=== gate_selftest_seq_flat ===
**gate_selftest_seq_flat: a small window of the routed layout**

The bar under the picture is 10 um long. Region (13, 13) to (43, 43) um. Cells in grey, sequential cells in the stronger grey; small squares are vias.
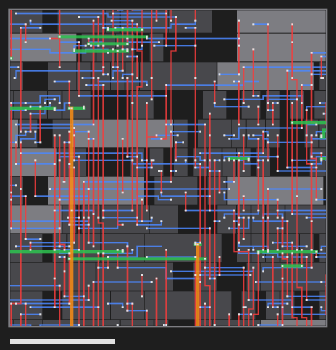
**gate_selftest_seq_flat: nets reached from selected ports**

The bar under the picture is 20 um long.
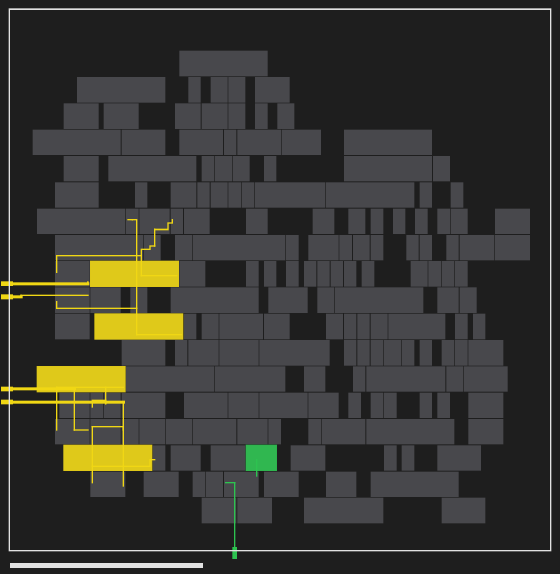
**gate_selftest_seq_flat: clock wiring as the flow saved it**

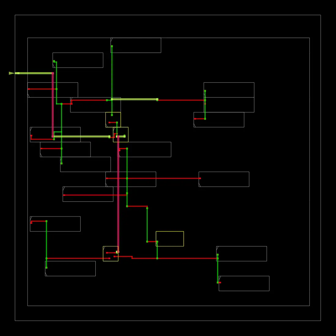
### config.mk
export PLATFORM = sky130hd
export DESIGN_NAME = gate_selftest_seq_flat
export DESIGN_NICKNAME = d
export VERILOG_FILES = /design/src/rtl/gate_selftest_seq_if.sv /design/src/rtl/gate_selftest_seq.sv /design/src/flat_wrapper.sv
export SDC_FILE = /design/constraint.sdc
export NUM_CORES = 1
export LEC_CHECK = 0
export ABC_AREA = 1
export CAP_MARGIN = 0
export CORE_MARGIN = 2
export CORE_UTILIZATION = 47
export DETAILED_ROUTE_END_ITERATION = 8
export GPL_TIMING_DRIVEN = 0
export PLACE_DENSITY = 0.76
export SKIP_CTS_REPAIR_TIMING = 1
export SLEW_MARGIN = 10
export SYNTH_ARGS = -nofsm -noshare
export SYNTH_HDL_FRONTEND = slang
export SYNTH_SLANG_ARGS = --single-unit
### constraint.sdc
create_clock -name clk -period 4 [get_ports clk]
set_clock_uncertainty 0.05 [all_clocks]
set_input_delay 0.8 -clock clk [delete_from_list [all_inputs] [get_ports clk]]
set_output_delay 0.8 -clock clk [all_outputs]
set_load 0.01 [all_outputs]
### src/rtl/gate_selftest_seq_if.sv
// Stimulus/response bundle between the self-test sequencer and the gate block.
// slave: the sequencer. master: whatever drives start and supplies gate results.
interface gate_selftest_seq_if #(
  parameter int unsigned ERR_W = 5
);
  logic             start;
  logic             a;
  logic             b;
  logic             and_g;
  logic             or_g;
  logic             not_a_g;
  logic             xor_g;
  logic             xnor_g;
  logic             nand_g;
  logic             busy;
  logic             done;
  logic             pass;
  logic [ERR_W-1:0] err_count;
  logic [3:0]       fail_vec;

  modport slave (
    input  start, and_g, or_g, not_a_g, xor_g, xnor_g, nand_g,
    output a, b, busy, done, pass, err_count, fail_vec
  );

  modport master (
    output start, and_g, or_g, not_a_g, xor_g, xnor_g, nand_g,
    input  a, b, busy, done, pass, err_count, fail_vec
  );
endinterface

### src/rtl/gate_selftest_seq.sv
// Self-test sequencer: walks a/b through 00,01,10,11, holds each vector for
// HOLD_CYCLES, then checks all six gate results against a golden model.
module gate_selftest_seq #(
  parameter int unsigned HOLD_CYCLES = 4,
  parameter int unsigned ERR_W       = 5
) (
  input  logic                 clk,
  input  logic                 rst_n,
  gate_selftest_seq_if.slave   bus
);

  localparam int unsigned HOLD_W = (HOLD_CYCLES > 1) ? $clog2(HOLD_CYCLES) : 1;
  localparam int unsigned SUM_W  = ERR_W + 3;
  localparam logic [SUM_W-1:0] ERR_MAX = SUM_W'((64'd1 << ERR_W) - 64'd1);
  localparam logic [HOLD_W-1:0] HOLD_LAST = HOLD_W'(HOLD_CYCLES - 1);

  localparam logic [1:0] S_IDLE   = 2'd0;
  localparam logic [1:0] S_DRIVE  = 2'd1;
  localparam logic [1:0] S_SAMPLE = 2'd2;
  localparam logic [1:0] S_DONE   = 2'd3;

  logic [1:0]        state_q, state_d;
  logic [1:0]        vec_q, vec_d;
  logic [HOLD_W-1:0] hold_q, hold_d;
  logic              a_q, a_d;
  logic              b_q, b_d;
  logic              busy_q, busy_d;
  logic              done_q, done_d;
  logic              pass_q, pass_d;
  logic [ERR_W-1:0]  err_q, err_d;
  logic [3:0]        fv_q, fv_d;

  logic [5:0]        exp_c;
  logic [5:0]        got_c;
  logic [5:0]        mism_c;
  logic [2:0]        pop_c;
  logic [SUM_W-1:0]  sum_c;
  logic [SUM_W-1:0]  sat_c;

  // Golden comparison against the registered stimulus, with saturating accumulate
  always_comb begin
    exp_c  = {a_q & b_q, a_q | b_q, ~a_q, a_q ^ b_q, ~(a_q ^ b_q), ~(a_q & b_q)};
    got_c  = {bus.and_g, bus.or_g, bus.not_a_g, bus.xor_g, bus.xnor_g, bus.nand_g};
    mism_c = exp_c ^ got_c;
    pop_c  = 3'd0;
    for (int i = 0; i < 6; i++) begin
      pop_c = pop_c + 3'(mism_c[i]);
    end
    sum_c = SUM_W'(err_q) + SUM_W'(pop_c);
    sat_c = (sum_c > ERR_MAX) ? ERR_MAX : sum_c;
  end

  // Next-state and next-output logic
  always_comb begin
    state_d = state_q;
    vec_d   = vec_q;
    hold_d  = hold_q;
    a_d     = a_q;
    b_d     = b_q;
    pass_d  = pass_q;
    err_d   = err_q;
    fv_d    = fv_q;

    case (state_q)
      S_IDLE, S_DONE: begin
        if (bus.start) begin
          state_d = S_DRIVE;
          vec_d   = 2'd0;
          hold_d  = '0;
          a_d     = 1'b0;
          b_d     = 1'b0;
          pass_d  = 1'b0;
          err_d   = '0;
          fv_d    = 4'd0;
        end
      end
      S_DRIVE: begin
        if (hold_q == HOLD_LAST) begin
          state_d = S_SAMPLE;
          hold_d  = '0;
        end else begin
          hold_d  = hold_q + HOLD_W'(1);
        end
      end
      S_SAMPLE: begin
        err_d = ERR_W'(sat_c);
        if (pop_c != 3'd0) begin
          fv_d[vec_q] = 1'b1;
        end
        if (vec_q == 2'd3) begin
          state_d = S_DONE;
          pass_d  = (sat_c == '0);
        end else begin
          state_d = S_DRIVE;
          vec_d   = vec_q + 2'd1;
          a_d     = vec_d[1];
          b_d     = vec_d[0];
        end
      end
      default: begin
        state_d = S_IDLE;
      end
    endcase

    busy_d = (state_d == S_DRIVE) || (state_d == S_SAMPLE);
    done_d = (state_d == S_DONE);
  end

  // State and output registers
  always_ff @(posedge clk or negedge rst_n) begin
    if (!rst_n) begin
      state_q <= S_IDLE;
      vec_q   <= 2'd0;
      hold_q  <= '0;
      a_q     <= 1'b0;
      b_q     <= 1'b0;
      busy_q  <= 1'b0;
      done_q  <= 1'b0;
      pass_q  <= 1'b0;
      err_q   <= '0;
      fv_q    <= 4'd0;
    end else begin
      state_q <= state_d;
      vec_q   <= vec_d;
      hold_q  <= hold_d;
      a_q     <= a_d;
      b_q     <= b_d;
      busy_q  <= busy_d;
      done_q  <= done_d;
      pass_q  <= pass_d;
      err_q   <= err_d;
      fv_q    <= fv_d;
    end
  end

  assign bus.a         = a_q;
  assign bus.b         = b_q;
  assign bus.busy      = busy_q;
  assign bus.done      = done_q;
  assign bus.pass      = pass_q;
  assign bus.err_count = err_q;
  assign bus.fail_vec  = fv_q;

endmodule

### src/flat_wrapper.sv
// flat-port wrapper written by rule: the top's interface ports become plain ports
module gate_selftest_seq_flat 
#(
  parameter int unsigned HOLD_CYCLES = 4,
  parameter int unsigned ERR_W       = 5
)
  (clk, rst_n, bus_start, bus_and_g, bus_or_g, bus_not_a_g, bus_xor_g, bus_xnor_g, bus_nand_g, bus_a, bus_b, bus_busy, bus_done, bus_pass, bus_err_count, bus_fail_vec);
  gate_selftest_seq_if #(.ERR_W(ERR_W)) bus_i ();
  input  logic clk;
  input  logic rst_n;
  input wire logic [$bits(bus_i.start)-1:0] bus_start;
  input wire logic [$bits(bus_i.and_g)-1:0] bus_and_g;
  input wire logic [$bits(bus_i.or_g)-1:0] bus_or_g;
  input wire logic [$bits(bus_i.not_a_g)-1:0] bus_not_a_g;
  input wire logic [$bits(bus_i.xor_g)-1:0] bus_xor_g;
  input wire logic [$bits(bus_i.xnor_g)-1:0] bus_xnor_g;
  input wire logic [$bits(bus_i.nand_g)-1:0] bus_nand_g;
  output wire logic [$bits(bus_i.a)-1:0] bus_a;
  output wire logic [$bits(bus_i.b)-1:0] bus_b;
  output wire logic [$bits(bus_i.busy)-1:0] bus_busy;
  output wire logic [$bits(bus_i.done)-1:0] bus_done;
  output wire logic [$bits(bus_i.pass)-1:0] bus_pass;
  output wire logic [$bits(bus_i.err_count)-1:0] bus_err_count;
  output wire logic [$bits(bus_i.fail_vec)-1:0] bus_fail_vec;
  assign bus_i.start = bus_start;
  assign bus_i.and_g = bus_and_g;
  assign bus_i.or_g = bus_or_g;
  assign bus_i.not_a_g = bus_not_a_g;
  assign bus_i.xor_g = bus_xor_g;
  assign bus_i.xnor_g = bus_xnor_g;
  assign bus_i.nand_g = bus_nand_g;
  assign bus_a = bus_i.a;
  assign bus_b = bus_i.b;
  assign bus_busy = bus_i.busy;
  assign bus_done = bus_i.done;
  assign bus_pass = bus_i.pass;
  assign bus_err_count = bus_i.err_count;
  assign bus_fail_vec = bus_i.fail_vec;
  gate_selftest_seq #(.HOLD_CYCLES(HOLD_CYCLES), .ERR_W(ERR_W)) u_core (.clk(clk), .rst_n(rst_n), .bus(bus_i));
endmodule
==> flow report <==
RUN STATUS
-------------------------------------------------------------
Run status                                       finished clean

LAYOUT
-------------------------------------------------------------
Final Core Density                                      0.637

GLOBAL ROUTE
-------------------------------------------------------------
Antenna violations before repair                            0
Met2 Resource Use GR                                    0.304

STA
-------------------------------------------------------------
Final setup violation count                                 0
Max Transition Viols Final                                  0

JOB
-------------------------------------------------------------
Count of tool warnings                                     32

WORST SETUP PATH
-------------------------------------------------------------
R2r worst-path depth                                       16
Worst setup path startpoint                        bus_nand_g
Crit path capture                                u_core.bus.err_count[4]

CLOCK TREE
-------------------------------------------------------------
TritonCTS clock tree                                    built
Deepest clock path buffer count                             2
CTS root buffer                                      clkbuf_4

POWER AND IR DROP
-------------------------------------------------------------
Clk pwr share                                           0.098

SYNTHESIS
-------------------------------------------------------------
Number of instances in the synthesized netlist            144

DETAILED ROUTING
-------------------------------------------------------------
WL met1                                               1150 um
Routed length on met3                                  152 um

HOLD PATH
-------------------------------------------------------------
Hold Path Stages                                            2

Notes on 'a small window of the routed layout' of gate_selftest_seq_flat above:
metal 4: marked orange. metal 3: marked green. metal 2: marked red. metal 1: marked blue.
Sequential cells in the window: 8. Most frequent: nand2_1 (18), inv_1 (11). Netlist names of flops here include u_core.bus.err_count (3). 86 logic cells have their middle in the window.

Notes on 'nets reached from selected ports' of gate_selftest_seq_flat above:
bus_fail_vec: marked yellow, direction output, end cells 4, wire 129 um. bus_xor_g: marked green, direction input, end cells 1, wire 9.20 um.
number of primary I/O pins: 23
tally of buffers added on design ports: 22

Notes on 'clock wiring as the flow saved it' of gate_selftest_seq_flat above:
count of clock-net buffers in the final layout: 4
clk sinks: 18

cell type report:
class / count / area share
Clock buffer: 4 / 0.0226
Inverter: 21 / 0.0506
Multi-Input combinational cell: 105 / 0.471
Sequential cell: 18 / 0.281
Tap cell: 30 / 0.0234
Timing Repair Buffer: 25 / 0.151
synth_stat cells:
library cell	n	area share
nand4_1	2	0.0099
nor2_4	2	0.018
nor2_2	1	0.0050
inv_4	1	0.0050
inv_1	20	0.059
ha_1	14	0.14
a21oi_1	1	0.0040
nor2_1	6	0.018
dfrtp_1	18	0.36
o21ai_0	11	0.044
nor2_8	1	0.016
fa_1	4	0.063
o31ai_1	1	0.0059
nand2_4	1	0.0089
o21ai_2	6	0.042
o21ai_1	2	0.0079
nand3_1	11	0.044
xnor2_1	5	0.035
xor2_1	2	0.014
nand2_1	34	0.10
o21a_1	1	0.0059
cells by family after synthesis:
kind of cell	after synthesis
AND-OR/OR-AND	22
XOR/XNOR	7
adder cells (fa/ha/maj)	18
buffers and inverters	21
flip-flops	18
AND/OR/NAND/NOR	58

=== uart_rx ===
File: config.mk
export PLATFORM = sky130hd
export DESIGN_NAME = uart_rx
export DESIGN_NICKNAME = d
export VERILOG_FILES = /design/src/rtl/uart_pkg.sv /design/src/rtl/uart_baud_cnt.sv /design/src/rtl/uart_rx.sv
export SDC_FILE = /design/constraint.sdc
export NUM_CORES = 1
export LEC_CHECK = 0
export ABC_AREA = 1
export CAP_MARGIN = 20
export CORE_AREA = 2 2 70 72
export DETAILED_ROUTE_END_ITERATION = 12
export DIE_AREA = 0 0 72 74
export SYNTH_ARGS = -nofsm -noshare
export SYNTH_HDL_FRONTEND = slang
export SYNTH_SLANG_ARGS = --single-unit
File: constraint.sdc
create_clock -name clk -period 1.95 [get_ports clk]
set_input_delay 0.585 -clock clk [delete_from_list [all_inputs] [get_ports clk]]
set_output_delay 0.585 -clock clk [all_outputs]
set_load 0.02 [all_outputs]
File: src/rtl/uart_pkg.sv
// Shared UART definitions: receiver FSM encodings and default frame/timing constants.
// UART_RX_PARITY_EN adds the PARITY state to the encoding.
package uart_pkg;

  localparam int UART_WIDTH_DEF = 8;
  localparam int UART_CPB_DEF   = 2;

  typedef enum logic [2:0] {
    ST_IDLE   = 3'd0,
    ST_START  = 3'd1,
    ST_DATA   = 3'd2,
`ifdef UART_RX_PARITY_EN
    ST_PARITY = 3'd3,
`endif
    ST_STOP   = 3'd4
  } rx_state_e;

endpackage

File: src/rtl/uart_baud_cnt.sv
// Bit-timing down-counter: load sets the interval, expire_o fires on the last cycle of it.
module uart_baud_cnt #(
  parameter  int CLKS_PER_BIT = 2,
  localparam int CW           = $clog2(CLKS_PER_BIT + 1)
) (
  input  logic          clk,
  input  logic          rst_n,
  input  logic          load_i,
  input  logic [CW-1:0] load_val_i,
  input  logic          en_i,
  output logic          expire_o
);

  logic [CW-1:0] cnt_q, cnt_d;

  // Saturates at 1 so the count never wraps while waiting for a reload.
  always_comb begin
    cnt_d = cnt_q;
    if (load_i)
      cnt_d = load_val_i;
    else if (en_i && (cnt_q > CW'(1)))
      cnt_d = cnt_q - CW'(1);
  end

  always_ff @(posedge clk or negedge rst_n) begin
    if (!rst_n) cnt_q <= '0;
    else        cnt_q <= cnt_d;
  end

  assign expire_o = en_i && (cnt_q <= CW'(1));

endmodule

File: src/rtl/uart_rx.sv
// UART receiver: synchronizer, framing FSM, shift register and one-entry output buffer.
// Define UART_RX_PARITY_EN for an even-parity bit between data and stop bits.
module uart_rx
  import uart_pkg::*;
#(
  parameter int WIDTH        = UART_WIDTH_DEF,
  parameter int CLKS_PER_BIT = UART_CPB_DEF
) (
  input  logic             clk,
  input  logic             rst_n,
  input  logic             rx_line,
  output logic [WIDTH-1:0] data,
  output logic             valid,
  input  logic             ready,
  output logic             frame_err,
  output logic             parity_err,
  output logic             overrun
);

  localparam int CW = $clog2(CLKS_PER_BIT + 1);
  localparam int BW = $clog2(WIDTH + 1);

  logic             sync1_q, sync2_q, rx_s;
  rx_state_e        state_q, state_d;
  logic             armed_q, armed_d;
  logic [BW-1:0]    bitcnt_q, bitcnt_d;
  logic [WIDTH-1:0] shift_q, shift_d;
  logic [WIDTH-1:0] data_q, data_d;
  logic             valid_q, valid_d;
  logic             ferr_q, ferr_d;
  logic             ovr_q, ovr_d;
  logic             bufovr_q, bufovr_d;
  logic             accept, hs;
  logic             baud_load, baud_en, baud_exp;
  logic [CW-1:0]    baud_val;
`ifdef UART_RX_PARITY_EN
  logic             perr_q, perr_d;
`endif

  assign rx_s = sync2_q;

  uart_baud_cnt #(.CLKS_PER_BIT(CLKS_PER_BIT)) u_baud (
    .clk        (clk),
    .rst_n      (rst_n),
    .load_i     (baud_load),
    .load_val_i (baud_val),
    .en_i       (baud_en),
    .expire_o   (baud_exp)
  );

  assign baud_en = (state_q != ST_IDLE);

  always_comb begin
    state_d   = state_q;
    armed_d   = armed_q;
    bitcnt_d  = bitcnt_q;
    shift_d   = shift_q;
    ferr_d    = 1'b0;
    accept    = 1'b0;
    baud_load = 1'b0;
    baud_val  = CW'(CLKS_PER_BIT);
`ifdef UART_RX_PARITY_EN
    perr_d    = 1'b0;
`endif
    case (state_q)
      ST_IDLE: begin
        // After a framing error, wait for the line to return high before rearming.
        if (!armed_q) begin
          if (rx_s) armed_d = 1'b1;
        end else if (!rx_s) begin
          state_d   = ST_START;
          baud_load = 1'b1;
          baud_val  = CW'(CLKS_PER_BIT / 2);
        end
      end
      ST_START: begin
        if (baud_exp) begin
          if (!rx_s) begin
            state_d   = ST_DATA;
            baud_load = 1'b1;
            bitcnt_d  = '0;
          end else begin
            state_d = ST_IDLE;
          end
        end
      end
      ST_DATA: begin
        if (baud_exp) begin
          shift_d   = {rx_s, shift_q[WIDTH-1:1]};
          baud_load = 1'b1;
          if (bitcnt_q == BW'(WIDTH - 1)) begin
`ifdef UART_RX_PARITY_EN
            state_d = ST_PARITY;
`else
            state_d = ST_STOP;
`endif
          end else begin
            bitcnt_d = bitcnt_q + BW'(1);
          end
        end
      end
`ifdef UART_RX_PARITY_EN
      ST_PARITY: begin
        if (baud_exp) begin
          if ((^shift_q) ^ rx_s) begin
            perr_d  = 1'b1;
            state_d = ST_IDLE;
          end else begin
            state_d   = ST_STOP;
            baud_load = 1'b1;
          end
        end
      end
`endif
      ST_STOP: begin
        if (baud_exp) begin
          state_d = ST_IDLE;
          if (rx_s) begin
            accept = 1'b1;
          end else begin
            ferr_d  = 1'b1;
            armed_d = 1'b0;
          end
        end
      end
      default: state_d = ST_IDLE;
    endcase
  end

  // bufovr_q marks a buffered byte that survived an overrun; its handshake leaves overrun set.
  assign hs = valid_q && ready;

  always_comb begin
    data_d   = data_q;
    valid_d  = valid_q;
    ovr_d    = ovr_q;
    bufovr_d = bufovr_q;
    if (accept) begin
      if (valid_q && !ready) begin
        ovr_d    = 1'b1;
        bufovr_d = 1'b1;
      end else begin
        data_d   = shift_q;
        valid_d  = 1'b1;
        bufovr_d = 1'b0;
      end
    end else if (hs) begin
      valid_d  = 1'b0;
      bufovr_d = 1'b0;
      if (!bufovr_q) ovr_d = 1'b0;
    end
  end

  always_ff @(posedge clk or negedge rst_n) begin
    if (!rst_n) begin
      sync1_q  <= 1'b1;
      sync2_q  <= 1'b1;
      state_q  <= ST_IDLE;
      armed_q  <= 1'b1;
      bitcnt_q <= '0;
      shift_q  <= '0;
      data_q   <= '0;
      valid_q  <= 1'b0;
      ferr_q   <= 1'b0;
      ovr_q    <= 1'b0;
      bufovr_q <= 1'b0;
    end else begin
      sync1_q  <= rx_line;
      sync2_q  <= sync1_q;
      state_q  <= state_d;
      armed_q  <= armed_d;
      bitcnt_q <= bitcnt_d;
      shift_q  <= shift_d;
      data_q   <= data_d;
      valid_q  <= valid_d;
      ferr_q   <= ferr_d;
      ovr_q    <= ovr_d;
      bufovr_q <= bufovr_d;
    end
  end

`ifdef UART_RX_PARITY_EN
  always_ff @(posedge clk or negedge rst_n) begin
    if (!rst_n) perr_q <= 1'b0;
    else        perr_q <= perr_d;
  end
  assign parity_err = perr_q;
`else
  assign parity_err = 1'b0;
`endif

  assign data      = data_q;
  assign valid     = valid_q;
  assign frame_err = ferr_q;
  assign overrun   = ovr_q;

endmodule

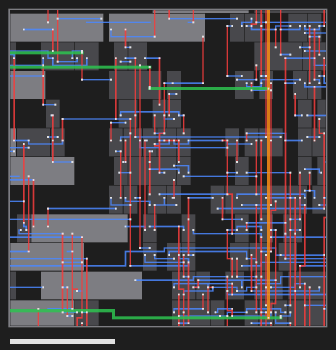
**Above:** uart_rx (a small window of the routed layout).
The bar under the picture is 10 um long. Region (21, 22) to (51, 52) um. Cells in grey, sequential cells in the stronger grey; small squares are vias.
metal 1: marked blue. metal 2: marked red. metal 3: marked green. metal 4: marked orange.
Sequential cells in the window: 7. Netlist names of flops here include shift_q (2), u_baud.cnt_q (2). 79 logic cells have their middle in the window. Most frequent: nand2_1 (21), nor2_1 (11).

==> flow report <==
DETAILED ROUTING
-------------------------------------------------------------------------------
Average vias per placed instance                                           4.60
Total length of routed wires                                            2710 um
Total number of vias                                                       1145
Detailed Route Iter0 Violations                                              51
WL met1                                                                 1330 um

LAYOUT
-------------------------------------------------------------------------------
Final Core Density                                                        0.411
Proportion of cell area occupied by registers                             0.426
Fraction of layout instances using a drive strength above 1               0.210

WORST SETUP PATH
-------------------------------------------------------------------------------
Largest driver fanout on the critical path                                    2
Critical Path End Type                                              output port
Buffers & Inverters on Critical Path                                          1

STA
-------------------------------------------------------------------------------
Setup TNS                                                                  0 ns
Final critical-path share of the clock period                             0.954
Number of endpoints with negative hold slack in the final report              0

POWER AND IR DROP
-------------------------------------------------------------------------------
PD cells                                                           1160 nW/um^2
Design internal power                                                 0.00139 W
Switching Power                                                      0.000804 W

SYNTHESIS
-------------------------------------------------------------------------------
Dominant cell type by area after synthesis                              dfrtp_1

RUN STATUS
-------------------------------------------------------------------------------
Run status                                                         finished clean

PLACED DESIGN
-------------------------------------------------------------------------------
Tally of buffers added on design ports                                       14

FLOORPLANNING
-------------------------------------------------------------------------------
Standard-cell row count                                                      25

GLOBAL ROUTE
-------------------------------------------------------------------------------
Via count of the first global-routing pass                                 1135

HOLD PATH
-------------------------------------------------------------------------------
End point of the worst hold path                                           rx_s

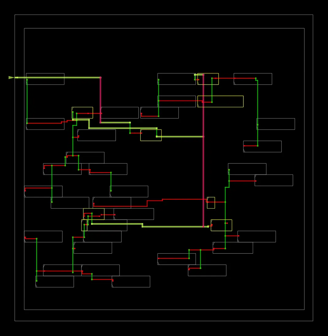
**Above:** uart_rx (clock wiring as the flow saved it).
count of clock-net buffers in the final layout: 6
CTS buffer count: 5
clk sinks: 32
largest clock skew in the final design: 0.00911 ns
clock latency reported for the late side of the worst-skew pair: 0.29 ns

## logic make-up (layout without fill, tap and decap cells)
family,count (synthesis),in the layout,share of synthesized area
and+or+nand+nor,86,86,0.264
other,1,1,0.00238
DFF,32,32,0.510
adders and majority gates,2,2,0.0159
AOI/OAI and AO/OA,27,27,0.131
xor gates and xnor gates,1,1,0.00555
buffers and inverters,25,46,0.0714
## worst max-delay path by stage
stage	from	endpoint	slack, ns	depth (start not counted)
final	data[6]	data[6]	0.09	1
after floorplan	u_baud.cnt_q[1]	shift_q[0]	0.56	8
after global placement	ready	data[4]	0.17	6
after global routing	data[6]	data[6]	0.04	1
after detailed placement	ready	data[2]	0.14	6
after CTS	data[6]	data[6]	0.07	1
## layer usage
layer  GRT usage  vias to the layer above
met5           0                        -
met4      0.0692                        0
met3      0.0325                        5
met2       0.189                       16
met1       0.156                      528
li1            -                      596
## Yosys cell counts (all sizes together)
cell	n
dfstp	3
nor3b	1
conb	1
nand3	18
a21oi	5
o21ai	22
buf	3
nand2	49
dfrtp	29
nand4	2
ha	2
nor2	16
inv	22
xor2	1

=== async_fifo ===
[config.mk]
export PLATFORM = sky130hd
export DESIGN_NAME = async_fifo
export DESIGN_NICKNAME = d
export VERILOG_FILES = /design/src/rtl/fifo_pkg.sv /design/src/rtl/fifo_mem.sv /design/src/rtl/async_fifo.sv
export SDC_FILE = /design/constraint.sdc
export NUM_CORES = 1
export LEC_CHECK = 0
export ABC_AREA = 1
export CORE_UTILIZATION = 57
export CTS_BUF_LIST = sky130_fd_sc_hd__clkbuf_8
export DETAILED_ROUTE_END_ITERATION = 10
export GPL_ROUTABILITY_DRIVEN = 0
export PLACE_DENSITY = 0.86
export SLEW_MARGIN = 20
export SYNTH_ARGS = -nofsm -noshare
export SYNTH_HDL_FRONTEND = slang
export SYNTH_SLANG_ARGS = --single-unit
[constraint.sdc]
create_clock -name clk -period 1.93 [get_ports clk]
set_clock_uncertainty 0.1 [all_clocks]
set_input_delay 0.386 -clock clk [delete_from_list [all_inputs] [get_ports clk]]
set_output_delay 0.386 -clock clk [all_outputs]
set_load 0.03 [all_outputs]
[src/rtl/fifo_pkg.sv]
// Shared defaults for the single-clock FIFO and its storage array.
package fifo_pkg;
    localparam int FIFO_DATA_WIDTH = 8;
    localparam int FIFO_ADDR_WIDTH = 4;
endpackage

[src/rtl/fifo_mem.sv]
// Simple dual-port RAM: synchronous write port, synchronous registered read port.
module fifo_mem
    import fifo_pkg::*;
#(
    parameter int DATA_WIDTH = FIFO_DATA_WIDTH,
    parameter int ADDR_WIDTH = FIFO_ADDR_WIDTH
) (
    input  logic                  clk,
    input  logic                  rst,
    input  logic                  we,
    input  logic [ADDR_WIDTH-1:0] waddr,
    input  logic [DATA_WIDTH-1:0] wdata,
    input  logic                  re,
    input  logic [ADDR_WIDTH-1:0] raddr,
    output logic [DATA_WIDTH-1:0] rdata
);

    localparam int DEPTH = 1 << ADDR_WIDTH;

    logic [DATA_WIDTH-1:0] mem [0:DEPTH-1];

    // Storage is deliberately left out of reset so it can map onto block RAM.
    always_ff @(posedge clk) begin
        if (we) begin
            mem[waddr] <= wdata;
        end
    end

    always_ff @(posedge clk) begin
        if (rst) begin
            rdata <= '0;
        end else if (re) begin
            rdata <= mem[raddr];
        end
    end

endmodule

[src/rtl/async_fifo.sv]
// Single-clock FIFO (legacy name): wrap-bit pointers, full/empty flags, registered read data.
module async_fifo
    import fifo_pkg::*;
#(
    parameter int DATA_WIDTH = FIFO_DATA_WIDTH,
    parameter int ADDR_WIDTH = FIFO_ADDR_WIDTH
) (
    input  logic                  clk,
    input  logic                  rst,
    input  logic                  wen,
    input  logic [DATA_WIDTH-1:0] wdata,
    output logic                  wfull,
    input  logic                  ren,
    output logic [DATA_WIDTH-1:0] rdata,
    output logic                  rempty
);

    localparam logic [ADDR_WIDTH:0] PTR_ONE = {{ADDR_WIDTH{1'b0}}, 1'b1};

    logic [ADDR_WIDTH:0] wptr;
    logic [ADDR_WIDTH:0] rptr;
    logic                wr_ok;
    logic                rd_ok;

    // The extra MSB distinguishes a full ring from an empty one when the indices match.
    assign rempty = (wptr == rptr);
    assign wfull  = (wptr[ADDR_WIDTH] != rptr[ADDR_WIDTH]) &&
                    (wptr[ADDR_WIDTH-1:0] == rptr[ADDR_WIDTH-1:0]);

    assign wr_ok = wen && !wfull && !rst;
    assign rd_ok = ren && !rempty && !rst;

    always_ff @(posedge clk) begin
        if (rst) begin
            wptr <= '0;
            rptr <= '0;
        end else begin
            if (wr_ok) begin
                wptr <= wptr + PTR_ONE;
            end
            if (rd_ok) begin
                rptr <= rptr + PTR_ONE;
            end
        end
    end

    fifo_mem #(
        .DATA_WIDTH(DATA_WIDTH),
        .ADDR_WIDTH(ADDR_WIDTH)
    ) u_mem (
        .clk  (clk),
        .rst  (rst),
        .we   (wr_ok),
        .waddr(wptr[ADDR_WIDTH-1:0]),
        .wdata(wdata),
        .re   (rd_ok),
        .raddr(rptr[ADDR_WIDTH-1:0]),
        .rdata(rdata)
    );

endmodule

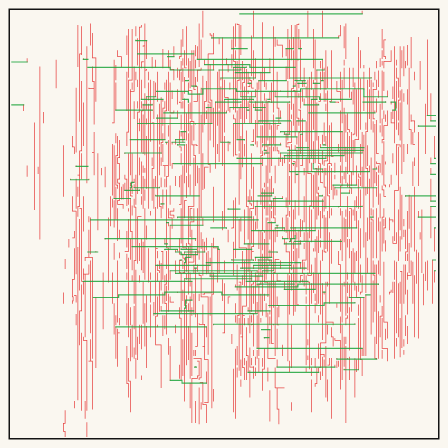
**Above:** async_fifo (routed metal, one colour a layer).
Only two layers are drawn.
metal 3: marked green, wire length 1590 um. metal 2: marked red, wire length 7670 um.
total number of vias: 4947
wire length per cell after detailed routing: 18.1 um
total length of routed wires: 16100 um

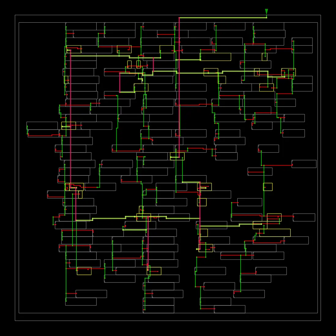
**Above:** async_fifo (clock wiring as the flow saved it).
CTS buffer count: 17
count of flip-flops and latches: 146
count of clock-net buffers in the final layout: 17
clock group total power: 0.00222 W
clock latency reported for the late side of the worst-skew pair: 0.46 ns

==> flow report <==
STA
---------------------------------------------------------------------
Final setup margin                                         -0.0557 ns
Final critical-path share of the clock period                    1.03
Setup TNS                                                  -0.0803 ns
Headroom to the max-slew limit                                  0.685
Final setup violation count                                         2

RUN STATUS
---------------------------------------------------------------------
Run status                                               complete, but fails checks
Failing checks                                           setup timing

CLOCK TREE
---------------------------------------------------------------------
Setup fix buffers added after clock tree synthesis                 10
Clock slew at reported path FFs                               0.08 ns

PLACED DESIGN
---------------------------------------------------------------------
Cell area reported after detailed placement                 7060 um^2
Inst Count DP                                                     846
Post-Place Worst Slack                                     -0.0272 ns

DETAILED ROUTING
---------------------------------------------------------------------
WL met1                                                       6110 um
First-pass DRT Iterations                                           5

GLOBAL ROUTE
---------------------------------------------------------------------
Via count of the first global-routing pass                       4862
GR met3 Demand/Resource                                        0.0891
Sum of overflow across all layers after global routing              0
Total Routing Usage GR                                          0.291

SYNTHESIS
---------------------------------------------------------------------
Post-synthesis average cell area                            9.68 um^2

WORST SETUP PATH
---------------------------------------------------------------------
Critical Path End Type                                    output port

POWER AND IR DROP
---------------------------------------------------------------------
Worst voltage drop across the vdd grid                         960 uV

HOLD PATH
---------------------------------------------------------------------
Start point of the worst min-delay path                       rptr[4]

LAYOUT
---------------------------------------------------------------------
Clock buffer and inverter area fraction after layout           0.0471

-- where the power goes --
part           switching (W)  total (W)  leakage [nW]  internal, W
registers          0.0000304    0.00351          1.31      0.00348
logic               0.000632   0.000937          1.78     0.000305
clock network        0.00111    0.00222         0.188      0.00111
-- synth_stat cells --
library cell / number / area, um^2
nor2_2: 1 / 6.26
o211ai_1: 4 / 30.0
a21oi_2: 1 / 8.76
nor3_1: 4 / 20.0
inv_2: 4 / 15.0
ha_1: 5 / 62.6
a21oi_1: 5 / 25.0
nand2_1: 233 / 875
nand4_1: 5 / 31.3
buf_4: 5 / 37.5
xor2_1: 2 / 17.5
nor2_4: 2 / 22.5
buf_2: 14 / 70.1
o21ai_0: 17 / 85.1
xnor2_1: 1 / 8.76
nor3_2: 1 / 10.0
inv_1: 88 / 330
nand3_1: 53 / 265
nand3_2: 1 / 10.0
buf_6: 1 / 11.3
inv_4: 1 / 6.26
nand2_2: 5 / 31.3
nand3_4: 3 / 52.6
dfxtp_1: 18 / 360
clkbuf_1: 7 / 26.3
edfxtp_1: 128 / 3840
nor2_1: 62 / 233
-- sequential cells by signal (all words and copies together), names as in the netlist --
register	count
u_mem.mem	128
wptr	5
u_mem.rdata	8
rptr	5

=== mips_cpu_sequencer_flat ===
==> config.mk <==
export PLATFORM = sky130hd
export DESIGN_NAME = mips_cpu_sequencer_flat
export DESIGN_NICKNAME = d
export VERILOG_FILES = /design/src/rtl/mips_cpu_pkg.sv /design/src/rtl/mips_cpu_sequencer_if.sv /design/src/rtl/mips_cpu_muldiv_timer.sv /design/src/rtl/mips_cpu_sequencer.sv /design/src/flat_wrapper.sv
export SDC_FILE = /design/constraint.sdc
export NUM_CORES = 1
export LEC_CHECK = 0
export ABC_AREA = 1
export CAP_MARGIN = 20
export CORE_MARGIN = 2
export CORE_UTILIZATION = 57
export DETAILED_ROUTE_END_ITERATION = 7
export GPL_TIMING_DRIVEN = 1
export PLACE_DENSITY = 0.86
export SLEW_MARGIN = 5
export SYNTH_ARGS = -nofsm -noshare
export SYNTH_HDL_FRONTEND = slang
export SYNTH_SLANG_ARGS = --single-unit
==> constraint.sdc <==
create_clock -name clk -period 4.5 [get_ports clk]
set_input_delay 0.9 -clock clk [delete_from_list [all_inputs] [get_ports clk]]
set_output_delay 0.9 -clock clk [all_outputs]
set_load 0.01 [all_outputs]
==> src/rtl/mips_cpu_pkg.sv <==
// Shared types and defaults for the multi-cycle MIPS control sequencer.
// Imported by the sequencer top and its mul/div busy timer.
package mips_cpu_pkg;

   typedef enum logic [2:0] {
      FETCH  = 3'd0,
      EXEC   = 3'd1,
      MEM    = 3'd2,
      MDWAIT = 3'd3,
      HALT   = 3'd4
   } seq_state_t;

   localparam logic [31:0] RESET_VECTOR_DEFAULT  = 32'hBFC0_0000;
   localparam logic [31:0] HALT_ADDR_DEFAULT     = 32'h0000_0000;
   localparam int unsigned MULDIV_CYCLES_DEFAULT = 32;

   // Sequential fall-through address; wraps modulo 2^32.
   function automatic logic [31:0] seq_next_pc(input logic [31:0] pc);
      return pc + 32'd4;
   endfunction

endpackage

==> src/rtl/mips_cpu_sequencer_if.sv <==
// Bus-side signals of the sequencer: instruction/data address source, strobes and stall.
// A read or write is held (same strobes, same address) for every cycle waitrequest is high; it completes on the first cycle its strobe is high and waitrequest is low.
interface mips_cpu_sequencer_if;

   logic [31:0] pc;
   logic        addr_sel;
   logic        mem_read;
   logic        mem_write;
   logic        ir_load;
   logic        waitrequest;

   modport master (
      output pc,
      output addr_sel,
      output mem_read,
      output mem_write,
      output ir_load,
      input  waitrequest
   );

   modport slave (
      input  pc,
      input  addr_sel,
      input  mem_read,
      input  mem_write,
      input  ir_load,
      output waitrequest
   );

endinterface

==> src/rtl/mips_cpu_muldiv_timer.sv <==
// Busy timer for the multi-cycle MULT/DIV unit: loaded on each issue, counts down to zero.
// busy_o stays high while HI/LO are not yet valid.
module mips_cpu_muldiv_timer #(
   parameter int unsigned CYCLES = 32
) (
   input  logic clk,
   input  logic reset,
   input  logic load_i,
   output logic busy_o
);

   localparam int CW = $clog2(CYCLES + 1);

   logic [CW-1:0] cnt_q;
   logic [CW-1:0] cnt_d;

   // A re-issue while busy restarts the count from the top.
   always_comb begin
      cnt_d = cnt_q;
      if (load_i) begin
         cnt_d = CW'(CYCLES);
      end else if (cnt_q != '0) begin
         cnt_d = cnt_q - CW'(1);
      end
   end

   always_ff @(posedge clk) begin
      if (reset) begin
         cnt_q <= '0;
      end else begin
         cnt_q <= cnt_d;
      end
   end

   assign busy_o = (cnt_q != '0);

endmodule

==> src/rtl/mips_cpu_sequencer.sv <==
// Multi-cycle control sequencer: owns the PC, steps FETCH/EXEC/MEM, stalls on the bus and on mul/div,
// implements the branch delay slot and halts when a jump lands on HALT_ADDR.
module mips_cpu_sequencer
   import mips_cpu_pkg::*;
#(
   parameter logic [31:0] RESET_VECTOR  = RESET_VECTOR_DEFAULT,
   parameter logic [31:0] HALT_ADDR     = HALT_ADDR_DEFAULT,
   parameter int unsigned MULDIV_CYCLES = MULDIV_CYCLES_DEFAULT
) (
   input  logic                        clk,
   input  logic                        reset,
   mips_cpu_sequencer_if.master        bus,
   input  logic                        is_load,
   input  logic                        is_store,
   input  logic                        is_muldiv,
   input  logic                        is_hilo_rd,
   input  logic                        branch_taken,
   input  logic [31:0]                 branch_target,
   output logic                        regwrite_en,
   output logic                        muldiv_start,
   output logic                        active,
   output logic [2:0]                  state
);

   seq_state_t  state_q, state_d;
   logic [31:0] pc_q, pc_d;
   logic        dly_pend_q, dly_pend_d;
   logic [31:0] dly_tgt_q, dly_tgt_d;
   logic        active_q, active_d;

   logic        md_busy;
   logic        commit;
   logic        addr_sel_s;
   logic        mem_read_s;
   logic        mem_write_s;
   logic        ir_load_s;

   mips_cpu_muldiv_timer #(
      .CYCLES (MULDIV_CYCLES)
   ) u_muldiv_timer (
      .clk    (clk),
      .reset  (reset),
      .load_i (muldiv_start),
      .busy_o (md_busy)
   );

   always_comb begin
      state_d      = state_q;
      pc_d         = pc_q;
      dly_pend_d   = dly_pend_q;
      dly_tgt_d    = dly_tgt_q;
      active_d     = active_q;
      commit       = 1'b0;
      addr_sel_s   = 1'b0;
      mem_read_s   = 1'b0;
      mem_write_s  = 1'b0;
      ir_load_s    = 1'b0;
      regwrite_en  = 1'b0;
      muldiv_start = 1'b0;

      case (state_q)
         FETCH: begin
            mem_read_s = 1'b1;
            if (!bus.waitrequest) begin
               ir_load_s = 1'b1;
               state_d   = EXEC;
            end
         end
         EXEC: begin
            if (is_load || is_store) begin
               state_d = MEM;
            end else if (is_hilo_rd && md_busy) begin
               state_d = MDWAIT;
            end else if (is_muldiv) begin
               muldiv_start = 1'b1;
               commit       = 1'b1;
            end else begin
               regwrite_en = 1'b1;
               commit      = 1'b1;
            end
         end
         MEM: begin
            addr_sel_s  = 1'b1;
            mem_read_s  = is_load;
            mem_write_s = is_store;
            if (!bus.waitrequest) begin
               regwrite_en = is_load;
               commit      = 1'b1;
            end
         end
         MDWAIT: begin
            if (!md_busy) begin
               regwrite_en = 1'b1;
               commit      = 1'b1;
            end
         end
         HALT: begin
         end
         default: begin
            state_d = FETCH;
         end
      endcase

      // Commit: a pending delay-slot target is consumed here; otherwise a taken branch arms one.
      if (commit) begin
         state_d = FETCH;
         if (dly_pend_q) begin
            pc_d       = dly_tgt_q;
            dly_pend_d = 1'b0;
            if (dly_tgt_q == HALT_ADDR) begin
               state_d  = HALT;
               active_d = 1'b0;
            end
         end else begin
            pc_d = seq_next_pc(pc_q);
            if (branch_taken) begin
               dly_pend_d = 1'b1;
               dly_tgt_d  = branch_target;
            end
         end
      end

      // Reset abandons any transaction in the very cycle it is asserted.
      if (reset) begin
         addr_sel_s   = 1'b0;
         mem_read_s   = 1'b0;
         mem_write_s  = 1'b0;
         ir_load_s    = 1'b0;
         regwrite_en  = 1'b0;
         muldiv_start = 1'b0;
      end
   end

   always_ff @(posedge clk) begin
      if (reset) begin
         state_q    <= FETCH;
         pc_q       <= RESET_VECTOR;
         dly_pend_q <= 1'b0;
         dly_tgt_q  <= '0;
         active_q   <= 1'b1;
      end else begin
         state_q    <= state_d;
         pc_q       <= pc_d;
         dly_pend_q <= dly_pend_d;
         dly_tgt_q  <= dly_tgt_d;
         active_q   <= active_d;
      end
   end

   assign bus.pc        = pc_q;
   assign bus.addr_sel  = addr_sel_s;
   assign bus.mem_read  = mem_read_s;
   assign bus.mem_write = mem_write_s;
   assign bus.ir_load   = ir_load_s;
   assign active        = active_q;
   assign state         = state_q;

endmodule

==> src/flat_wrapper.sv <==
// flat-port wrapper written by rule: the top's interface ports become plain ports
module mips_cpu_sequencer_flat import mips_cpu_pkg::*;
#(
   parameter logic [31:0] RESET_VECTOR  = RESET_VECTOR_DEFAULT,
   parameter logic [31:0] HALT_ADDR     = HALT_ADDR_DEFAULT,
   parameter int unsigned MULDIV_CYCLES = MULDIV_CYCLES_DEFAULT
)
  (clk, reset, is_load, is_store, is_muldiv, is_hilo_rd, branch_taken, branch_target, regwrite_en, muldiv_start, active, state, bus_pc, bus_addr_sel, bus_mem_read, bus_mem_write, bus_ir_load, bus_waitrequest);
  mips_cpu_sequencer_if bus_i ();
  input  logic clk;
  input  logic reset;
  input  logic is_load;
  input  logic is_store;
  input  logic is_muldiv;
  input  logic is_hilo_rd;
  input  logic branch_taken;
  input  logic [31:0] branch_target;
  output logic regwrite_en;
  output logic muldiv_start;
  output logic active;
  output logic [2:0] state;
  output wire logic [$bits(bus_i.pc)-1:0] bus_pc;
  output wire logic [$bits(bus_i.addr_sel)-1:0] bus_addr_sel;
  output wire logic [$bits(bus_i.mem_read)-1:0] bus_mem_read;
  output wire logic [$bits(bus_i.mem_write)-1:0] bus_mem_write;
  output wire logic [$bits(bus_i.ir_load)-1:0] bus_ir_load;
  input wire logic [$bits(bus_i.waitrequest)-1:0] bus_waitrequest;
  assign bus_pc = bus_i.pc;
  assign bus_addr_sel = bus_i.addr_sel;
  assign bus_mem_read = bus_i.mem_read;
  assign bus_mem_write = bus_i.mem_write;
  assign bus_ir_load = bus_i.ir_load;
  assign bus_i.waitrequest = bus_waitrequest;
  mips_cpu_sequencer #(.RESET_VECTOR(RESET_VECTOR), .HALT_ADDR(HALT_ADDR), .MULDIV_CYCLES(MULDIV_CYCLES)) u_core (.clk(clk), .reset(reset), .bus(bus_i), .is_load(is_load), .is_store(is_store), .is_muldiv(is_muldiv), .is_hilo_rd(is_hilo_rd), .branch_taken(branch_taken), .branch_target(branch_target), .regwrite_en(regwrite_en), .muldiv_start(muldiv_start), .active(active), .state(state));
endmodule
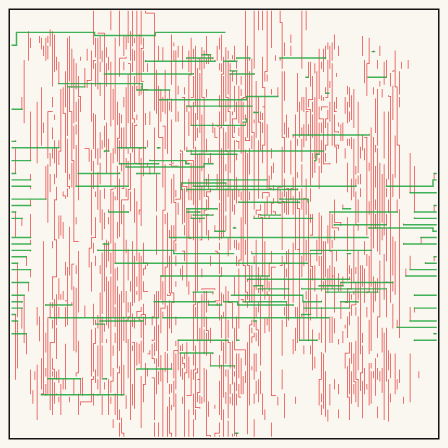
**Above:** mips_cpu_sequencer_flat (routed metal, one colour a layer).
Only two layers are drawn.
metal 3: marked green, wire length 1120 um. metal 2: marked red, wire length 6010 um.
Total Routing Usage GR: 0.314
total length of routed wires: 12900 um
wire length per cell after detailed routing: 15.0 um
total number of vias: 4730

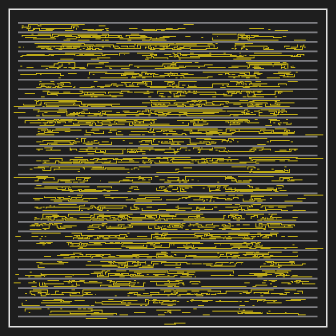
**Above:** mips_cpu_sequencer_flat (metal 1).
Supply wires on this layer in grey.
733 nets have wire on it. The longest straight run is 30.6 um. The wires run mostly horizontal.
global-route met1 utilization: 0.394

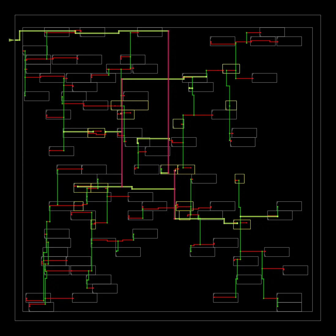
**Above:** mips_cpu_sequencer_flat (clock wiring as the flow saved it).
CTS buffer count: 9
count of flip-flops and latches: 75

-- worst paths after layout --
| kind | endpoint | depth (start not counted) |
|---|---|---|
| worst max-delay path | regwrite_en | 8 |
| worst min-delay path | u_core.active | 2 |
| worst max register to register | u_core.state[0] | 9 |
| worst min register to register | u_core.active | 2 |
-- worst max-delay path, delay by kind of cell --
kind,cells,cell delay (ns)
compound gates,1,0.14
buf+inv,3,1.12
simple gates,4,0.62
-- stage by stage --
stage | worst slack (ns) | instance area [um^2]
after floorplan | 1.87 | 4290
final | 0.815 | 5290
after detailed placement | 0.823 | 5090
after global routing | 0.728 | 5290
after CTS | 0.823 | 5290
after global placement | 0.950 | 5090
-- routing by layer --
layer,GRT usage,wire [um]
met1,0.394,5410
met2,0.530,6010
met3,0.0760,1120
met4,0.101,318
met5,0,0
-- power groups by stage --
| stage | clock network (W) | logic [W] | registers [W] |
|---|---|---|---|
| final | 0.000538 | 0.000908 | 0.000876 |
| after global routing | 0.000569 | 0.00101 | 0.000886 |
| after CTS | 0.000540 | 0.000902 | 0.000873 |
| after detailed placement | 0 | 0.000896 | 0.000888 |
| after global placement | 0 | 0.000860 | 0.000880 |
| after floorplan | 0 | 0.000632 | 0.000872 |
==> flow report <==
RUN STATUS
------------------------------------------------------------------------------
Run status                                                        finished clean

SYNTHESIS
------------------------------------------------------------------------------
Sequential area share after synthesis                                    0.350
Net count after synthesis                                                  728
Yosys Warn Count                                                             0
Synthesized-area fraction occupied by ao, oa, aoi and oai cells         0.0977

LAYOUT
------------------------------------------------------------------------------
Fraction of standard cell area in multi-input logic                      0.459
Final instance count without filler cells                                  859
Inverters                                                                   53
Nets@finish                                                                798
P&R area growth vs syn                                                   23.4%

WORST SETUP PATH
------------------------------------------------------------------------------
Worst path cell trace                                             clkdlybuf4s50_1 -> or2_1 -> nor2_1 -> nand2_4 -> inv_1 -> nand2_1 -> a21oi_1 -> clkdlybuf4s50_1
Critical-path top delay cell                                      clkdlybuf4s50_1
Kind of start point of the critical path                          primary input
Largest incremental delay on the critical path                         0.58 ns
Launch point of the worst reg-to-reg path                         u_core.u_muldiv_timer.cnt_q[0]
Path type of the worst setup path                                 primary input to output port

HOLD PATH
------------------------------------------------------------------------------
Start point of the worst min-delay path                           u_core.active
Kind of path behind the tightest hold check                       flip-flop to flip-flop

STA
------------------------------------------------------------------------------
Final setup violation count                                                  0
Final critical-path share of the clock period                            0.819
Unrepaired setup endpoints after global routing                             no
Minimum hold slack                                                    0.461 ns

JOB
------------------------------------------------------------------------------
Count of maximum capacitance violations                                      0

CLOCK TREE
------------------------------------------------------------------------------
CTS root buffer                                                       clkbuf_8
Setup fix buffers added after clock tree synthesis                           0

PLACED DESIGN
------------------------------------------------------------------------------
Tally of buffers added on design ports                                      81
Inst Count DP                                                              843

POWER AND IR DROP
------------------------------------------------------------------------------
Sw Share                                                                 0.404

GLOBAL ROUTE
------------------------------------------------------------------------------
Via count of the first global-routing pass                                4345

DETAILED ROUTING
------------------------------------------------------------------------------
Average vias per placed instance                                          5.51


=== segment_display_engine ===
**src/rtl/segment_display_engine.sv**
```systemverilog
// Seven-segment display engine: gameplay view, BCD score view with blanking and blink.
// Latency: disp_o is registered, 1 cycle from the mode/data inputs; a score conversion takes SCORE_W+2 cycles.
// Backpressure: scoreLoad is accepted only while idle; a load seen while busy is dropped, not queued.
module segment_display_engine #(
  parameter int NUM_DIGITS   = 6,
  parameter int SCORE_W      = 14,
  parameter int SCORE_DIGITS = 4,
  parameter int BLINK_DIV    = 25000000,
  parameter bit LZ_BLANK     = 1'b1
) (
  input  logic                      clk,
  input  logic                      rst_n,
  input  logic                      logged_in_i,
  input  logic                      show_score_i,
  input  logic                      player_pos_i,
  input  logic [NUM_DIGITS-1:0]     ceiling_bits_i,
  input  logic [NUM_DIGITS-1:0]     floor_bits_i,
  input  logic [SCORE_W-1:0]        score_i,
  input  logic                      score_load_i,
  input  logic                      blink_en_i,
  output logic                      busy_o,
  output logic                      score_ready_o,
  output logic [NUM_DIGITS*7-1:0]   disp_o
);

  localparam int BCD_W = 4 * SCORE_DIGITS;
  localparam int CNT_W = $clog2(SCORE_W + 1);
  localparam int BLK_W = (BLINK_DIV > 1) ? $clog2(BLINK_DIV) : 1;

  function automatic logic [63:0] pow10(input int n);
    logic [63:0] r;
    r = 64'd1;
    for (int i = 0; i < n; i++) r = r * 64'd10;
    return r;
  endfunction

  // Largest value the shown digits can hold (all nines); larger scores saturate to it.
  localparam logic [63:0] SAT_MAX = pow10(SCORE_DIGITS) - 64'd1;

  function automatic logic [6:0] seg(input logic [3:0] v);
    case (v)
      4'd0: seg = 7'b1000000;
      4'd1: seg = 7'b1111001;
      4'd2: seg = 7'b0100100;
      4'd3: seg = 7'b0110000;
      4'd4: seg = 7'b0011001;
      4'd5: seg = 7'b0010010;
      4'd6: seg = 7'b0000010;
      4'd7: seg = 7'b1111000;
      4'd8: seg = 7'b0000000;
      4'd9: seg = 7'b0010000;
      default: seg = 7'h7F;
    endcase
  endfunction

  typedef enum logic [1:0] {IDLE, CONV, LATCH} state_e;

  state_e                  state_q, state_d;
  logic [SCORE_W-1:0]      bin_q, bin_d;
  logic [BCD_W-1:0]        shf_q, shf_d;
  logic [CNT_W-1:0]        cnt_q, cnt_d;
  logic [BCD_W-1:0]        bcd_q, bcd_d;
  logic                    ready_q, ready_d;
  logic [BLK_W-1:0]        blk_cnt_q, blk_cnt_d;
  logic                    phase_off_q, phase_off_d;
  logic [NUM_DIGITS*7-1:0] disp_q, disp_d;

  logic [63:0]             score_ext;
  logic [SCORE_W-1:0]      score_sat;
  logic [BCD_W-1:0]        adj;
  logic [SCORE_DIGITS-1:0] lz;
  logic                    seen_nz;
  logic [6:0]              dig;

  assign score_ext = {{(64-SCORE_W){1'b0}}, score_i};
  assign score_sat = (score_ext > SAT_MAX) ? SCORE_W'(SAT_MAX) : score_i;

  // State register; reset aborts any conversion in flight
  always_ff @(posedge clk or negedge rst_n) begin
    if (!rst_n) state_q <= IDLE;
    else        state_q <= state_d;
  end

  // Next state: IDLE -> CONV on load, CONV for SCORE_W shifts, one LATCH cycle
  always_comb begin
    state_d = state_q;
    case (state_q)
      IDLE:    if (score_load_i) state_d = CONV;
      CONV:    if (cnt_q == CNT_W'(SCORE_W - 1)) state_d = LATCH;
      LATCH:   state_d = IDLE;
      default: state_d = IDLE;
    endcase
  end

  // FSM outputs: busy covers CONV and LATCH
  always_comb begin
    busy_o        = (state_q != IDLE);
    score_ready_o = ready_q;
    disp_o        = disp_q;
  end

  // Add-3 on every BCD nibble >= 5, ahead of the shift
  always_comb begin
    adj = shf_q;
    for (int k = 0; k < SCORE_DIGITS; k++) begin
      if (adj[4*k +: 4] >= 4'd5) adj[4*k +: 4] = adj[4*k +: 4] + 4'd3;
    end
  end

  // Conversion datapath: capture, shift-add-3, latch result with a one-cycle ready pulse
  always_comb begin
    bin_d   = bin_q;
    shf_d   = shf_q;
    cnt_d   = cnt_q;
    bcd_d   = bcd_q;
    ready_d = 1'b0;
    case (state_q)
      IDLE: if (score_load_i) begin
        bin_d = score_sat;
        shf_d = '0;
        cnt_d = '0;
      end
      CONV: begin
        bin_d = bin_q << 1;
        shf_d = (adj << 1) | BCD_W'(bin_q[SCORE_W-1]);
        cnt_d = cnt_q + CNT_W'(1);
      end
      LATCH: begin
        bcd_d   = shf_q;
        ready_d = 1'b1;
      end
      default: ;
    endcase
  end

  // Blink timer runs only in score mode with blink enabled; phase toggles on each wrap
  always_comb begin
    blk_cnt_d   = '0;
    phase_off_d = 1'b0;
    if (blink_en_i && show_score_i) begin
      phase_off_d = phase_off_q;
      if (blk_cnt_q == BLK_W'(BLINK_DIV - 1)) begin
        phase_off_d = ~phase_off_q;
      end else begin
        blk_cnt_d = blk_cnt_q + BLK_W'(1);
      end
    end
  end

  // Leading-zero mask: zero digits above the top non-zero digit; digit 0 always shown
  always_comb begin
    lz      = '0;
    seen_nz = 1'b0;
    for (int k = SCORE_DIGITS - 1; k >= 0; k--) begin
      if (bcd_q[4*k +: 4] != 4'd0) seen_nz = 1'b1;
      lz[k] = LZ_BLANK && !seen_nz && (k != 0);
    end
  end

  // Display mux: logged-out blank, gameplay (obstacle bit 1 lights its segment), score view
  always_comb begin
    disp_d = '1;
    dig    = 7'h7F;
    if (!logged_in_i) begin
      disp_d = '1;
    end else if (!show_score_i) begin
      for (int i = 0; i < NUM_DIGITS; i++) begin
        dig = {3'b111, ~floor_bits_i[i], 2'b11, ~ceiling_bits_i[i]};
        if (i == NUM_DIGITS - 2) dig[2:1] = player_pos_i ? 2'b10 : 2'b01;
        disp_d[7*i +: 7] = dig;
      end
    end else if (!(blink_en_i && phase_off_q)) begin
      for (int k = 0; k < SCORE_DIGITS; k++) begin
        disp_d[7*k +: 7] = lz[k] ? 7'h7F : seg(bcd_q[4*k +: 4]);
      end
    end
  end

  // Datapath, blink and display registers
  always_ff @(posedge clk or negedge rst_n) begin
    if (!rst_n) begin
      bin_q       <= '0;
      shf_q       <= '0;
      cnt_q       <= '0;
      bcd_q       <= '0;
      ready_q     <= 1'b0;
      blk_cnt_q   <= '0;
      phase_off_q <= 1'b0;
      disp_q      <= '1;
    end else begin
      bin_q       <= bin_d;
      shf_q       <= shf_d;
      cnt_q       <= cnt_d;
      bcd_q       <= bcd_d;
      ready_q     <= ready_d;
      blk_cnt_q   <= blk_cnt_d;
      phase_off_q <= phase_off_d;
      disp_q      <= disp_d;
    end
  end

endmodule

```
**config.mk**
```make
export PLATFORM = sky130hd
export DESIGN_NAME = segment_display_engine
export DESIGN_NICKNAME = d
export VERILOG_FILES = /design/src/rtl/segment_display_engine.sv
export SDC_FILE = /design/constraint.sdc
export NUM_CORES = 1
export LEC_CHECK = 0
export ABC_AREA = 1
export ABC_CLOCK_PERIOD_IN_PS = 1700
export CORE_ASPECT_RATIO = 1.1
export CORE_UTILIZATION = 26
export DETAILED_ROUTE_END_ITERATION = 10
export HOLD_SLACK_MARGIN = 0.06
export SYNTH_ARGS = -nofsm -noshare
export SYNTH_HDL_FRONTEND = slang
export SYNTH_SLANG_ARGS = --single-unit
export TNS_END_PERCENT = 10
```
**constraint.sdc**
```tcl
create_clock -name clk -period 1.7 [get_ports clk]
set_input_delay 0.425 -clock clk [delete_from_list [all_inputs] [get_ports clk]]
set_output_delay 0.425 -clock clk [all_outputs]
set_load 0.05 [all_outputs]
```
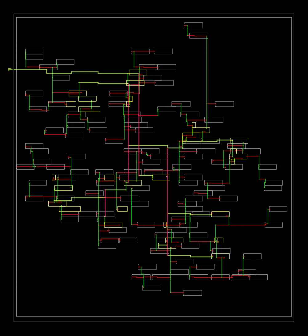
**Above:** segment_display_engine (clock wiring as the flow saved it).
clock group total power: 0.00349 W
count of flip-flops and latches: 113

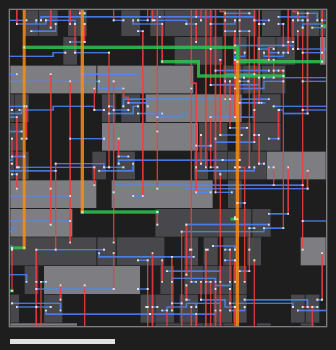
**Above:** segment_display_engine (a small window of the routed layout).
The bar under the picture is 10 um long. Region (58, 65) to (88, 95) um. Cells in grey, sequential cells in the stronger grey; small squares are vias.
metal 3: marked green. metal 2: marked red. metal 4: marked orange. metal 1: marked blue.
Sequential cells in the window: 9. Most frequent: nand2_1 (15), o21ai_0 (13), inv_1 (9). 67 logic cells have their middle in the window. Netlist names of flops here include bcd_q (4), shf_q (3), disp_o (2).

==> flow report <==
RUN STATUS
------------------------------------------------------------------------------------------
Run status                                                                    finished clean

WORST SETUP PATH
------------------------------------------------------------------------------------------
Path type of the worst setup path                                             flip-flop to output port
Launch point of the worst reg-to-reg path                                     blk_cnt_q[0]
Critical Path AT                                                                   1.21 ns
Required @ worst endpoint                                                          1.27 ns
Worst setup path startpoint                                                     state_q[1]

GLOBAL ROUTE
------------------------------------------------------------------------------------------
Total Routing Usage GR                                                               0.121
Antenna violations before repair                                                         0
Maximum number of pins on one net before global-route repair                            49

LAYOUT
------------------------------------------------------------------------------------------
Total area of sequential cells                                                   2870 um^2
Most frequent logic cell in the layout                                             nand2_1
Combinational Area                                                               2620 um^2
Final instance count without filler cells                                             1109

POWER AND IR DROP
------------------------------------------------------------------------------------------
Tot Pwr                                                                           0.0125 W
Sw Share                                                                             0.369
Leakage                                                                            3.55 nW
Design internal power                                                            0.00786 W
Clk pwr share                                                                        0.280

SYNTHESIS
------------------------------------------------------------------------------------------
Flip-flops with a built-in enable                                                        0
Yosys Warn Count                                                                         0
Share of synthesized cell area in full adder, half adder and majority cells         0.0661
Largest cells by area after synthesis                                         dfrtp_1 34%, dfstp_2 15%, nand2_1 11%
Leading register cell type out of synthesis                                        dfrtp_1
Synth mux share                                                                    0.00171

FLOORPLANNING
------------------------------------------------------------------------------------------
Standard-cell row count                                                                 57
Core footprint                                                                  22100 um^2
Core Density at Floorplan                                                            0.265

DETAILED ROUTING
------------------------------------------------------------------------------------------
Wire length per cell after detailed routing                                        12.0 um
DRC errors left                                                                          0
Average vias per placed instance                                                      4.25

STA
------------------------------------------------------------------------------------------
Final setup margin                                                               0.0636 ns
Final critical delay including setup and external delays                           1.64 ns

CLOCK TREE
------------------------------------------------------------------------------------------
CTS root buffer                                                                  clkbuf_16
H-tree levels                                                                            4
Setup fix buffers added after clock tree synthesis                                       0
CTS buffer count                                                                        17
Clock slew at reported path FFs                                                    0.05 ns

PLACED DESIGN
------------------------------------------------------------------------------------------
Inst Count DP                                                                         1076

worst paths after layout:
path | to | slack, ns
setup / recovery | busy_o | 0.06
hold / removal | bin_q[5] | 0.46
setup reg to reg | blk_cnt_q[12] | 0.16
hold reg to reg | cnt_q[3] | 0.47
max in group asynchronous | disp_o[14] | 0.62
min in group clk | cnt_q[3] | 0.47
cell type report:
class | count | share of cell area
well taps | 295 | 0.0464
clock buffers | 21 | 0.0591
inverters | 73 | 0.0344
multi-input cells | 503 | 0.329
repair buffers | 93 | 0.156
clock inverters | 11 | 0.0140
flip-flops and latches | 113 | 0.361
flip-flops by register name (all words and copies together), names as in the netlist:
signal	flops
state_q	2
bin_q	14
phase_off_q	1
blk_cnt_q	25
bcd_q	16
shf_q	16
cnt_q	4
disp_o	34
score_ready_o	1
routing by layer:
metal / GRT usage / part of all wire / wire length (um)
met5: 0 / 0 / 0
met4: 0.0431 / 0.013 / 173
met3: 0.0335 / 0.031 / 409
met2: 0.208 / 0.51 / 6780
met1: 0.143 / 0.45 / 5990
worst max-delay path: stages, from the launching register on:
cell and delay (ns):
dfrtp_1 0.42, nor2_2 0.15, inv_1 0.08, buf_12 0.15

=== fifo_read_ctrl ===
**fifo_read_ctrl: clock wiring as the flow saved it**

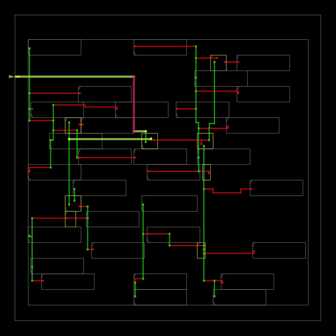
**fifo_read_ctrl: a small window of the routed layout**

The bar under the picture is 10 um long. Region (12, 12) to (42, 42) um. Cells in grey, sequential cells in the stronger grey; small squares are vias.
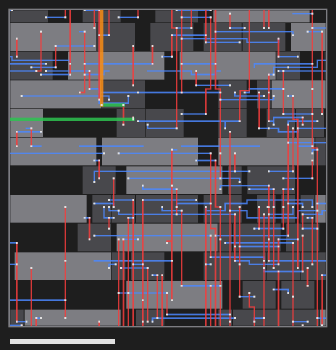
**src/rtl/fifo_pkg.sv**
```systemverilog
// Shared definitions for the async FIFO read and write controllers.
// Latency: none (types, constants and pure functions only).
// Backpressure: not applicable.
package fifo_pkg;

  // Default geometry shared by both FIFO controllers.
  localparam int FIFO_DATA_WIDTH = 8;
  localparam int FIFO_ADDR_WIDTH = 4;

  // Pointer helpers work on a 32-bit container; callers cast to their
  // own pointer width, so pointers up to 32 bits are supported.
  localparam int FIFO_PTR_MAX_W = 32;

  // Read-side controller states.
  typedef enum logic [1:0] {
    EMPTY = 2'd0,
    FETCH = 2'd1,
    VALID = 2'd2
  } rd_state_e;

  // Binary to reflected Gray code.
  function automatic logic [FIFO_PTR_MAX_W-1:0] bin2gray(
    input logic [FIFO_PTR_MAX_W-1:0] bin
  );
    return bin ^ (bin >> 1);
  endfunction

  // Reflected Gray code back to binary (prefix XOR from the MSB down).
  function automatic logic [FIFO_PTR_MAX_W-1:0] gray2bin(
    input logic [FIFO_PTR_MAX_W-1:0] gray
  );
    logic [FIFO_PTR_MAX_W-1:0] bin;
    bin[FIFO_PTR_MAX_W-1] = gray[FIFO_PTR_MAX_W-1];
    for (int i = FIFO_PTR_MAX_W - 2; i >= 0; i--) begin
      bin[i] = bin[i+1] ^ gray[i];
    end
    return bin;
  endfunction

endpackage

```
**src/rtl/ptr_sync.sv**
```systemverilog
// Two-flop synchronizer for a Gray-coded pointer crossing clock domains.
// Latency: 2 g_clk cycles from sync_in to sync_out.
// Backpressure: none; samples every cycle.
module ptr_sync #(
  parameter int WIDTH = 5
) (
  input  logic             g_clk,
  input  logic             w_rst,
  input  logic [WIDTH-1:0] sync_in,
  output logic [WIDTH-1:0] sync_out
);

  logic [WIDTH-1:0] meta_d, meta_q;
  logic [WIDTH-1:0] sync_d, sync_q;

  // First stage captures the foreign-domain pointer, second stage settles it.
  always_comb begin
    meta_d = sync_in;
    sync_d = meta_q;
  end

  // Both stages clear asynchronously so the pointer reads as zero in reset.
  always_ff @(posedge g_clk or negedge w_rst) begin
    if (!w_rst) begin
      meta_q <= '0;
      sync_q <= '0;
    end else begin
      meta_q <= meta_d;
      sync_q <= sync_d;
    end
  end

  assign sync_out = sync_q;

endmodule

```
**src/rtl/fifo_read_ctrl.sv**
```systemverilog
// Async FIFO read-side controller: RAM read pointer, empty flag, registered output word.
// Latency: dout_valid rises 2 g_clk after rempty falls; 1 idle cycle between back-to-back words.
// Backpressure: dout/dout_valid hold until dout_ready; optional rlevel output with RD_LEVEL_EN.
module fifo_read_ctrl
  import fifo_pkg::*;
#(
  parameter int DATA_WIDTH = FIFO_DATA_WIDTH,
  parameter int ADDR_WIDTH = FIFO_ADDR_WIDTH
) (
  input  logic                  g_clk,
  input  logic                  w_rst,
  input  logic [ADDR_WIDTH:0]   wptr_gray,
  output logic [ADDR_WIDTH:0]   rptr_gray,
  output logic [ADDR_WIDTH-1:0] raddr,
  input  logic [DATA_WIDTH-1:0] rdata,
  output logic [DATA_WIDTH-1:0] dout,
  output logic                  dout_valid,
  input  logic                  dout_ready,
  output logic                  rempty
`ifdef RD_LEVEL_EN
  ,
  output logic [ADDR_WIDTH:0]   rlevel
`endif
);

  localparam int PW = ADDR_WIDTH + 1;

  // Write pointer as seen in the read domain.
  logic [PW-1:0] wq2;

  rd_state_e             state_d, state_q;
  logic [PW-1:0]         rbin_d, rbin_q;
  logic [PW-1:0]         rptr_gray_d, rptr_gray_q;
  logic                  rempty_d, rempty_q;
  logic [DATA_WIDTH-1:0] dout_d, dout_q;
  logic                  dout_valid_d, dout_valid_q;
  logic                  accept;
  logic                  rinc;

  // The only consumer of wptr_gray: bring it into g_clk before any use.
  ptr_sync #(
    .WIDTH (PW)
  ) u_wptr_sync (
    .g_clk    (g_clk),
    .w_rst    (w_rst),
    .sync_in  (wptr_gray),
    .sync_out (wq2)
  );

  // Next-state, pointer advance and empty detection.
  always_comb begin
    accept       = dout_valid_q & dout_ready;
    rinc         = 1'b0;
    state_d      = state_q;
    dout_d       = dout_q;
    dout_valid_d = dout_valid_q;

    case (state_q)
      EMPTY: begin
        // rempty is registered, so a word is only fetched once the
        // synchronized write pointer has shown it is really there.
        if (!rempty_q) begin
          rinc    = 1'b1;
          state_d = FETCH;
        end
      end
      FETCH: begin
        // RAM data for the address issued last cycle is now on rdata.
        dout_d       = rdata;
        dout_valid_d = 1'b1;
        state_d      = VALID;
      end
      VALID: begin
        if (accept) begin
          dout_valid_d = 1'b0;
          if (!rempty_q) begin
            rinc    = 1'b1;
            state_d = FETCH;
          end else begin
            state_d = EMPTY;
          end
        end
      end
      default: begin
        dout_valid_d = 1'b0;
        state_d      = EMPTY;
      end
    endcase

    // rinc is only raised with rempty_q low, so the pointer cannot overrun.
    // The extra MSB wraps naturally and marks the lap for full/empty.
    rbin_d      = rbin_q + {{ADDR_WIDTH{1'b0}}, rinc};
    rptr_gray_d = PW'(bin2gray(FIFO_PTR_MAX_W'(rbin_d)));
    rempty_d    = (rptr_gray_d == wq2);
  end

  // Controller state and all registered outputs update together.
  always_ff @(posedge g_clk or negedge w_rst) begin
    if (!w_rst) begin
      state_q      <= EMPTY;
      rbin_q       <= '0;
      rptr_gray_q  <= '0;
      rempty_q     <= 1'b1;
      dout_q       <= '0;
      dout_valid_q <= 1'b0;
    end else begin
      state_q      <= state_d;
      rbin_q       <= rbin_d;
      rptr_gray_q  <= rptr_gray_d;
      rempty_q     <= rempty_d;
      dout_q       <= dout_d;
      dout_valid_q <= dout_valid_d;
    end
  end

  assign rptr_gray  = rptr_gray_q;
  assign raddr      = rbin_q[ADDR_WIDTH-1:0];
  assign dout       = dout_q;
  assign dout_valid = dout_valid_q;
  assign rempty     = rempty_q;

`ifdef RD_LEVEL_EN
  logic [PW-1:0] rlevel_d, rlevel_q;

  // Occupancy from the read side's view; lags writes by the sync delay.
  always_comb begin
    rlevel_d = PW'(gray2bin(FIFO_PTR_MAX_W'(wq2))) - rbin_q;
  end

  // Registered so the level is a clean flop output.
  always_ff @(posedge g_clk or negedge w_rst) begin
    if (!w_rst) begin
      rlevel_q <= '0;
    end else begin
      rlevel_q <= rlevel_d;
    end
  end

  assign rlevel = rlevel_q;
`endif

endmodule

```
**config.mk**
```make
export PLATFORM = sky130hd
export DESIGN_NAME = fifo_read_ctrl
export DESIGN_NICKNAME = d
export VERILOG_FILES = /design/src/rtl/fifo_pkg.sv /design/src/rtl/ptr_sync.sv /design/src/rtl/fifo_read_ctrl.sv
export SDC_FILE = /design/constraint.sdc
export NUM_CORES = 1
export LEC_CHECK = 0
export CORE_MARGIN = 2
export CORE_UTILIZATION = 48
export CTS_CLUSTER_SIZE = 16
export DETAILED_ROUTE_END_ITERATION = 16
export PLACE_DENSITY = 0.81
export SETUP_SLACK_MARGIN = 0.15
export SLEW_MARGIN = 20
export SYNTH_ARGS = -nofsm -noshare
export SYNTH_HDL_FRONTEND = slang
export SYNTH_SLANG_ARGS = --single-unit
```
**constraint.sdc**
```tcl
create_clock -name g_clk -period 6.4 [get_ports g_clk]
set_input_delay 0.64 -clock g_clk [delete_from_list [all_inputs] [get_ports g_clk]]
set_output_delay 0.64 -clock g_clk [all_outputs]
set_load 0.01 [all_outputs]
```
==> flow report <==
GLOBAL ROUTE
--------------------------------------------------------------------------
Antenna violations before repair                                         0
Global-route wire length before repair                             3170 um
Most used routing layer                                               met2
Sum of overflow across all layers after global routing                   0
GR met3 Demand/Resource                                             0.0593

DETAILED ROUTING
--------------------------------------------------------------------------
First-pass DRT Iterations                                                4
Remaining antenna violation count                                        0
Highest signal layer in the routed design                             met4
WL met1                                                             819 um

CLOCK TREE
--------------------------------------------------------------------------
TritonCTS clock tree                                                 built
Setup fix buffers added after clock tree synthesis                       0
Clock slew at reported path FFs                                    0.10 ns
CTS root buffer                                                   clkbuf_4

WORST SETUP PATH
--------------------------------------------------------------------------
Path type of the worst setup path                             primary input to flip-flop
Launch point of the worst reg-to-reg path                       dout_valid

LAYOUT
--------------------------------------------------------------------------
Proportion of cell area occupied by registers                        0.488
Filler cells                                                           185
Fraction of layout instances using a drive strength above 1          0.154
Most frequent logic cell in the layout                        clkdlybuf4s50_1

SYNTHESIS
--------------------------------------------------------------------------
Net count after synthesis                                               93
Sequential area share after synthesis                                0.668
Synth cell types                                                        25

PLACED DESIGN
--------------------------------------------------------------------------
Half-perimeter wire length after placement                         1440 um

RUN STATUS
--------------------------------------------------------------------------
Run status                                                    finished clean

HOLD PATH
--------------------------------------------------------------------------
End point of the worst hold path                              u_wptr_sync.sync_out[3]

## Picture notes: 'clock wiring as the flow saved it' of fifo_read_ctrl
largest clock skew in the final design: 0.0186 ns
count of clock-net buffers in the final layout: 7

## Picture notes: 'a small window of the routed layout' of fifo_read_ctrl
metal 4: marked orange. metal 1: marked blue. metal 3: marked green. metal 2: marked red.
52 logic cells have their middle in the window. Most frequent: dfrtp_1 (13), xor2_1 (5). Netlist names of flops here include rbin_q (4), dout (3), u_wptr_sync.sync_out (3). Sequential cells in the window: 14.

## worst register-to-register path, delay by kind of cell, from the launching register on
family	cells	cell delay [ns]
flip-flops	1	0.38
XOR/XNOR	2	0.42
AND-OR/OR-AND	2	0.52
AND/OR/NAND/NOR	2	0.48
adder cells (fa/ha/maj)	2	0.50
## state kept, by name, summed over array words and instances, names as in the netlist
| signal | flops |
|---|---|
| u_wptr_sync.sync_out | 5 |
| rbin_q | 5 |
| rptr_gray | 4 |
| u_wptr_sync.meta_q | 5 |
| dout_valid | 1 |
| dout | 8 |
| rempty | 1 |
| state_q | 2 |
## logic make-up after synthesis
group,after synthesis,synth area share
adder cells (fa/ha/maj),2,0.0215
XOR/XNOR,13,0.123
buffers and inverters,4,0.0129
AND-OR/OR-AND,6,0.0430
flip-flops,31,0.668
AND/OR/NAND/NOR,11,0.0548
multiplexers,8,0.0774
## where the power goes
part | switching (W) | total [W] | internal (W)
clock network | 0.0000600 | 0.000103 | 0.0000428
logic | 0.000179 | 0.000411 | 0.000231
registers | 0.0000484 | 0.000322 | 0.000273
total | 0.000288 | 0.000835 | 0.000548

=== word66_unloader ===
**src/rtl/word66_unloader.sv**
```systemverilog
// word66_unloader: captures a WIDTH-bit result word in one handshake and
// drains it, low slice first, as BEAT-bit beats over a ready/valid output.
//
// Handshake semantics: a transfer happens on a rising edge when valid and
// ready are both high. Once out_valid is raised, out_data/out_idx/out_last
// stay stable until the beat is accepted. in_ready is combinational: it is
// high in IDLE, or in the last-beat cycle of SEND when out_ready is high.
// clr overrides every handshake in the cycle where it is asserted.
module word66_unloader #(
  parameter int WIDTH = 66,
  parameter int BEAT  = 32
) (
  input  logic             clock,
  input  logic             clr,
  input  logic             in_valid,
  output logic             in_ready,
  input  logic [WIDTH-1:0] in_data,
  output logic             out_valid,
  input  logic             out_ready,
  output logic [BEAT-1:0]  out_data,
  output logic [1:0]       out_idx,
  output logic             out_last,
  output logic             busy,
  output logic             dbg_state
);

  // Beat count is derived from the widths and intentionally not a parameter.
  localparam int NBEATS = (WIDTH + BEAT - 1) / BEAT;
  localparam int PADW   = NBEATS * BEAT;
  localparam logic [1:0] LAST_IDX = 2'(NBEATS - 1);

  typedef enum logic {
    ST_IDLE = 1'b0,
    ST_SEND = 1'b1
  } state_t;

  state_t           r_state;
  state_t           w_state_nxt;
  logic [WIDTH-1:0] r_hold;
  logic [WIDTH-1:0] w_hold_nxt;
  logic [1:0]       r_idx;
  logic [1:0]       w_idx_nxt;

  logic [PADW-1:0]  w_padded;
  logic             w_send;
  logic             w_last;
  logic             w_xfer;
  logic             w_capture;

  // Held word zero-extended to a whole number of beats so the top slice
  // carries only the remaining high bits.
  assign w_padded  = PADW'(r_hold);
  assign w_send    = (r_state == ST_SEND);
  assign w_last    = w_send && (r_idx == LAST_IDX);
  assign w_xfer    = out_valid && out_ready;
  assign w_capture = in_valid && in_ready;

  // State register: clr discards any held word and returns to IDLE.
  always_ff @(posedge clock) begin
    if (clr) begin
      r_state <= ST_IDLE;
      r_hold  <= '0;
      r_idx   <= '0;
    end else begin
      r_state <= w_state_nxt;
      r_hold  <= w_hold_nxt;
      r_idx   <= w_idx_nxt;
    end
  end

  // Next-state logic: capture in IDLE, advance on beat transfer, and chain
  // straight into the next word when one is offered at the last beat.
  always_comb begin
    w_state_nxt = r_state;
    w_hold_nxt  = r_hold;
    w_idx_nxt   = r_idx;
    case (r_state)
      ST_IDLE: begin
        if (w_capture) begin
          w_state_nxt = ST_SEND;
          w_hold_nxt  = in_data;
          w_idx_nxt   = '0;
        end
      end
      ST_SEND: begin
        if (w_xfer) begin
          if (w_last) begin
            w_idx_nxt = '0;
            if (w_capture) begin
              w_hold_nxt  = in_data;
              w_state_nxt = ST_SEND;
            end else begin
              w_state_nxt = ST_IDLE;
            end
          end else begin
            w_idx_nxt = r_idx + 2'd1;
          end
        end
      end
      default: begin
        w_state_nxt = ST_IDLE;
      end
    endcase
  end

  // Output logic: beat selection from the held word plus handshake flags.
  always_comb begin
    out_valid = w_send && !clr;
    in_ready  = !clr && (!w_send || (w_last && out_ready));
    out_data  = '0;
    if (w_send) begin
      out_data = w_padded[int'(r_idx) * BEAT +: BEAT];
    end
    out_idx   = r_idx;
    out_last  = w_last;
    busy      = w_send;
    dbg_state = r_state;
  end

endmodule

```
**config.mk**
```make
export PLATFORM = sky130hd
export DESIGN_NAME = word66_unloader
export DESIGN_NICKNAME = d
export VERILOG_FILES = /design/src/rtl/word66_unloader.sv
export SDC_FILE = /design/constraint.sdc
export NUM_CORES = 1
export LEC_CHECK = 0
export ABC_AREA = 1
export CAP_MARGIN = 20
export CORE_MARGIN = 1
export CORE_UTILIZATION = 46
export DETAILED_ROUTE_END_ITERATION = 10
export PLACE_DENSITY = 0.88
export SLEW_MARGIN = 15
export SYNTH_ARGS = -nofsm -noshare
export SYNTH_HDL_FRONTEND = slang
export SYNTH_SLANG_ARGS = --single-unit
```
**constraint.sdc**
```tcl
create_clock -name clock -period 1.5 [get_ports clock]
set_input_delay 0.3 -clock clock [delete_from_list [all_inputs] [get_ports clock]]
set_output_delay 0.3 -clock clock [all_outputs]
set_load 0.01 [all_outputs]
```
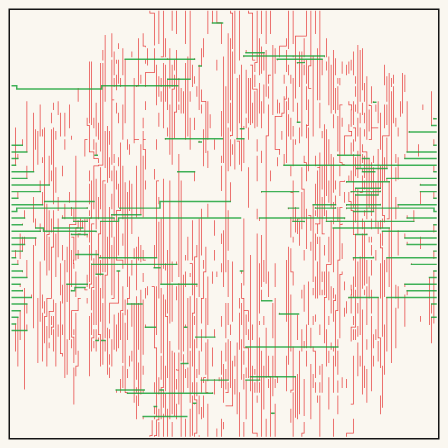
**Above:** word66_unloader (routed metal, one colour a layer).
Only two layers are drawn.
metal 3: marked green, wire length 741 um. metal 2: marked red, wire length 5390 um.
wire length per cell after detailed routing: 14.9 um
total number of vias: 3848

==> flow report <==
POWER AND IR DROP
--------------------------------------------------------------------------------
Worst voltage drop across the vdd grid                                    572 uV
PD cells                                                             985 nW/um^2

FLOORPLANNING
--------------------------------------------------------------------------------
Chip width                                                                 88 um
Vertical die dimension                                                     88 um
Core footprint                                                         6980 um^2

DETAILED ROUTING
--------------------------------------------------------------------------------
Average vias per placed instance                                            5.37
First-pass DRT Iterations                                                      5

STA
--------------------------------------------------------------------------------
Maximum frequency from static timing analysis                          0.576 GHz
Final critical delay including setup and external delays                 1.74 ns
Final setup violation count                                                   34
Setup TNS                                                               -6.65 ns
Max Transition Viols Final                                                     0
Final setup margin                                                     -0.235 ns
Largest clock skew in the final design                                 0.0105 ns

WORST SETUP PATH
--------------------------------------------------------------------------------
Worst setup path startpoint                                           out_idx[1]

LAYOUT
--------------------------------------------------------------------------------
Fraction of layout instances using a drive strength above 1                0.209
Nets@finish                                                                  686
Combinational Area                                                     1770 um^2
Number of inserted diodes                                                      0
Final instance count without filler cells                                    717

HOLD PATH
--------------------------------------------------------------------------------
Hold Path Stages                                                               3
Start point of the worst min-delay path                                 in_valid

RUN STATUS
--------------------------------------------------------------------------------
Failing checks                                                      setup timing
Run status                                                          complete, but fails checks

GLOBAL ROUTE
--------------------------------------------------------------------------------
Sum of overflow across all layers after global routing                         0

PLACED DESIGN
--------------------------------------------------------------------------------
Placer's final routability congestion estimate                             0.836
Half-perimeter wire length after placement                               6580 um

CLOCK TREE
--------------------------------------------------------------------------------
CTS root buffer                                                         clkbuf_8
Count of instances resized after the clock tree is built                     200

JOB
--------------------------------------------------------------------------------
Count of maximum capacitance violations                                        0

SYNTHESIS
--------------------------------------------------------------------------------
Post-synthesis average cell area                                       6.67 um^2
Fraction of post-synthesis cell area in the top cell type by area          0.406

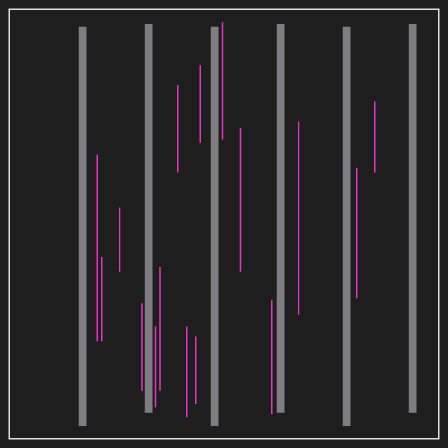
**Above:** word66_unloader (met4 routing).
Supply wires on this layer in grey.
The layer holds 3.3% of the routed length. The wires run mostly vertical. The layer carries 349 um of wire.
total length of routed wires: 10700 um

## layer usage
metal	GRT usage	vias to the layer above	share of wire
met3	0.0452	35	0.069
met5	0	-	0
met2	0.492	190	0.50
met4	0.159	0	0.033
li1	-	1846	-
met1	0.327	1777	0.39
## per-stage QoR
stage                      util  hold slack, ns  worst slack (ns)
after CTS                 0.710           0.297            -0.253
after global placement    0.656           0.501            -0.347
after detailed placement  0.656           0.511            -0.360
final                     0.727           0.320            -0.235
after global routing      0.727           0.339            -0.278
after floorplan               -           0.454            0.0387
## report_power, final
| group | internal [W] | switching (W) | total (W) |
|---|---|---|---|
| Combinational | 0.000479 | 0.000573 | 0.00105 |
| Clock | 0.00124 | 0.000690 | 0.00193 |
| Sequential | 0.00197 | 0.0000460 | 0.00202 |
| Total | 0.00369 | 0.00131 | 0.00500 |
## layout make-up
| cell class | count | share of cell area |
|---|---|---|
| multi-input cells | 323 | 0.348 |
| well taps | 96 | 0.0237 |
| clock buffers | 13 | 0.0333 |
| inverters | 73 | 0.0554 |
| flip-flops and latches | 69 | 0.273 |
| clock inverters | 3 | 0.0177 |
| repair buffers | 140 | 0.249 |
## registers in the layout (all words and copies together), names as in the netlist
name,cells
busy,1
out_idx,2
r_hold,66

=== alu_seq ===
**alu_seq: clock wiring as the flow saved it**

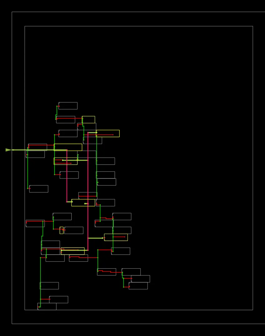
**alu_seq: a small window of the routed layout**

The bar under the picture is 10 um long. Region (35, 46) to (65, 76) um. Cells in grey, sequential cells in the stronger grey; small squares are vias.
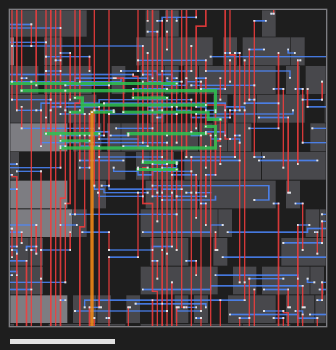
### config.mk
export PLATFORM = sky130hd
export DESIGN_NAME = alu_seq
export DESIGN_NICKNAME = d
export VERILOG_FILES = /design/src/rtl/alu_seq.sv
export SDC_FILE = /design/constraint.sdc
export NUM_CORES = 1
export LEC_CHECK = 0
export CORE_ASPECT_RATIO = 1.25
export CORE_MARGIN = 5
export CORE_UTILIZATION = 40
export DETAILED_ROUTE_END_ITERATION = 8
export GPL_ROUTABILITY_DRIVEN = 1
export GPL_TIMING_DRIVEN = 0
export PLACE_DENSITY = 0.64
export SKIP_LAST_GASP = 1
export SYNTH_ARGS = -nofsm -noshare
export SYNTH_HDL_FRONTEND = slang
export SYNTH_SLANG_ARGS = --single-unit
### constraint.sdc
create_clock -name clk -period 6.4 [get_ports clk]
set_clock_uncertainty 0.1 [all_clocks]
set_input_delay 1.28 -clock clk [delete_from_list [all_inputs] [get_ports clk]]
set_output_delay 1.28 -clock clk [all_outputs]
set_load 0.02 [all_outputs]
### src/rtl/alu_seq.sv
// Operand/control sequencer for the 8-bit ALU: loads A then B, fires one EXEC cycle,
// captures result and Z/N/C/DZ flags. Define ALU_SEQ_CHECK_EN to add the result self-check.
module alu_seq #(
    parameter int WIDTH = 8
) (
    input  logic             clk,
    input  logic             rst_n,
    input  logic [WIDTH-1:0] data_bus_in,
    input  logic             start,
    input  logic [2:0]       op,
    output logic             busy,
    output logic             done,
    output logic [WIDTH-1:0] a_data_bus,
    output logic [WIDTH-1:0] b_data_bus,
    output logic [7:0]       opr,
    output logic             alu_en,
    input  logic [WIDTH-1:0] alu_result,
    output logic [WIDTH-1:0] result,
    output logic             flag_z,
    output logic             flag_n,
    output logic             flag_c,
    output logic             flag_dz,
    output logic             alu_err
);

    localparam logic [2:0] OP_ADD = 3'd0;
    localparam logic [2:0] OP_SUB = 3'd1;
    localparam logic [2:0] OP_MUL = 3'd2;
    localparam logic [2:0] OP_DIV = 3'd3;
    localparam logic [2:0] OP_CMP = 3'd7;

    typedef enum logic [1:0] {S_IDLE, S_LOAD_B, S_EXEC, S_DONE} state_t;

    state_t             state, state_nxt;
    logic [2:0]         op_q;
    logic [WIDTH-1:0]   sum_lo;
    logic [2*WIDTH-1:0] prod_w;
    logic               carry;
    logic               div_zero;

    assign div_zero = (op_q == OP_DIV) && (data_bus_in == '0);

    always_ff @(posedge clk) begin
        if (!rst_n) state <= S_IDLE;
        else        state <= state_nxt;
    end

    always_comb begin
        state_nxt = state;
        case (state)
            S_IDLE:   if (start) state_nxt = S_LOAD_B;
            S_LOAD_B: state_nxt = div_zero ? S_DONE : S_EXEC;
            S_EXEC:   state_nxt = S_DONE;
            S_DONE:   state_nxt = S_IDLE;
            default:  state_nxt = S_IDLE;
        endcase
    end

    assign busy   = (state != S_IDLE);
    assign done   = (state == S_DONE);
    assign alu_en = (state == S_EXEC);

    // CMP has no ALU opcode of its own; it borrows SUB and discards the result.
    always_comb begin
        opr = 8'h00;
        if (state == S_EXEC)
            opr = (op_q == OP_CMP) ? 8'h02 : (8'h01 << op_q);
    end

    assign sum_lo = a_data_bus + b_data_bus;
    assign prod_w = {{WIDTH{1'b0}}, a_data_bus} * {{WIDTH{1'b0}}, b_data_bus};

    always_comb begin
        carry = 1'b0;
        case (op_q)
            OP_ADD:         carry = (sum_lo < a_data_bus);
            OP_SUB, OP_CMP: carry = (a_data_bus < b_data_bus);
            OP_MUL:         carry = (prod_w > {{WIDTH{1'b0}}, {WIDTH{1'b1}}});
            default:        carry = 1'b0;
        endcase
    end

`ifdef ALU_SEQ_CHECK_EN
    logic [WIDTH-1:0] exp_result;

    always_comb begin
        exp_result = '0;
        case (op_q)
            OP_ADD:         exp_result = sum_lo;
            OP_SUB, OP_CMP: exp_result = a_data_bus - b_data_bus;
            OP_MUL:         exp_result = prod_w[WIDTH-1:0];
            OP_DIV:         exp_result = (b_data_bus != '0) ? a_data_bus / b_data_bus : '0;
            3'd4:           exp_result = a_data_bus & b_data_bus;
            3'd5:           exp_result = a_data_bus | b_data_bus;
            3'd6:           exp_result = a_data_bus ^ b_data_bus;
            default:        exp_result = '0;
        endcase
    end

    // Case inequality so an X/Z result from the ALU also trips the error.
    always_ff @(posedge clk) begin
        if (!rst_n)
            alu_err <= 1'b0;
        else if (state == S_EXEC && alu_result !== exp_result)
            alu_err <= 1'b1;
    end
`else
    assign alu_err = 1'b0;
`endif

    always_ff @(posedge clk) begin
        if (!rst_n) begin
            op_q       <= '0;
            a_data_bus <= '0;
            b_data_bus <= '0;
            result     <= '0;
            flag_z     <= 1'b0;
            flag_n     <= 1'b0;
            flag_c     <= 1'b0;
            flag_dz    <= 1'b0;
        end else begin
            case (state)
                S_IDLE: begin
                    if (start) begin
                        a_data_bus <= data_bus_in;
                        op_q       <= op;
                    end
                end
                S_LOAD_B: begin
                    b_data_bus <= data_bus_in;
                    if (div_zero) flag_dz <= 1'b1;
                end
                S_EXEC: begin
                    if (op_q != OP_CMP) result <= alu_result;
                    flag_z  <= (alu_result == '0);
                    flag_n  <= alu_result[WIDTH-1];
                    flag_c  <= carry;
                    flag_dz <= 1'b0;
                end
                default: ;
            endcase
        end
    end

endmodule

==> flow report <==
RUN STATUS
-------------------------------------------------------------------------------
Run status                                                         finished clean

FLOORPLANNING
-------------------------------------------------------------------------------
Number of primary I/O pins                                                   62
Standard-cell row count                                                      41

STA
-------------------------------------------------------------------------------
Headroom to the max-slew limit                                            0.527
Unrepaired setup endpoints after global routing                              no
Slew of the pin with the lowest slew margin                            0.709 ns
Setup TNS                                                                  0 ns
Final critical delay including setup and external delays                5.60 ns

PLACED DESIGN
-------------------------------------------------------------------------------
Post-Place Worst Slack                                                 0.892 ns
Cell area reported after detailed placement                           4810 um^2

LAYOUT
-------------------------------------------------------------------------------
Final instance count without filler cells                                   685
Fraction of layout instances using a drive strength above 1              0.0288
Nets@finish                                                                 675
Most numerous logic cells after layout                             79 x inv_1, 61 x ha_1, 59 x clkdlybuf4s50_1
P&R area growth vs syn                                                    22.9%

CLOCK TREE
-------------------------------------------------------------------------------
Count of instances resized after the clock tree is built                      0
Setup fix buffers added after clock tree synthesis                            0

WORST SETUP PATH
-------------------------------------------------------------------------------
Largest driver fanout on the critical path                                   10
Cell type with the highest occurrence count on the critical path           fa_1
Required @ worst endpoint                                               6.45 ns
Number of stages on the worst setup path                                     16
Kind of start point of the critical path                              flip-flop
Launch point of the worst reg-to-reg path                          a_data_bus[0]

JOB
-------------------------------------------------------------------------------
Count of tool warnings                                                       42

HOLD PATH
-------------------------------------------------------------------------------
Hold Path Stages                                                              2

SYNTHESIS
-------------------------------------------------------------------------------
Number of cells in Yosys stat                                               488

GLOBAL ROUTE
-------------------------------------------------------------------------------
GR met3 Demand/Resource                                                  0.0318

POWER AND IR DROP
-------------------------------------------------------------------------------
Tot Pwr                                                               0.00132 W

About 'clock wiring as the flow saved it' of alu_seq:
clock latency reported for the late side of the worst-skew pair: 0.27 ns
count of clock-net buffers in the final layout: 7
CTS buffer count: 5
count of flip-flops and latches: 33

About 'a small window of the routed layout' of alu_seq:
metal 1: marked blue. metal 3: marked green. metal 4: marked orange. metal 2: marked red.
Netlist names of flops here include a_data_bus (2), b_data_bus (2). Most frequent: inv_1 (17), fa_1 (9). 68 logic cells have their middle in the window. Sequential cells in the window: 4.

-- area by class of cell --
class,count,area (um^2),area share
Multi-Input combinational cell,363,3040,0.610
Sequential cell,33,661,0.133
Clock buffer,7,143,0.0286
Buffer,14,63.8,0.0128
Inverter,79,297,0.0595
Tap cell,129,161,0.0324
Clock inverter,1,30.0,0.00602
Timing Repair Buffer,59,591,0.118
-- cell families (layout without fill, tap and decap cells) --
family	after synthesis	after routing	share of synthesized area
XOR/XNOR	7	7	0.0151
AND-OR/OR-AND	78	78	0.126
other	1	2	0.000924
adder cells (fa/ha/maj)	98	98	0.371
buffers and inverters	93	160	0.0888
flip-flops	33	33	0.163
multiplexers	20	20	0.0494
AND/OR/NAND/NOR	158	158	0.187
-- metal layers --
| layer | wire [um] | share of wire | vias to the layer above |
|---|---|---|---|
| met4 | 225 | 0.022 | 0 |
| met1 | 4250 | 0.41 | 1682 |
| met5 | 0 | 0 | - |
| li1 | - | - | 1732 |
| met3 | 519 | 0.050 | 20 |
| met2 | 5330 | 0.52 | 102 |

=== spi_master_ctrl ===
==> src/rtl/spi_master_ctrl.sv <==
// SPI mode-0 initiator: one 16-SCLK transaction of {addr, rw} followed by a data byte,
// with a start/done host handshake and MISO capture into rdata on reads.
module spi_master_ctrl #(
    parameter int CLK_DIV = 4,
    parameter int ADDR_W  = 7,
    parameter int DATA_W  = 8
) (
    input  logic              clk,
    input  logic              reset,
    input  logic              start,
    input  logic              rw,
    input  logic [ADDR_W-1:0] addr,
    input  logic [DATA_W-1:0] wdata,
    output logic              busy,
    output logic              done,
    output logic [DATA_W-1:0] rdata,
    output logic              sclk_pin,
    output logic              cs_pin,
    output logic              mosi_pin,
    input  logic              miso_pin
);

    localparam int CMD_W = ADDR_W + 1;
    localparam int TOT_W = CMD_W + DATA_W;
    localparam int DIV_W = (CLK_DIV > 1) ? $clog2(CLK_DIV) : 1;

    localparam logic [DIV_W-1:0] DIV_LAST  = DIV_W'(CLK_DIV - 1);
    localparam logic [4:0]       HALF_LAST = 5'(2 * TOT_W - 1);
    // Low half-period index that precedes the rise of the first data bit.
    localparam logic [4:0]       RX_FIRST  = 5'(2 * CMD_W - 1);

    localparam logic [2:0] IDLE  = 3'd0;
    localparam logic [2:0] SETUP = 3'd1;
    localparam logic [2:0] SHIFT = 3'd2;
    localparam logic [2:0] HOLD  = 3'd3;
    localparam logic [2:0] GAP   = 3'd4;

    generate
        if (CLK_DIV < 4) begin : g_div_check
            $error("spi_master_ctrl: CLK_DIV must be at least 4");
        end
    endgenerate

    logic [2:0]        state;
    logic [DIV_W-1:0]  div_cnt;
    logic [4:0]        half_cnt;
    logic [TOT_W-1:0]  tx_sr;
    logic [DATA_W-1:0] rx_sr;
    logic              rw_q;
    logic              div_wrap;

    assign div_wrap = (div_cnt == DIV_LAST);

    always_ff @(posedge clk) begin
        if (reset) begin
            state    <= IDLE;
            div_cnt  <= '0;
            half_cnt <= '0;
            tx_sr    <= '0;
            rx_sr    <= '0;
            rw_q     <= 1'b0;
            busy     <= 1'b0;
            done     <= 1'b0;
            rdata    <= '0;
            sclk_pin <= 1'b0;
            cs_pin   <= 1'b1;
            mosi_pin <= 1'b0;
        end else begin
            done <= 1'b0;
            case (state)
                IDLE: begin
                    div_cnt <= '0;
                    if (start) begin
                        tx_sr    <= {addr, rw, rw ? {DATA_W{1'b0}} : wdata};
                        rw_q     <= rw;
                        mosi_pin <= addr[ADDR_W-1];
                        cs_pin   <= 1'b0;
                        busy     <= 1'b1;
                        state    <= SETUP;
                    end
                end
                SETUP: begin
                    if (div_wrap) begin
                        div_cnt  <= '0;
                        half_cnt <= '0;
                        sclk_pin <= 1'b1;
                        state    <= SHIFT;
                    end else begin
                        div_cnt <= div_cnt + 1'b1;
                    end
                end
                SHIFT: begin
                    if (div_wrap) begin
                        div_cnt <= '0;
                        // Even half-periods are SCLK high; their end is the falling edge.
                        if (!half_cnt[0]) begin
                            sclk_pin <= 1'b0;
                            mosi_pin <= tx_sr[TOT_W-2];
                            tx_sr    <= {tx_sr[TOT_W-2:0], 1'b0};
                            half_cnt <= half_cnt + 5'd1;
                        end else if (half_cnt == HALF_LAST) begin
                            state <= HOLD;
                        end else begin
                            sclk_pin <= 1'b1;
                            half_cnt <= half_cnt + 5'd1;
                            if (rw_q && half_cnt >= RX_FIRST) begin
                                rx_sr <= {rx_sr[DATA_W-2:0], miso_pin};
                            end
                        end
                    end else begin
                        div_cnt <= div_cnt + 1'b1;
                    end
                end
                HOLD: begin
                    if (div_wrap) begin
                        div_cnt <= '0;
                        cs_pin  <= 1'b1;
                        done    <= 1'b1;
                        if (rw_q) begin
                            rdata <= rx_sr;
                        end
                        state <= GAP;
                    end else begin
                        div_cnt <= div_cnt + 1'b1;
                    end
                end
                GAP: begin
                    if (div_wrap) begin
                        div_cnt <= '0;
                        busy    <= 1'b0;
                        state   <= IDLE;
                    end else begin
                        div_cnt <= div_cnt + 1'b1;
                    end
                end
                default: state <= IDLE;
            endcase
        end
    end

endmodule

==> config.mk <==
export PLATFORM = sky130hd
export DESIGN_NAME = spi_master_ctrl
export DESIGN_NICKNAME = d
export VERILOG_FILES = /design/src/rtl/spi_master_ctrl.sv
export SDC_FILE = /design/constraint.sdc
export NUM_CORES = 1
export LEC_CHECK = 0
export ABC_AREA = 1
export CORE_MARGIN = 5
export CORE_UTILIZATION = 50
export DETAILED_ROUTE_END_ITERATION = 8
export DONT_BUFFER_PORTS = 1
export PLACE_DENSITY = 0.77
export SYNTH_ARGS = -nofsm -noshare
export SYNTH_HDL_FRONTEND = slang
export SYNTH_SLANG_ARGS = --single-unit
==> constraint.sdc <==
create_clock -name clk -period 3.66 [get_ports clk]
set_clock_uncertainty 0.1 [all_clocks]
set_input_delay 1.098 -clock clk [delete_from_list [all_inputs] [get_ports clk]]
set_output_delay 1.098 -clock clk [all_outputs]
set_load 0.005 [all_outputs]
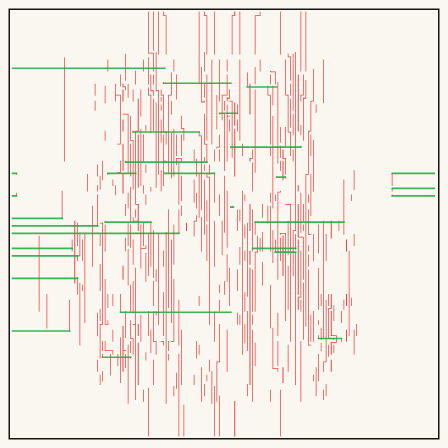
**Above:** spi_master_ctrl (routed metal, one colour a layer).
Only two layers are drawn.
metal 3: marked green, wire length 292 um. metal 2: marked red, wire length 2320 um.
wire length per cell after detailed routing: 12.5 um
total length of routed wires: 4860 um

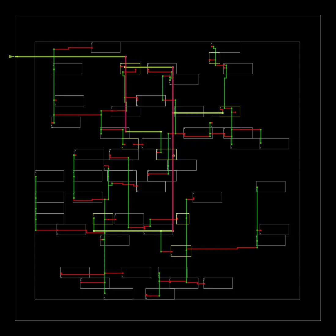
**Above:** spi_master_ctrl (clock wiring as the flow saved it).
count of clock-net buffers in the final layout: 5
clk sinks: 47

==> flow report <==
RUN STATUS
-------------------------------------------------------------------------------
Run status                                                         finished clean

WORST SETUP PATH
-------------------------------------------------------------------------------
Largest incremental delay on the critical path                          0.50 ns
Kind of cell adding the most delay to the critical path            simple AND/OR/NAND/NOR gates

LAYOUT
-------------------------------------------------------------------------------
Total area of sequential cells                                         941 um^2
Filler cells                                                                435

SYNTHESIS
-------------------------------------------------------------------------------
Synth cell types                                                             22
Sequential area share after synthesis                                     0.413
Largest cells by area after synthesis                              dfxtp_1 41%, nand2_1 16%, nor2_1 8.9%
Yosys synthesis chip area                                             2280 um^2
Leading register cell type out of synthesis                             dfxtp_1

STA
-------------------------------------------------------------------------------
Number of endpoints with negative hold slack in the final report              0
Final setup violation count                                                   0
Unrepaired setup endpoints after global routing                              no
Setup TNS                                                                  0 ns

FLOORPLANNING
-------------------------------------------------------------------------------
Tap cells                                                                    52
Core Density at Floorplan                                                 0.520
Core footprint                                                        4380 um^2

PLACED DESIGN
-------------------------------------------------------------------------------
Cell area reported after detailed placement                           2260 um^2

CLOCK TREE
-------------------------------------------------------------------------------
Clock latency reported for the late side of the worst-skew pair         0.31 ns
H-tree levels                                                                 2

POWER AND IR DROP
-------------------------------------------------------------------------------
PD cells                                                            577 nW/um^2

==> power by group through the flow <==
| stage | clock network (W) | logic (W) | registers [W] |
|---|---|---|---|
| 6_report | 0.000343 | 0.000365 | 0.000654 |
| 5_1_grt | 0.000375 | 0.000423 | 0.000665 |
| 4_1_cts | 0.000351 | 0.000365 | 0.000653 |
| 3_5_place_dp | 0 | 0.000363 | 0.000664 |
| 3_3_place_gp | 0 | 0.000356 | 0.000661 |
| 2_1_floorplan | 0 | 0.000347 | 0.000633 |
==> sequential cells by signal, summed over array words and instances, names as in the netlist <==
name,count
half_cnt,5
rdata,8
tx_sr,15
cs_pin,1
busy,1
state,3
div_cnt,2
done,1
rw_q,1
mosi_pin,1
rx_sr,8
sclk_pin,1
==> layer usage <==
| metal | wire length [um] | GRT usage | up-vias |
|---|---|---|---|
| met4 | 76 | 0.0619 | 0 |
| met2 | 2320 | 0.270 | 42 |
| met1 | 2170 | 0.201 | 905 |
| li1 | - | - | 1083 |
| met5 | 0 | 0 | - |
| met3 | 291 | 0.0567 | 8 |
==> cell families after synthesis <==
group / share of synthesized area
DFF: 0.413
adders and majority gates: 0.0220
buffers and inverters: 0.0829
AOI/OAI and AO/OA: 0.122
and+or+nand+nor: 0.360

=== axis_snoop_upsizer ===
## config.mk

```make
export PLATFORM = sky130hd
export DESIGN_NAME = axis_snoop_upsizer
export DESIGN_NICKNAME = d
export VERILOG_FILES = /design/src/rtl/axis_snoop_upsizer.sv
export SDC_FILE = /design/constraint.sdc
export NUM_CORES = 1
export LEC_CHECK = 0
export CELL_PAD_IN_SITES_DETAIL_PLACEMENT = 2
export CELL_PAD_IN_SITES_GLOBAL_PLACEMENT = 2
export CORE_AREA = 2 2 97 99
export CTS_CLUSTER_DIAMETER = 200
export CTS_CLUSTER_SIZE = 20
export DETAILED_ROUTE_END_ITERATION = 12
export DIE_AREA = 0 0 99 101
export GPL_ROUTABILITY_DRIVEN = 1
export GPL_TIMING_DRIVEN = 0
export PLACE_DENSITY_LB_ADDON = 0.08
export REMOVE_ABC_BUFFERS = 1
export SYNTH_ARGS = -nofsm -noshare
export SYNTH_HDL_FRONTEND = slang
export SYNTH_SLANG_ARGS = --single-unit
```

## constraint.sdc

```tcl
create_clock -name axis_aclk -period 1.85 [get_ports axis_aclk]
set_input_delay 0.37 -clock axis_aclk [delete_from_list [all_inputs] [get_ports axis_aclk]]
set_output_delay 0.37 -clock axis_aclk [all_outputs]
set_load 0.005 [all_outputs]
```

## src/rtl/axis_snoop_upsizer.sv

```systemverilog
// Packs a narrow AXI-Stream byte stream into RATIO-lane words. A tlast input
// closes the current word early, with a contiguous low-lane tkeep.
module axis_snoop_upsizer #(
  parameter int IN_WIDTH = 8,
  parameter int RATIO    = 4
) (
  input  logic                      axis_aclk,
  input  logic                      axis_areset,
  input  logic [IN_WIDTH-1:0]       s_axis_tdata,
  input  logic                      s_axis_tlast,
  input  logic                      s_axis_tvalid,
  output logic                      s_axis_tready,
  output logic [IN_WIDTH*RATIO-1:0] m_axis_tdata,
  output logic [RATIO-1:0]          m_axis_tkeep,
  output logic                      m_axis_tlast,
  output logic                      m_axis_tvalid,
  input  logic                      m_axis_tready
);

  localparam int OUT_WIDTH = IN_WIDTH * RATIO;
  localparam int IDX_W     = $clog2(RATIO);
  localparam logic [IDX_W-1:0] LAST_IDX = IDX_W'(RATIO - 1);

  // The final lane never needs storage: the beat that fills it completes the word.
  logic [RATIO-2:0][IN_WIDTH-1:0] acc_q, acc_d;
  logic [IDX_W-1:0]               idx_q, idx_d;
  logic [OUT_WIDTH-1:0]           out_data_q, out_data_d;
  logic [RATIO-1:0]               out_keep_q, out_keep_d;
  logic                           out_last_q, out_last_d;
  logic                           out_valid_q, out_valid_d;

  logic                           accept;
  logic                           complete;
  logic [OUT_WIDTH-1:0]           word;
  logic [RATIO-1:0]               keep;

  assign s_axis_tready = !axis_areset && (!out_valid_q || m_axis_tready);

  // Word closed by the current beat: stored lanes below idx, the live byte in
  // lane idx, zeros above.
  // NOTE: every always_comb output gets a default before any branch so no path
  // leaves it unassigned and no latch is inferred.
  always_comb begin
    word = '0;
    keep = '0;
    for (int k = 0; k < RATIO - 1; k++) begin
      if (IDX_W'(k) < idx_q) begin
        word[k*IN_WIDTH +: IN_WIDTH] = acc_q[k];
      end
    end
    for (int k = 0; k < RATIO; k++) begin
      if (IDX_W'(k) == idx_q) begin
        word[k*IN_WIDTH +: IN_WIDTH] = s_axis_tdata;
      end
      keep[k] = (IDX_W'(k) <= idx_q);
    end
  end

  always_comb begin
    accept      = s_axis_tvalid && s_axis_tready;
    complete    = accept && (s_axis_tlast || (idx_q == LAST_IDX));
    acc_d       = acc_q;
    idx_d       = idx_q;
    out_data_d  = out_data_q;
    out_keep_d  = out_keep_q;
    out_last_d  = out_last_q;
    out_valid_d = out_valid_q;

    if (out_valid_q && m_axis_tready) begin
      out_valid_d = 1'b0;
    end

    // A completion can only coincide with an empty or draining output
    // register, so reloading here never overwrites an unaccepted word.
    if (complete) begin
      out_data_d  = word;
      out_keep_d  = keep;
      out_last_d  = s_axis_tlast;
      out_valid_d = 1'b1;
      idx_d       = '0;
      acc_d       = '0;
    end else if (accept) begin
      for (int k = 0; k < RATIO - 1; k++) begin
        if (IDX_W'(k) == idx_q) begin
          acc_d[k] = s_axis_tdata;
        end
      end
      idx_d = idx_q + IDX_W'(1);
    end
  end

  // NOTE: sequential state uses non-blocking assignments so every flop samples
  // the pre-edge value of its _d input regardless of process ordering.
  // NOTE: the accumulator is a handful of flops, not a RAM, so it is reset
  // along with everything else; a reset mid-packet then leaves no stale bytes.
  always_ff @(posedge axis_aclk or posedge axis_areset) begin
    if (axis_areset) begin
      acc_q       <= '0;
      idx_q       <= '0;
      out_data_q  <= '0;
      out_keep_q  <= '0;
      out_last_q  <= 1'b0;
      out_valid_q <= 1'b0;
    end else begin
      acc_q       <= acc_d;
      idx_q       <= idx_d;
      out_data_q  <= out_data_d;
      out_keep_q  <= out_keep_d;
      out_last_q  <= out_last_d;
      out_valid_q <= out_valid_d;
    end
  end

  assign m_axis_tdata  = out_data_q;
  assign m_axis_tkeep  = out_keep_q;
  assign m_axis_tlast  = out_last_q;
  assign m_axis_tvalid = out_valid_q;

endmodule
```

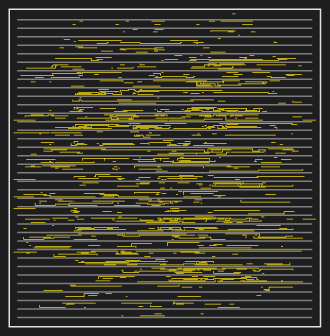
**Above:** axis_snoop_upsizer (metal 1).
Supply wires on this layer in grey.
The layer holds 46% of the routed length. 236 nets have wire on it.
global-route met1 utilization: 0.220
total number of vias: 1960
total length of routed wires: 7630 um

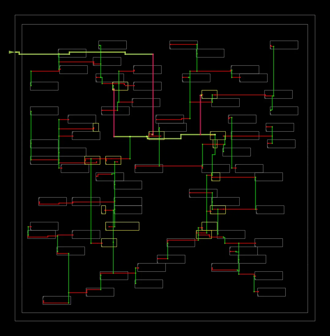
**Above:** axis_snoop_upsizer (clock wiring as the flow saved it).
clk sinks: 64
CTS buffer count: 9

cell type report:
type,instances,area [um^2]
Fill cell,923,5290
Clock inverter,3,42.5
Clock buffer,12,145
Timing Repair Buffer,56,563
Tap cell,111,139
Sequential cell,64,1600
Inverter,4,17.5
Multi-Input combinational cell,119,1180
timing repair:
| item | CTS | global route |
|---|---|---|
| setup endpoints to repair | 35 | 58 |
| cloned | 1 | 0 |
| pin swaps | 2 | 0 |
| gates resized | 8 | 10 |
| setup buffers | 5 | 0 |
| hold buffers | 0 | 0 |
power by group:
group / total [W] / switching [W] / internal [W]
logic: 0.00120 / 0.000475 / 0.000730
registers: 0.00186 / 0.000170 / 0.00169
clock network: 0.00118 / 0.000532 / 0.000651
Yosys cell counts, drive strengths merged, types with 2 or more instances:
cell and n:
o31ai 2, o311ai 3, mux2 32, or2b 2, buf 11, nor2 4
inv 4, clkbuf 3, nor3 2, dfrtp 64, nand4 2, and4 3
ha 5, a22o 48, nand2 2, o21ai 5, nor2b 3
worst max-delay path, stage by stage:
cell and delay (ns):
clkdlybuf4s50_1 0.54, and2b_1 0.45, and4_1 0.47, a22o_1 0.21
==> flow report <==
SYNTHESIS
-------------------------------------------------------------------------------------
Post-synthesis average cell area                                            14.0 um^2
Number of instances in the synthesized netlist                                    200
Yosys Warn Count                                                                    0
Post-synthesis share of cell area spent on and, or, nand and nor gates         0.0576

WORST SETUP PATH
-------------------------------------------------------------------------------------
End of the worst register-to-register path                               m_axis_tdata[23]
Kind of start point of the critical path                                 primary input
Path type of the worst setup path                                        primary input to flip-flop
Critical Path End Type                                                      flip-flop

FLOORPLANNING
-------------------------------------------------------------------------------------
Standard-cell row count                                                            35

STA
-------------------------------------------------------------------------------------
Number of endpoints with negative hold slack in the final report                    0
Final setup margin                                                          0.0726 ns

JOB
-------------------------------------------------------------------------------------
Count of maximum capacitance violations                                             0

RUN STATUS
-------------------------------------------------------------------------------------
Run status                                                               finished clean

LAYOUT
-------------------------------------------------------------------------------------
Fraction of layout instances using a drive strength above 1                     0.264

GLOBAL ROUTE
-------------------------------------------------------------------------------------
Global-route wire length before repair                                       12400 um

POWER AND IR DROP
-------------------------------------------------------------------------------------
Worst voltage drop across the vdd grid                                         421 uV

DETAILED ROUTING
-------------------------------------------------------------------------------------
Wire length per cell after detailed routing                                   20.7 um


=== cp0_ext_flat ===
File: src/rtl/cp0_ext_if.sv
// MIPS-style CP0 pipeline-side bus: mtc0/mfc0 access, interrupt lines, commit and eret.
// Latency: n/a (signal bundle only).
// Backpressure: none; every strobe is a single-cycle event that the CP0 always accepts.
// master = pipeline/testbench side, slave = cp0_ext.
interface cp0_ext_if #(
    parameter int N_HW_INT = 5
);
    logic                we;          // mtc0 write strobe
    logic [4:0]          r_reg;       // CP0 register select (read and write)
    logic [31:0]         data_in;     // mtc0 write data
    logic [31:0]         data_out;    // mfc0 read data (pre-write value)
    logic [N_HW_INT-1:0] int_;        // external interrupt lines
    logic                exc_req;     // synchronous exception commit request
    logic [4:0]          exc_code;    // ExcCode for exc_req
    logic                exc_bd;      // faulting instruction sits in a delay slot
    logic [31:0]         exc_pc;      // PC of faulting/interrupted instruction
    logic                eret;        // eret commit
    logic                int_out;     // interrupt request to pipeline
    logic [31:0]         exc_vector;  // target PC for the current commit
    logic [31:0]         status_out;
    logic [31:0]         cause_out;
    logic [31:0]         epc_out;

    modport master (
        output we, r_reg, data_in, int_, exc_req, exc_code, exc_bd, exc_pc, eret,
        input  data_out, int_out, exc_vector, status_out, cause_out, epc_out
    );

    modport slave (
        input  we, r_reg, data_in, int_, exc_req, exc_code, exc_bd, exc_pc, eret,
        output data_out, int_out, exc_vector, status_out, cause_out, epc_out
    );
endinterface

File: src/rtl/cp0_ext.sv
// CP0 subset: Count/Compare timer, Status, Cause, EPC, interrupt gating and exception commit.
// Latency: reads combinational; writes/commits take effect at the next clk edge; int_ adds one register stage.
// Backpressure: none; mtc0, commit and eret are accepted every cycle (commit > eret > mtc0 on shared fields).
// Ports: clk, rst (synchronous, active-high), bus (cp0_ext_if.slave) carrying the mtc0/mfc0 access,
//        interrupt lines, exception/eret commit inputs, int_out, exc_vector and live Status/Cause/EPC.
module cp0_ext #(
    parameter int                  N_HW_INT  = 5,
    parameter logic [N_HW_INT-1:0] EDGE_MASK = '0,
    parameter int                  COUNT_DIV = 2,
    parameter logic [31:0]         VEC_BASE  = 32'h0000_0180
) (
    input  logic         clk,
    input  logic         rst,
    cp0_ext_if.slave     bus
);

    localparam logic [4:0] REG_COUNT   = 5'd9;
    localparam logic [4:0] REG_COMPARE = 5'd11;
    localparam logic [4:0] REG_STATUS  = 5'd12;
    localparam logic [4:0] REG_CAUSE   = 5'd13;
    localparam logic [4:0] REG_EPC     = 5'd14;

    // Timer state
    logic [31:0] presc;
    logic [31:0] count;
    logic [31:0] compare;
    logic        inc_d;      // Count incremented on the previous edge
    logic        timer_ip;

    // Status fields
    logic        ie;
    logic        exl;
    logic [7:0]  im;

    // Cause fields
    logic        bd;
    logic        iv;
    logic [1:0]  sw_ip;
    logic [4:0]  exc_code_q;

    logic [31:0] epc;

    // Interrupt line sampling
    logic [N_HW_INT-1:0] int_q;
    logic [N_HW_INT-1:0] int_qq;
    logic [N_HW_INT-1:0] edge_ip;

    // Decoded writes
    logic wr_count, wr_compare, wr_status, wr_cause, wr_epc;
    assign wr_count   = bus.we && (bus.r_reg == REG_COUNT);
    assign wr_compare = bus.we && (bus.r_reg == REG_COMPARE);
    assign wr_status  = bus.we && (bus.r_reg == REG_STATUS);
    assign wr_cause   = bus.we && (bus.r_reg == REG_CAUSE);
    assign wr_epc     = bus.we && (bus.r_reg == REG_EPC);

    logic presc_wrap;
    assign presc_wrap = (presc == 32'(COUNT_DIV - 1));

    // Hardware IP bits: edge lines come from the sticky register, level lines straight from the sample.
    logic [N_HW_INT-1:0] hw_ip;
    logic [4:0]          hw_pad;
    logic [7:0]          ip;

    always_comb begin
        hw_ip  = (EDGE_MASK & edge_ip) | (~EDGE_MASK & int_q);
        hw_pad = '0;
        hw_pad[N_HW_INT-1:0] = hw_ip;
        ip = {timer_ip, hw_pad, sw_ip};
    end

    // Sticky edge bits: a fresh rising edge beats a same-cycle software clear.
    logic [N_HW_INT-1:0] rise;
    logic [N_HW_INT-1:0] sw_clr;
    logic [N_HW_INT-1:0] edge_next;

    always_comb begin
        rise      = int_q & ~int_qq;
        sw_clr    = {N_HW_INT{wr_cause}} & ~bus.data_in[10 +: N_HW_INT];
        edge_next = EDGE_MASK & (rise | (edge_ip & ~sw_clr));
    end

    logic [31:0] status_val;
    logic [31:0] cause_val;
    assign status_val = {16'b0, im, 6'b0, exl, ie};
    assign cause_val  = {bd, 7'b0, iv, 7'b0, ip, 1'b0, exc_code_q, 2'b0};

    logic commit;
    logic intr_commit;
    assign bus.int_out  = (|(ip & im)) & ie & ~exl;
    assign commit       = bus.exc_req | bus.int_out;
    assign intr_commit  = ~bus.exc_req & bus.int_out;
    assign bus.exc_vector = (intr_commit && iv) ? (VEC_BASE + 32'h0000_0200) : VEC_BASE;

    assign bus.status_out = status_val;
    assign bus.cause_out  = cause_val;
    assign bus.epc_out    = epc;

    always_comb begin
        case (bus.r_reg)
            REG_COUNT:   bus.data_out = count;
            REG_COMPARE: bus.data_out = compare;
            REG_STATUS:  bus.data_out = status_val;
            REG_CAUSE:   bus.data_out = cause_val;
            REG_EPC:     bus.data_out = epc;
            default:     bus.data_out = 32'h0;
        endcase
    end

    always_ff @(posedge clk) begin
        if (rst) begin
            presc      <= '0;
            count      <= '0;
            compare    <= '0;
            inc_d      <= 1'b0;
            timer_ip   <= 1'b0;
            ie         <= 1'b0;
            exl        <= 1'b1;
            im         <= '0;
            bd         <= 1'b0;
            iv         <= 1'b0;
            sw_ip      <= '0;
            exc_code_q <= '0;
            epc        <= '0;
            int_q      <= '0;
            int_qq     <= '0;
            edge_ip    <= '0;
        end else begin
            int_q   <= bus.int_;
            int_qq  <= int_q;
            edge_ip <= edge_next;

            // Count: software load restarts the prescaler phase.
            if (wr_count) begin
                count <= bus.data_in;
                presc <= '0;
                inc_d <= 1'b0;
            end else begin
                inc_d <= presc_wrap;
                if (presc_wrap) begin
                    presc <= '0;
                    count <= count + 32'd1;
                end else begin
                    presc <= presc + 32'd1;
                end
            end

            if (wr_compare)
                compare <= bus.data_in;

            // Match is judged on the value an increment produced; a Compare write always wins.
            if (wr_compare)
                timer_ip <= 1'b0;
            else if (inc_d && (count == compare))
                timer_ip <= 1'b1;

            if (wr_status) begin
                ie <= bus.data_in[0];
                im <= bus.data_in[15:8];
            end

            if (commit)
                exl <= 1'b1;
            else if (bus.eret)
                exl <= 1'b0;
            else if (wr_status)
                exl <= bus.data_in[1];

            if (wr_cause) begin
                iv    <= bus.data_in[23];
                sw_ip <= bus.data_in[9:8];
            end

            // Commit owns EPC/BD/ExcCode; nested commits (EXL already set) keep the original EPC/BD.
            if (commit) begin
                exc_code_q <= bus.exc_req ? bus.exc_code : 5'd0;
                if (!exl) begin
                    epc <= bus.exc_bd ? (bus.exc_pc - 32'd4) : bus.exc_pc;
                    bd  <= bus.exc_bd;
                end
            end else if (wr_epc) begin
                epc <= bus.data_in;
            end
        end
    end

endmodule

File: src/flat_wrapper.sv
// flat-port wrapper written by rule: the top's interface ports become plain ports
module cp0_ext_flat 
#(
    parameter int                  N_HW_INT  = 5,
    parameter logic [N_HW_INT-1:0] EDGE_MASK = '0,
    parameter int                  COUNT_DIV = 2,
    parameter logic [31:0]         VEC_BASE  = 32'h0000_0180
)
  (clk, rst, bus_we, bus_r_reg, bus_data_in, bus_int_, bus_exc_req, bus_exc_code, bus_exc_bd, bus_exc_pc, bus_eret, bus_data_out, bus_int_out, bus_exc_vector, bus_status_out, bus_cause_out, bus_epc_out);
  cp0_ext_if #(.N_HW_INT(N_HW_INT)) bus_i ();
  input  logic clk;
  input  logic rst;
  input wire logic [$bits(bus_i.we)-1:0] bus_we;
  input wire logic [$bits(bus_i.r_reg)-1:0] bus_r_reg;
  input wire logic [$bits(bus_i.data_in)-1:0] bus_data_in;
  input wire logic [$bits(bus_i.int_)-1:0] bus_int_;
  input wire logic [$bits(bus_i.exc_req)-1:0] bus_exc_req;
  input wire logic [$bits(bus_i.exc_code)-1:0] bus_exc_code;
  input wire logic [$bits(bus_i.exc_bd)-1:0] bus_exc_bd;
  input wire logic [$bits(bus_i.exc_pc)-1:0] bus_exc_pc;
  input wire logic [$bits(bus_i.eret)-1:0] bus_eret;
  output wire logic [$bits(bus_i.data_out)-1:0] bus_data_out;
  output wire logic [$bits(bus_i.int_out)-1:0] bus_int_out;
  output wire logic [$bits(bus_i.exc_vector)-1:0] bus_exc_vector;
  output wire logic [$bits(bus_i.status_out)-1:0] bus_status_out;
  output wire logic [$bits(bus_i.cause_out)-1:0] bus_cause_out;
  output wire logic [$bits(bus_i.epc_out)-1:0] bus_epc_out;
  assign bus_i.we = bus_we;
  assign bus_i.r_reg = bus_r_reg;
  assign bus_i.data_in = bus_data_in;
  assign bus_i.int_ = bus_int_;
  assign bus_i.exc_req = bus_exc_req;
  assign bus_i.exc_code = bus_exc_code;
  assign bus_i.exc_bd = bus_exc_bd;
  assign bus_i.exc_pc = bus_exc_pc;
  assign bus_i.eret = bus_eret;
  assign bus_data_out = bus_i.data_out;
  assign bus_int_out = bus_i.int_out;
  assign bus_exc_vector = bus_i.exc_vector;
  assign bus_status_out = bus_i.status_out;
  assign bus_cause_out = bus_i.cause_out;
  assign bus_epc_out = bus_i.epc_out;
  cp0_ext #(.N_HW_INT(N_HW_INT), .EDGE_MASK(EDGE_MASK), .COUNT_DIV(COUNT_DIV), .VEC_BASE(VEC_BASE)) u_core (.clk(clk), .rst(rst), .bus(bus_i));
endmodule
File: config.mk
export PLATFORM = sky130hd
export DESIGN_NAME = cp0_ext_flat
export DESIGN_NICKNAME = d
export VERILOG_FILES = /design/src/rtl/cp0_ext_if.sv /design/src/rtl/cp0_ext.sv /design/src/flat_wrapper.sv
export SDC_FILE = /design/constraint.sdc
export NUM_CORES = 1
export LEC_CHECK = 0
export CORE_MARGIN = 10
export CORE_UTILIZATION = 53
export DETAILED_ROUTE_END_ITERATION = 6
export PLACE_DENSITY_LB_ADDON = 0.1
export SLEW_MARGIN = 20
export SYNTH_ARGS = -nofsm -noshare
export SYNTH_HDL_FRONTEND = slang
export SYNTH_SLANG_ARGS = --single-unit
File: constraint.sdc
create_clock -name clk -period 4.25 [get_ports clk]
set_input_delay 0.425 -clock clk [delete_from_list [all_inputs] [get_ports clk]]
set_output_delay 0.425 -clock clk [all_outputs]
set_load 0.005 [all_outputs]
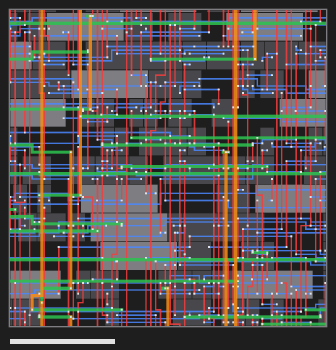
**Above:** cp0_ext_flat (a small window of the routed layout).
The bar under the picture is 10 um long. Region (60, 60) to (90, 90) um. Cells in grey, sequential cells in the stronger grey; small squares are vias.
metal 2: marked red. metal 1: marked blue. metal 3: marked green. metal 4: marked orange.
Sequential cells in the window: 11. Most frequent: dfxtp_1 (11), nand2_1 (9). 67 logic cells have their middle in the window. Netlist names of flops here include u_core.count (5), u_core.compare (3), u_core.bus.epc_out (2).

==> flow report <==
GLOBAL ROUTE
------------------------------------------------------------------------------------------
GR met3 Demand/Resource                                                             0.0770

POWER AND IR DROP
------------------------------------------------------------------------------------------
Top power group                                                               sequential cells
Clock group total power                                                          0.00142 W

SYNTHESIS
------------------------------------------------------------------------------------------
Synthesized-area fraction occupied by ao, oa, aoi and oai cells                      0.142
Yosys Warn Count                                                                         0
Share of synthesized cell area in full adder, half adder and majority cells        0.00564
Dominant cell type by area after synthesis                                         dfxtp_1
Leading register cell type out of synthesis                                        dfxtp_1
Summed instance area of the synthesized netlist                                  8880 um^2

DETAILED ROUTING
------------------------------------------------------------------------------------------
Remaining antenna violation count                                                        0
Met2 Routed Length                                                                14200 um
First-pass DRT Iterations                                                                7
Total length of routed wires                                                      29700 um
DRC errors left                                                                          9
Highest signal layer in the routed design                                             met5

PLACED DESIGN
------------------------------------------------------------------------------------------
Inst Count DP                                                                         1451
Placer's final routability congestion estimate                                       0.919

STA
------------------------------------------------------------------------------------------
Maximum frequency from static timing analysis                                    0.312 GHz

RUN STATUS
------------------------------------------------------------------------------------------
Failing checks                                                                         DRC
Run status                                                                    complete, but fails checks

CLOCK TREE
------------------------------------------------------------------------------------------
TritonCTS clock tree                                                                 built
Setup fix buffers added after clock tree synthesis                                       0
CTS root buffer                                                                  clkbuf_16
CTS buffer count                                                                        17

WORST SETUP PATH
------------------------------------------------------------------------------------------
Number of stages on the worst setup path                                                 5
Launch point of the worst reg-to-reg path                                     u_core.presc[0]

FLOORPLANNING
------------------------------------------------------------------------------------------
Chip width                                                                          149 um

LAYOUT
------------------------------------------------------------------------------------------
Final Core Density                                                                   0.666

[layout make-up]
cell class / instances / area, um^2
sequential: 154 / 3080
clock buffer: 20 / 437
clock inverter: 12 / 103
timing repair buffer: 191 / 1870
fill: 1464 / 5530
tap: 220 / 275
inverter: 31 / 116
multi-input combinational: 855 / 5110
[placed cells by master, fill, tap and decap left out, drive strengths merged, types with 26 or more instances in the layout]
master	n
conb	70
clkdlybuf4s50	174
a21oi	57
dfxtp	154
o21ai	29
nand2	144
inv	30
xor2	80
nor2	128
xnor2	36
nor3	34
a211oi	33
nand3	26
nor4	36
[state kept, by name, summed over array words and instances (netlist names)]
signal and flops:
u_core.bus.epc_out 32, u_core.bd 1, u_core.count 32, u_core.compare 32
u_core.sw_ip 2, u_core.hw_ip 5, u_core.presc 32, u_core.exc_code_q 5
u_core.exl 1, u_core.iv 1, u_core.im 8, u_core.timer_ip 1
u_core.inc_d 1, u_core.ie 1
[through the flow]
stage                     hold slack (ns)  worst slack (ns)
final                               0.474              1.04
after global routing                0.492             0.922
after CTS                           0.475              1.08
after detailed placement            0.466              1.16
after global placement              0.450              1.15
after floorplan                     0.433              1.95


==> layout pictures side by side <==
A small window of the routed layout.
Plate I
The bar under the picture is 10 um long. Region (30, 30) to (60, 60) um. Cells in grey, sequential cells in the stronger grey; small squares are vias.
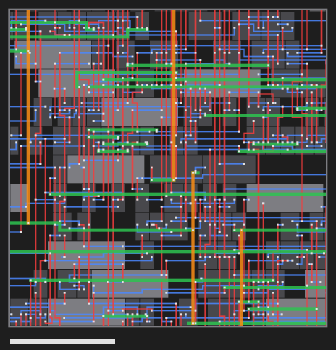
Plate II
The bar under the picture is 10 um long. Region (39, 39) to (69, 69) um. Cells in grey, sequential cells in the stronger grey; small squares are vias.
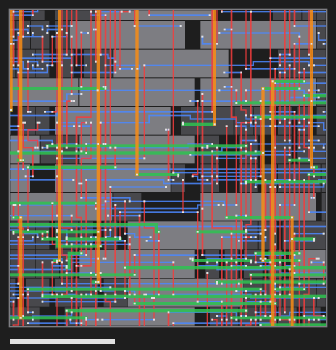
Plate III
The bar under the picture is 10 um long. Region (29, 29) to (59, 59) um. Cells in grey, sequential cells in the stronger grey; small squares are vias.
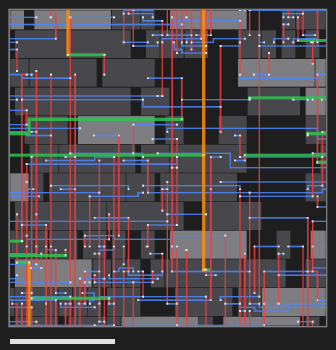
Plate IV
The bar under the picture is 10 um long. Region (24, 24) to (54, 54) um. Cells in grey, sequential cells in the stronger grey; small squares are vias.
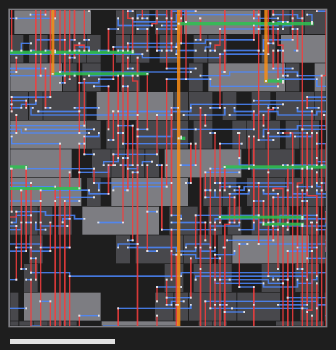
Plate V
The bar under the picture is 10 um long. Region (34, 36) to (64, 66) um. Cells in grey, sequential cells in the stronger grey; small squares are vias.
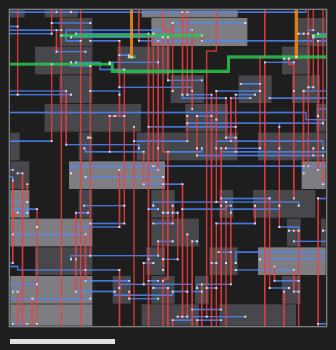
- async_fifo = Plate II
- word66_unloader = Plate III
- spi_master_ctrl = Plate IV
- axis_snoop_upsizer = Plate V
- mips_cpu_sequencer_flat = Plate I
Of these, smallest die: Plate IV
Of these, largest die: Plate II

Key to Plate IV:
metal 4: marked orange. metal 1: marked blue. metal 3: marked green. metal 2: marked red.
94 logic cells have their middle in the window. Most frequent: nand2_1 (16), dfxtp_1 (14). Netlist names of flops here include tx_sr (6), rx_sr (3). Sequential cells in the window: 14.


==> screenshots <==
Routed metal, one colour a layer.
Only two layers are drawn.
(a)
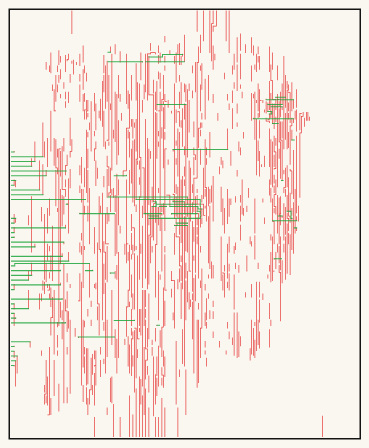
(b)
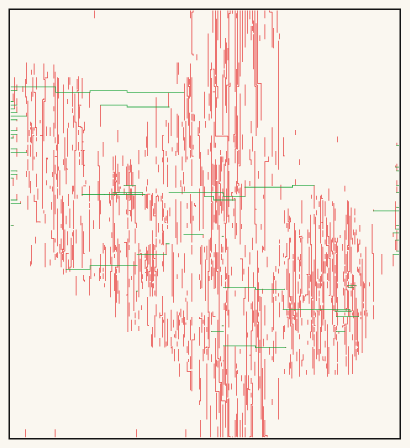
(c)
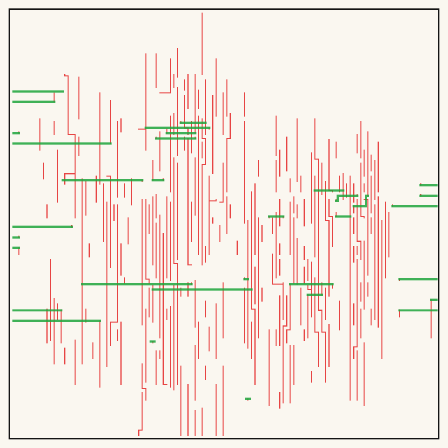
(d)
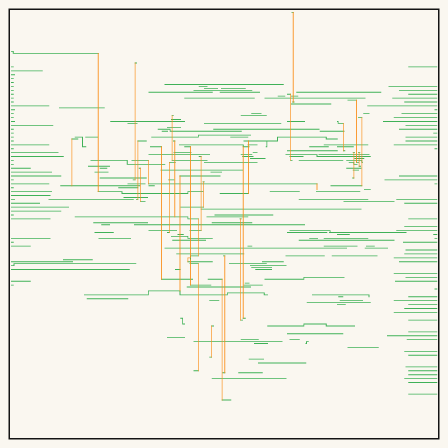
(e)
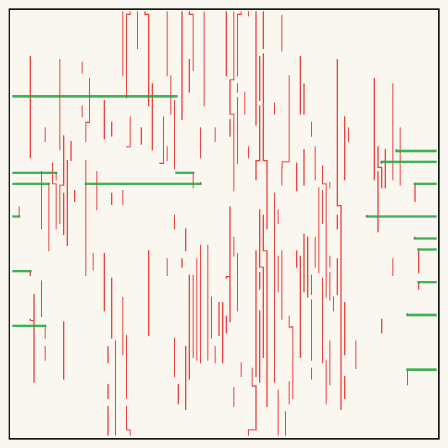
(f)
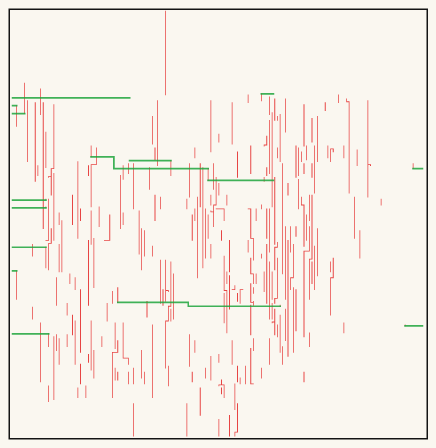
(d) is cp0_ext_flat.
(e) is fifo_read_ctrl.
(b) is segment_display_engine.
(f) is uart_rx.
(a) is alu_seq.
(c) is gate_selftest_seq_flat.
- most wire: (d)
- least wire: (e)

Key to (a):
metal 2: marked red, wire length 5330 um. metal 3: marked green, wire length 520 um.

No activity file was given, so power comes from the tool's default toggle rates.
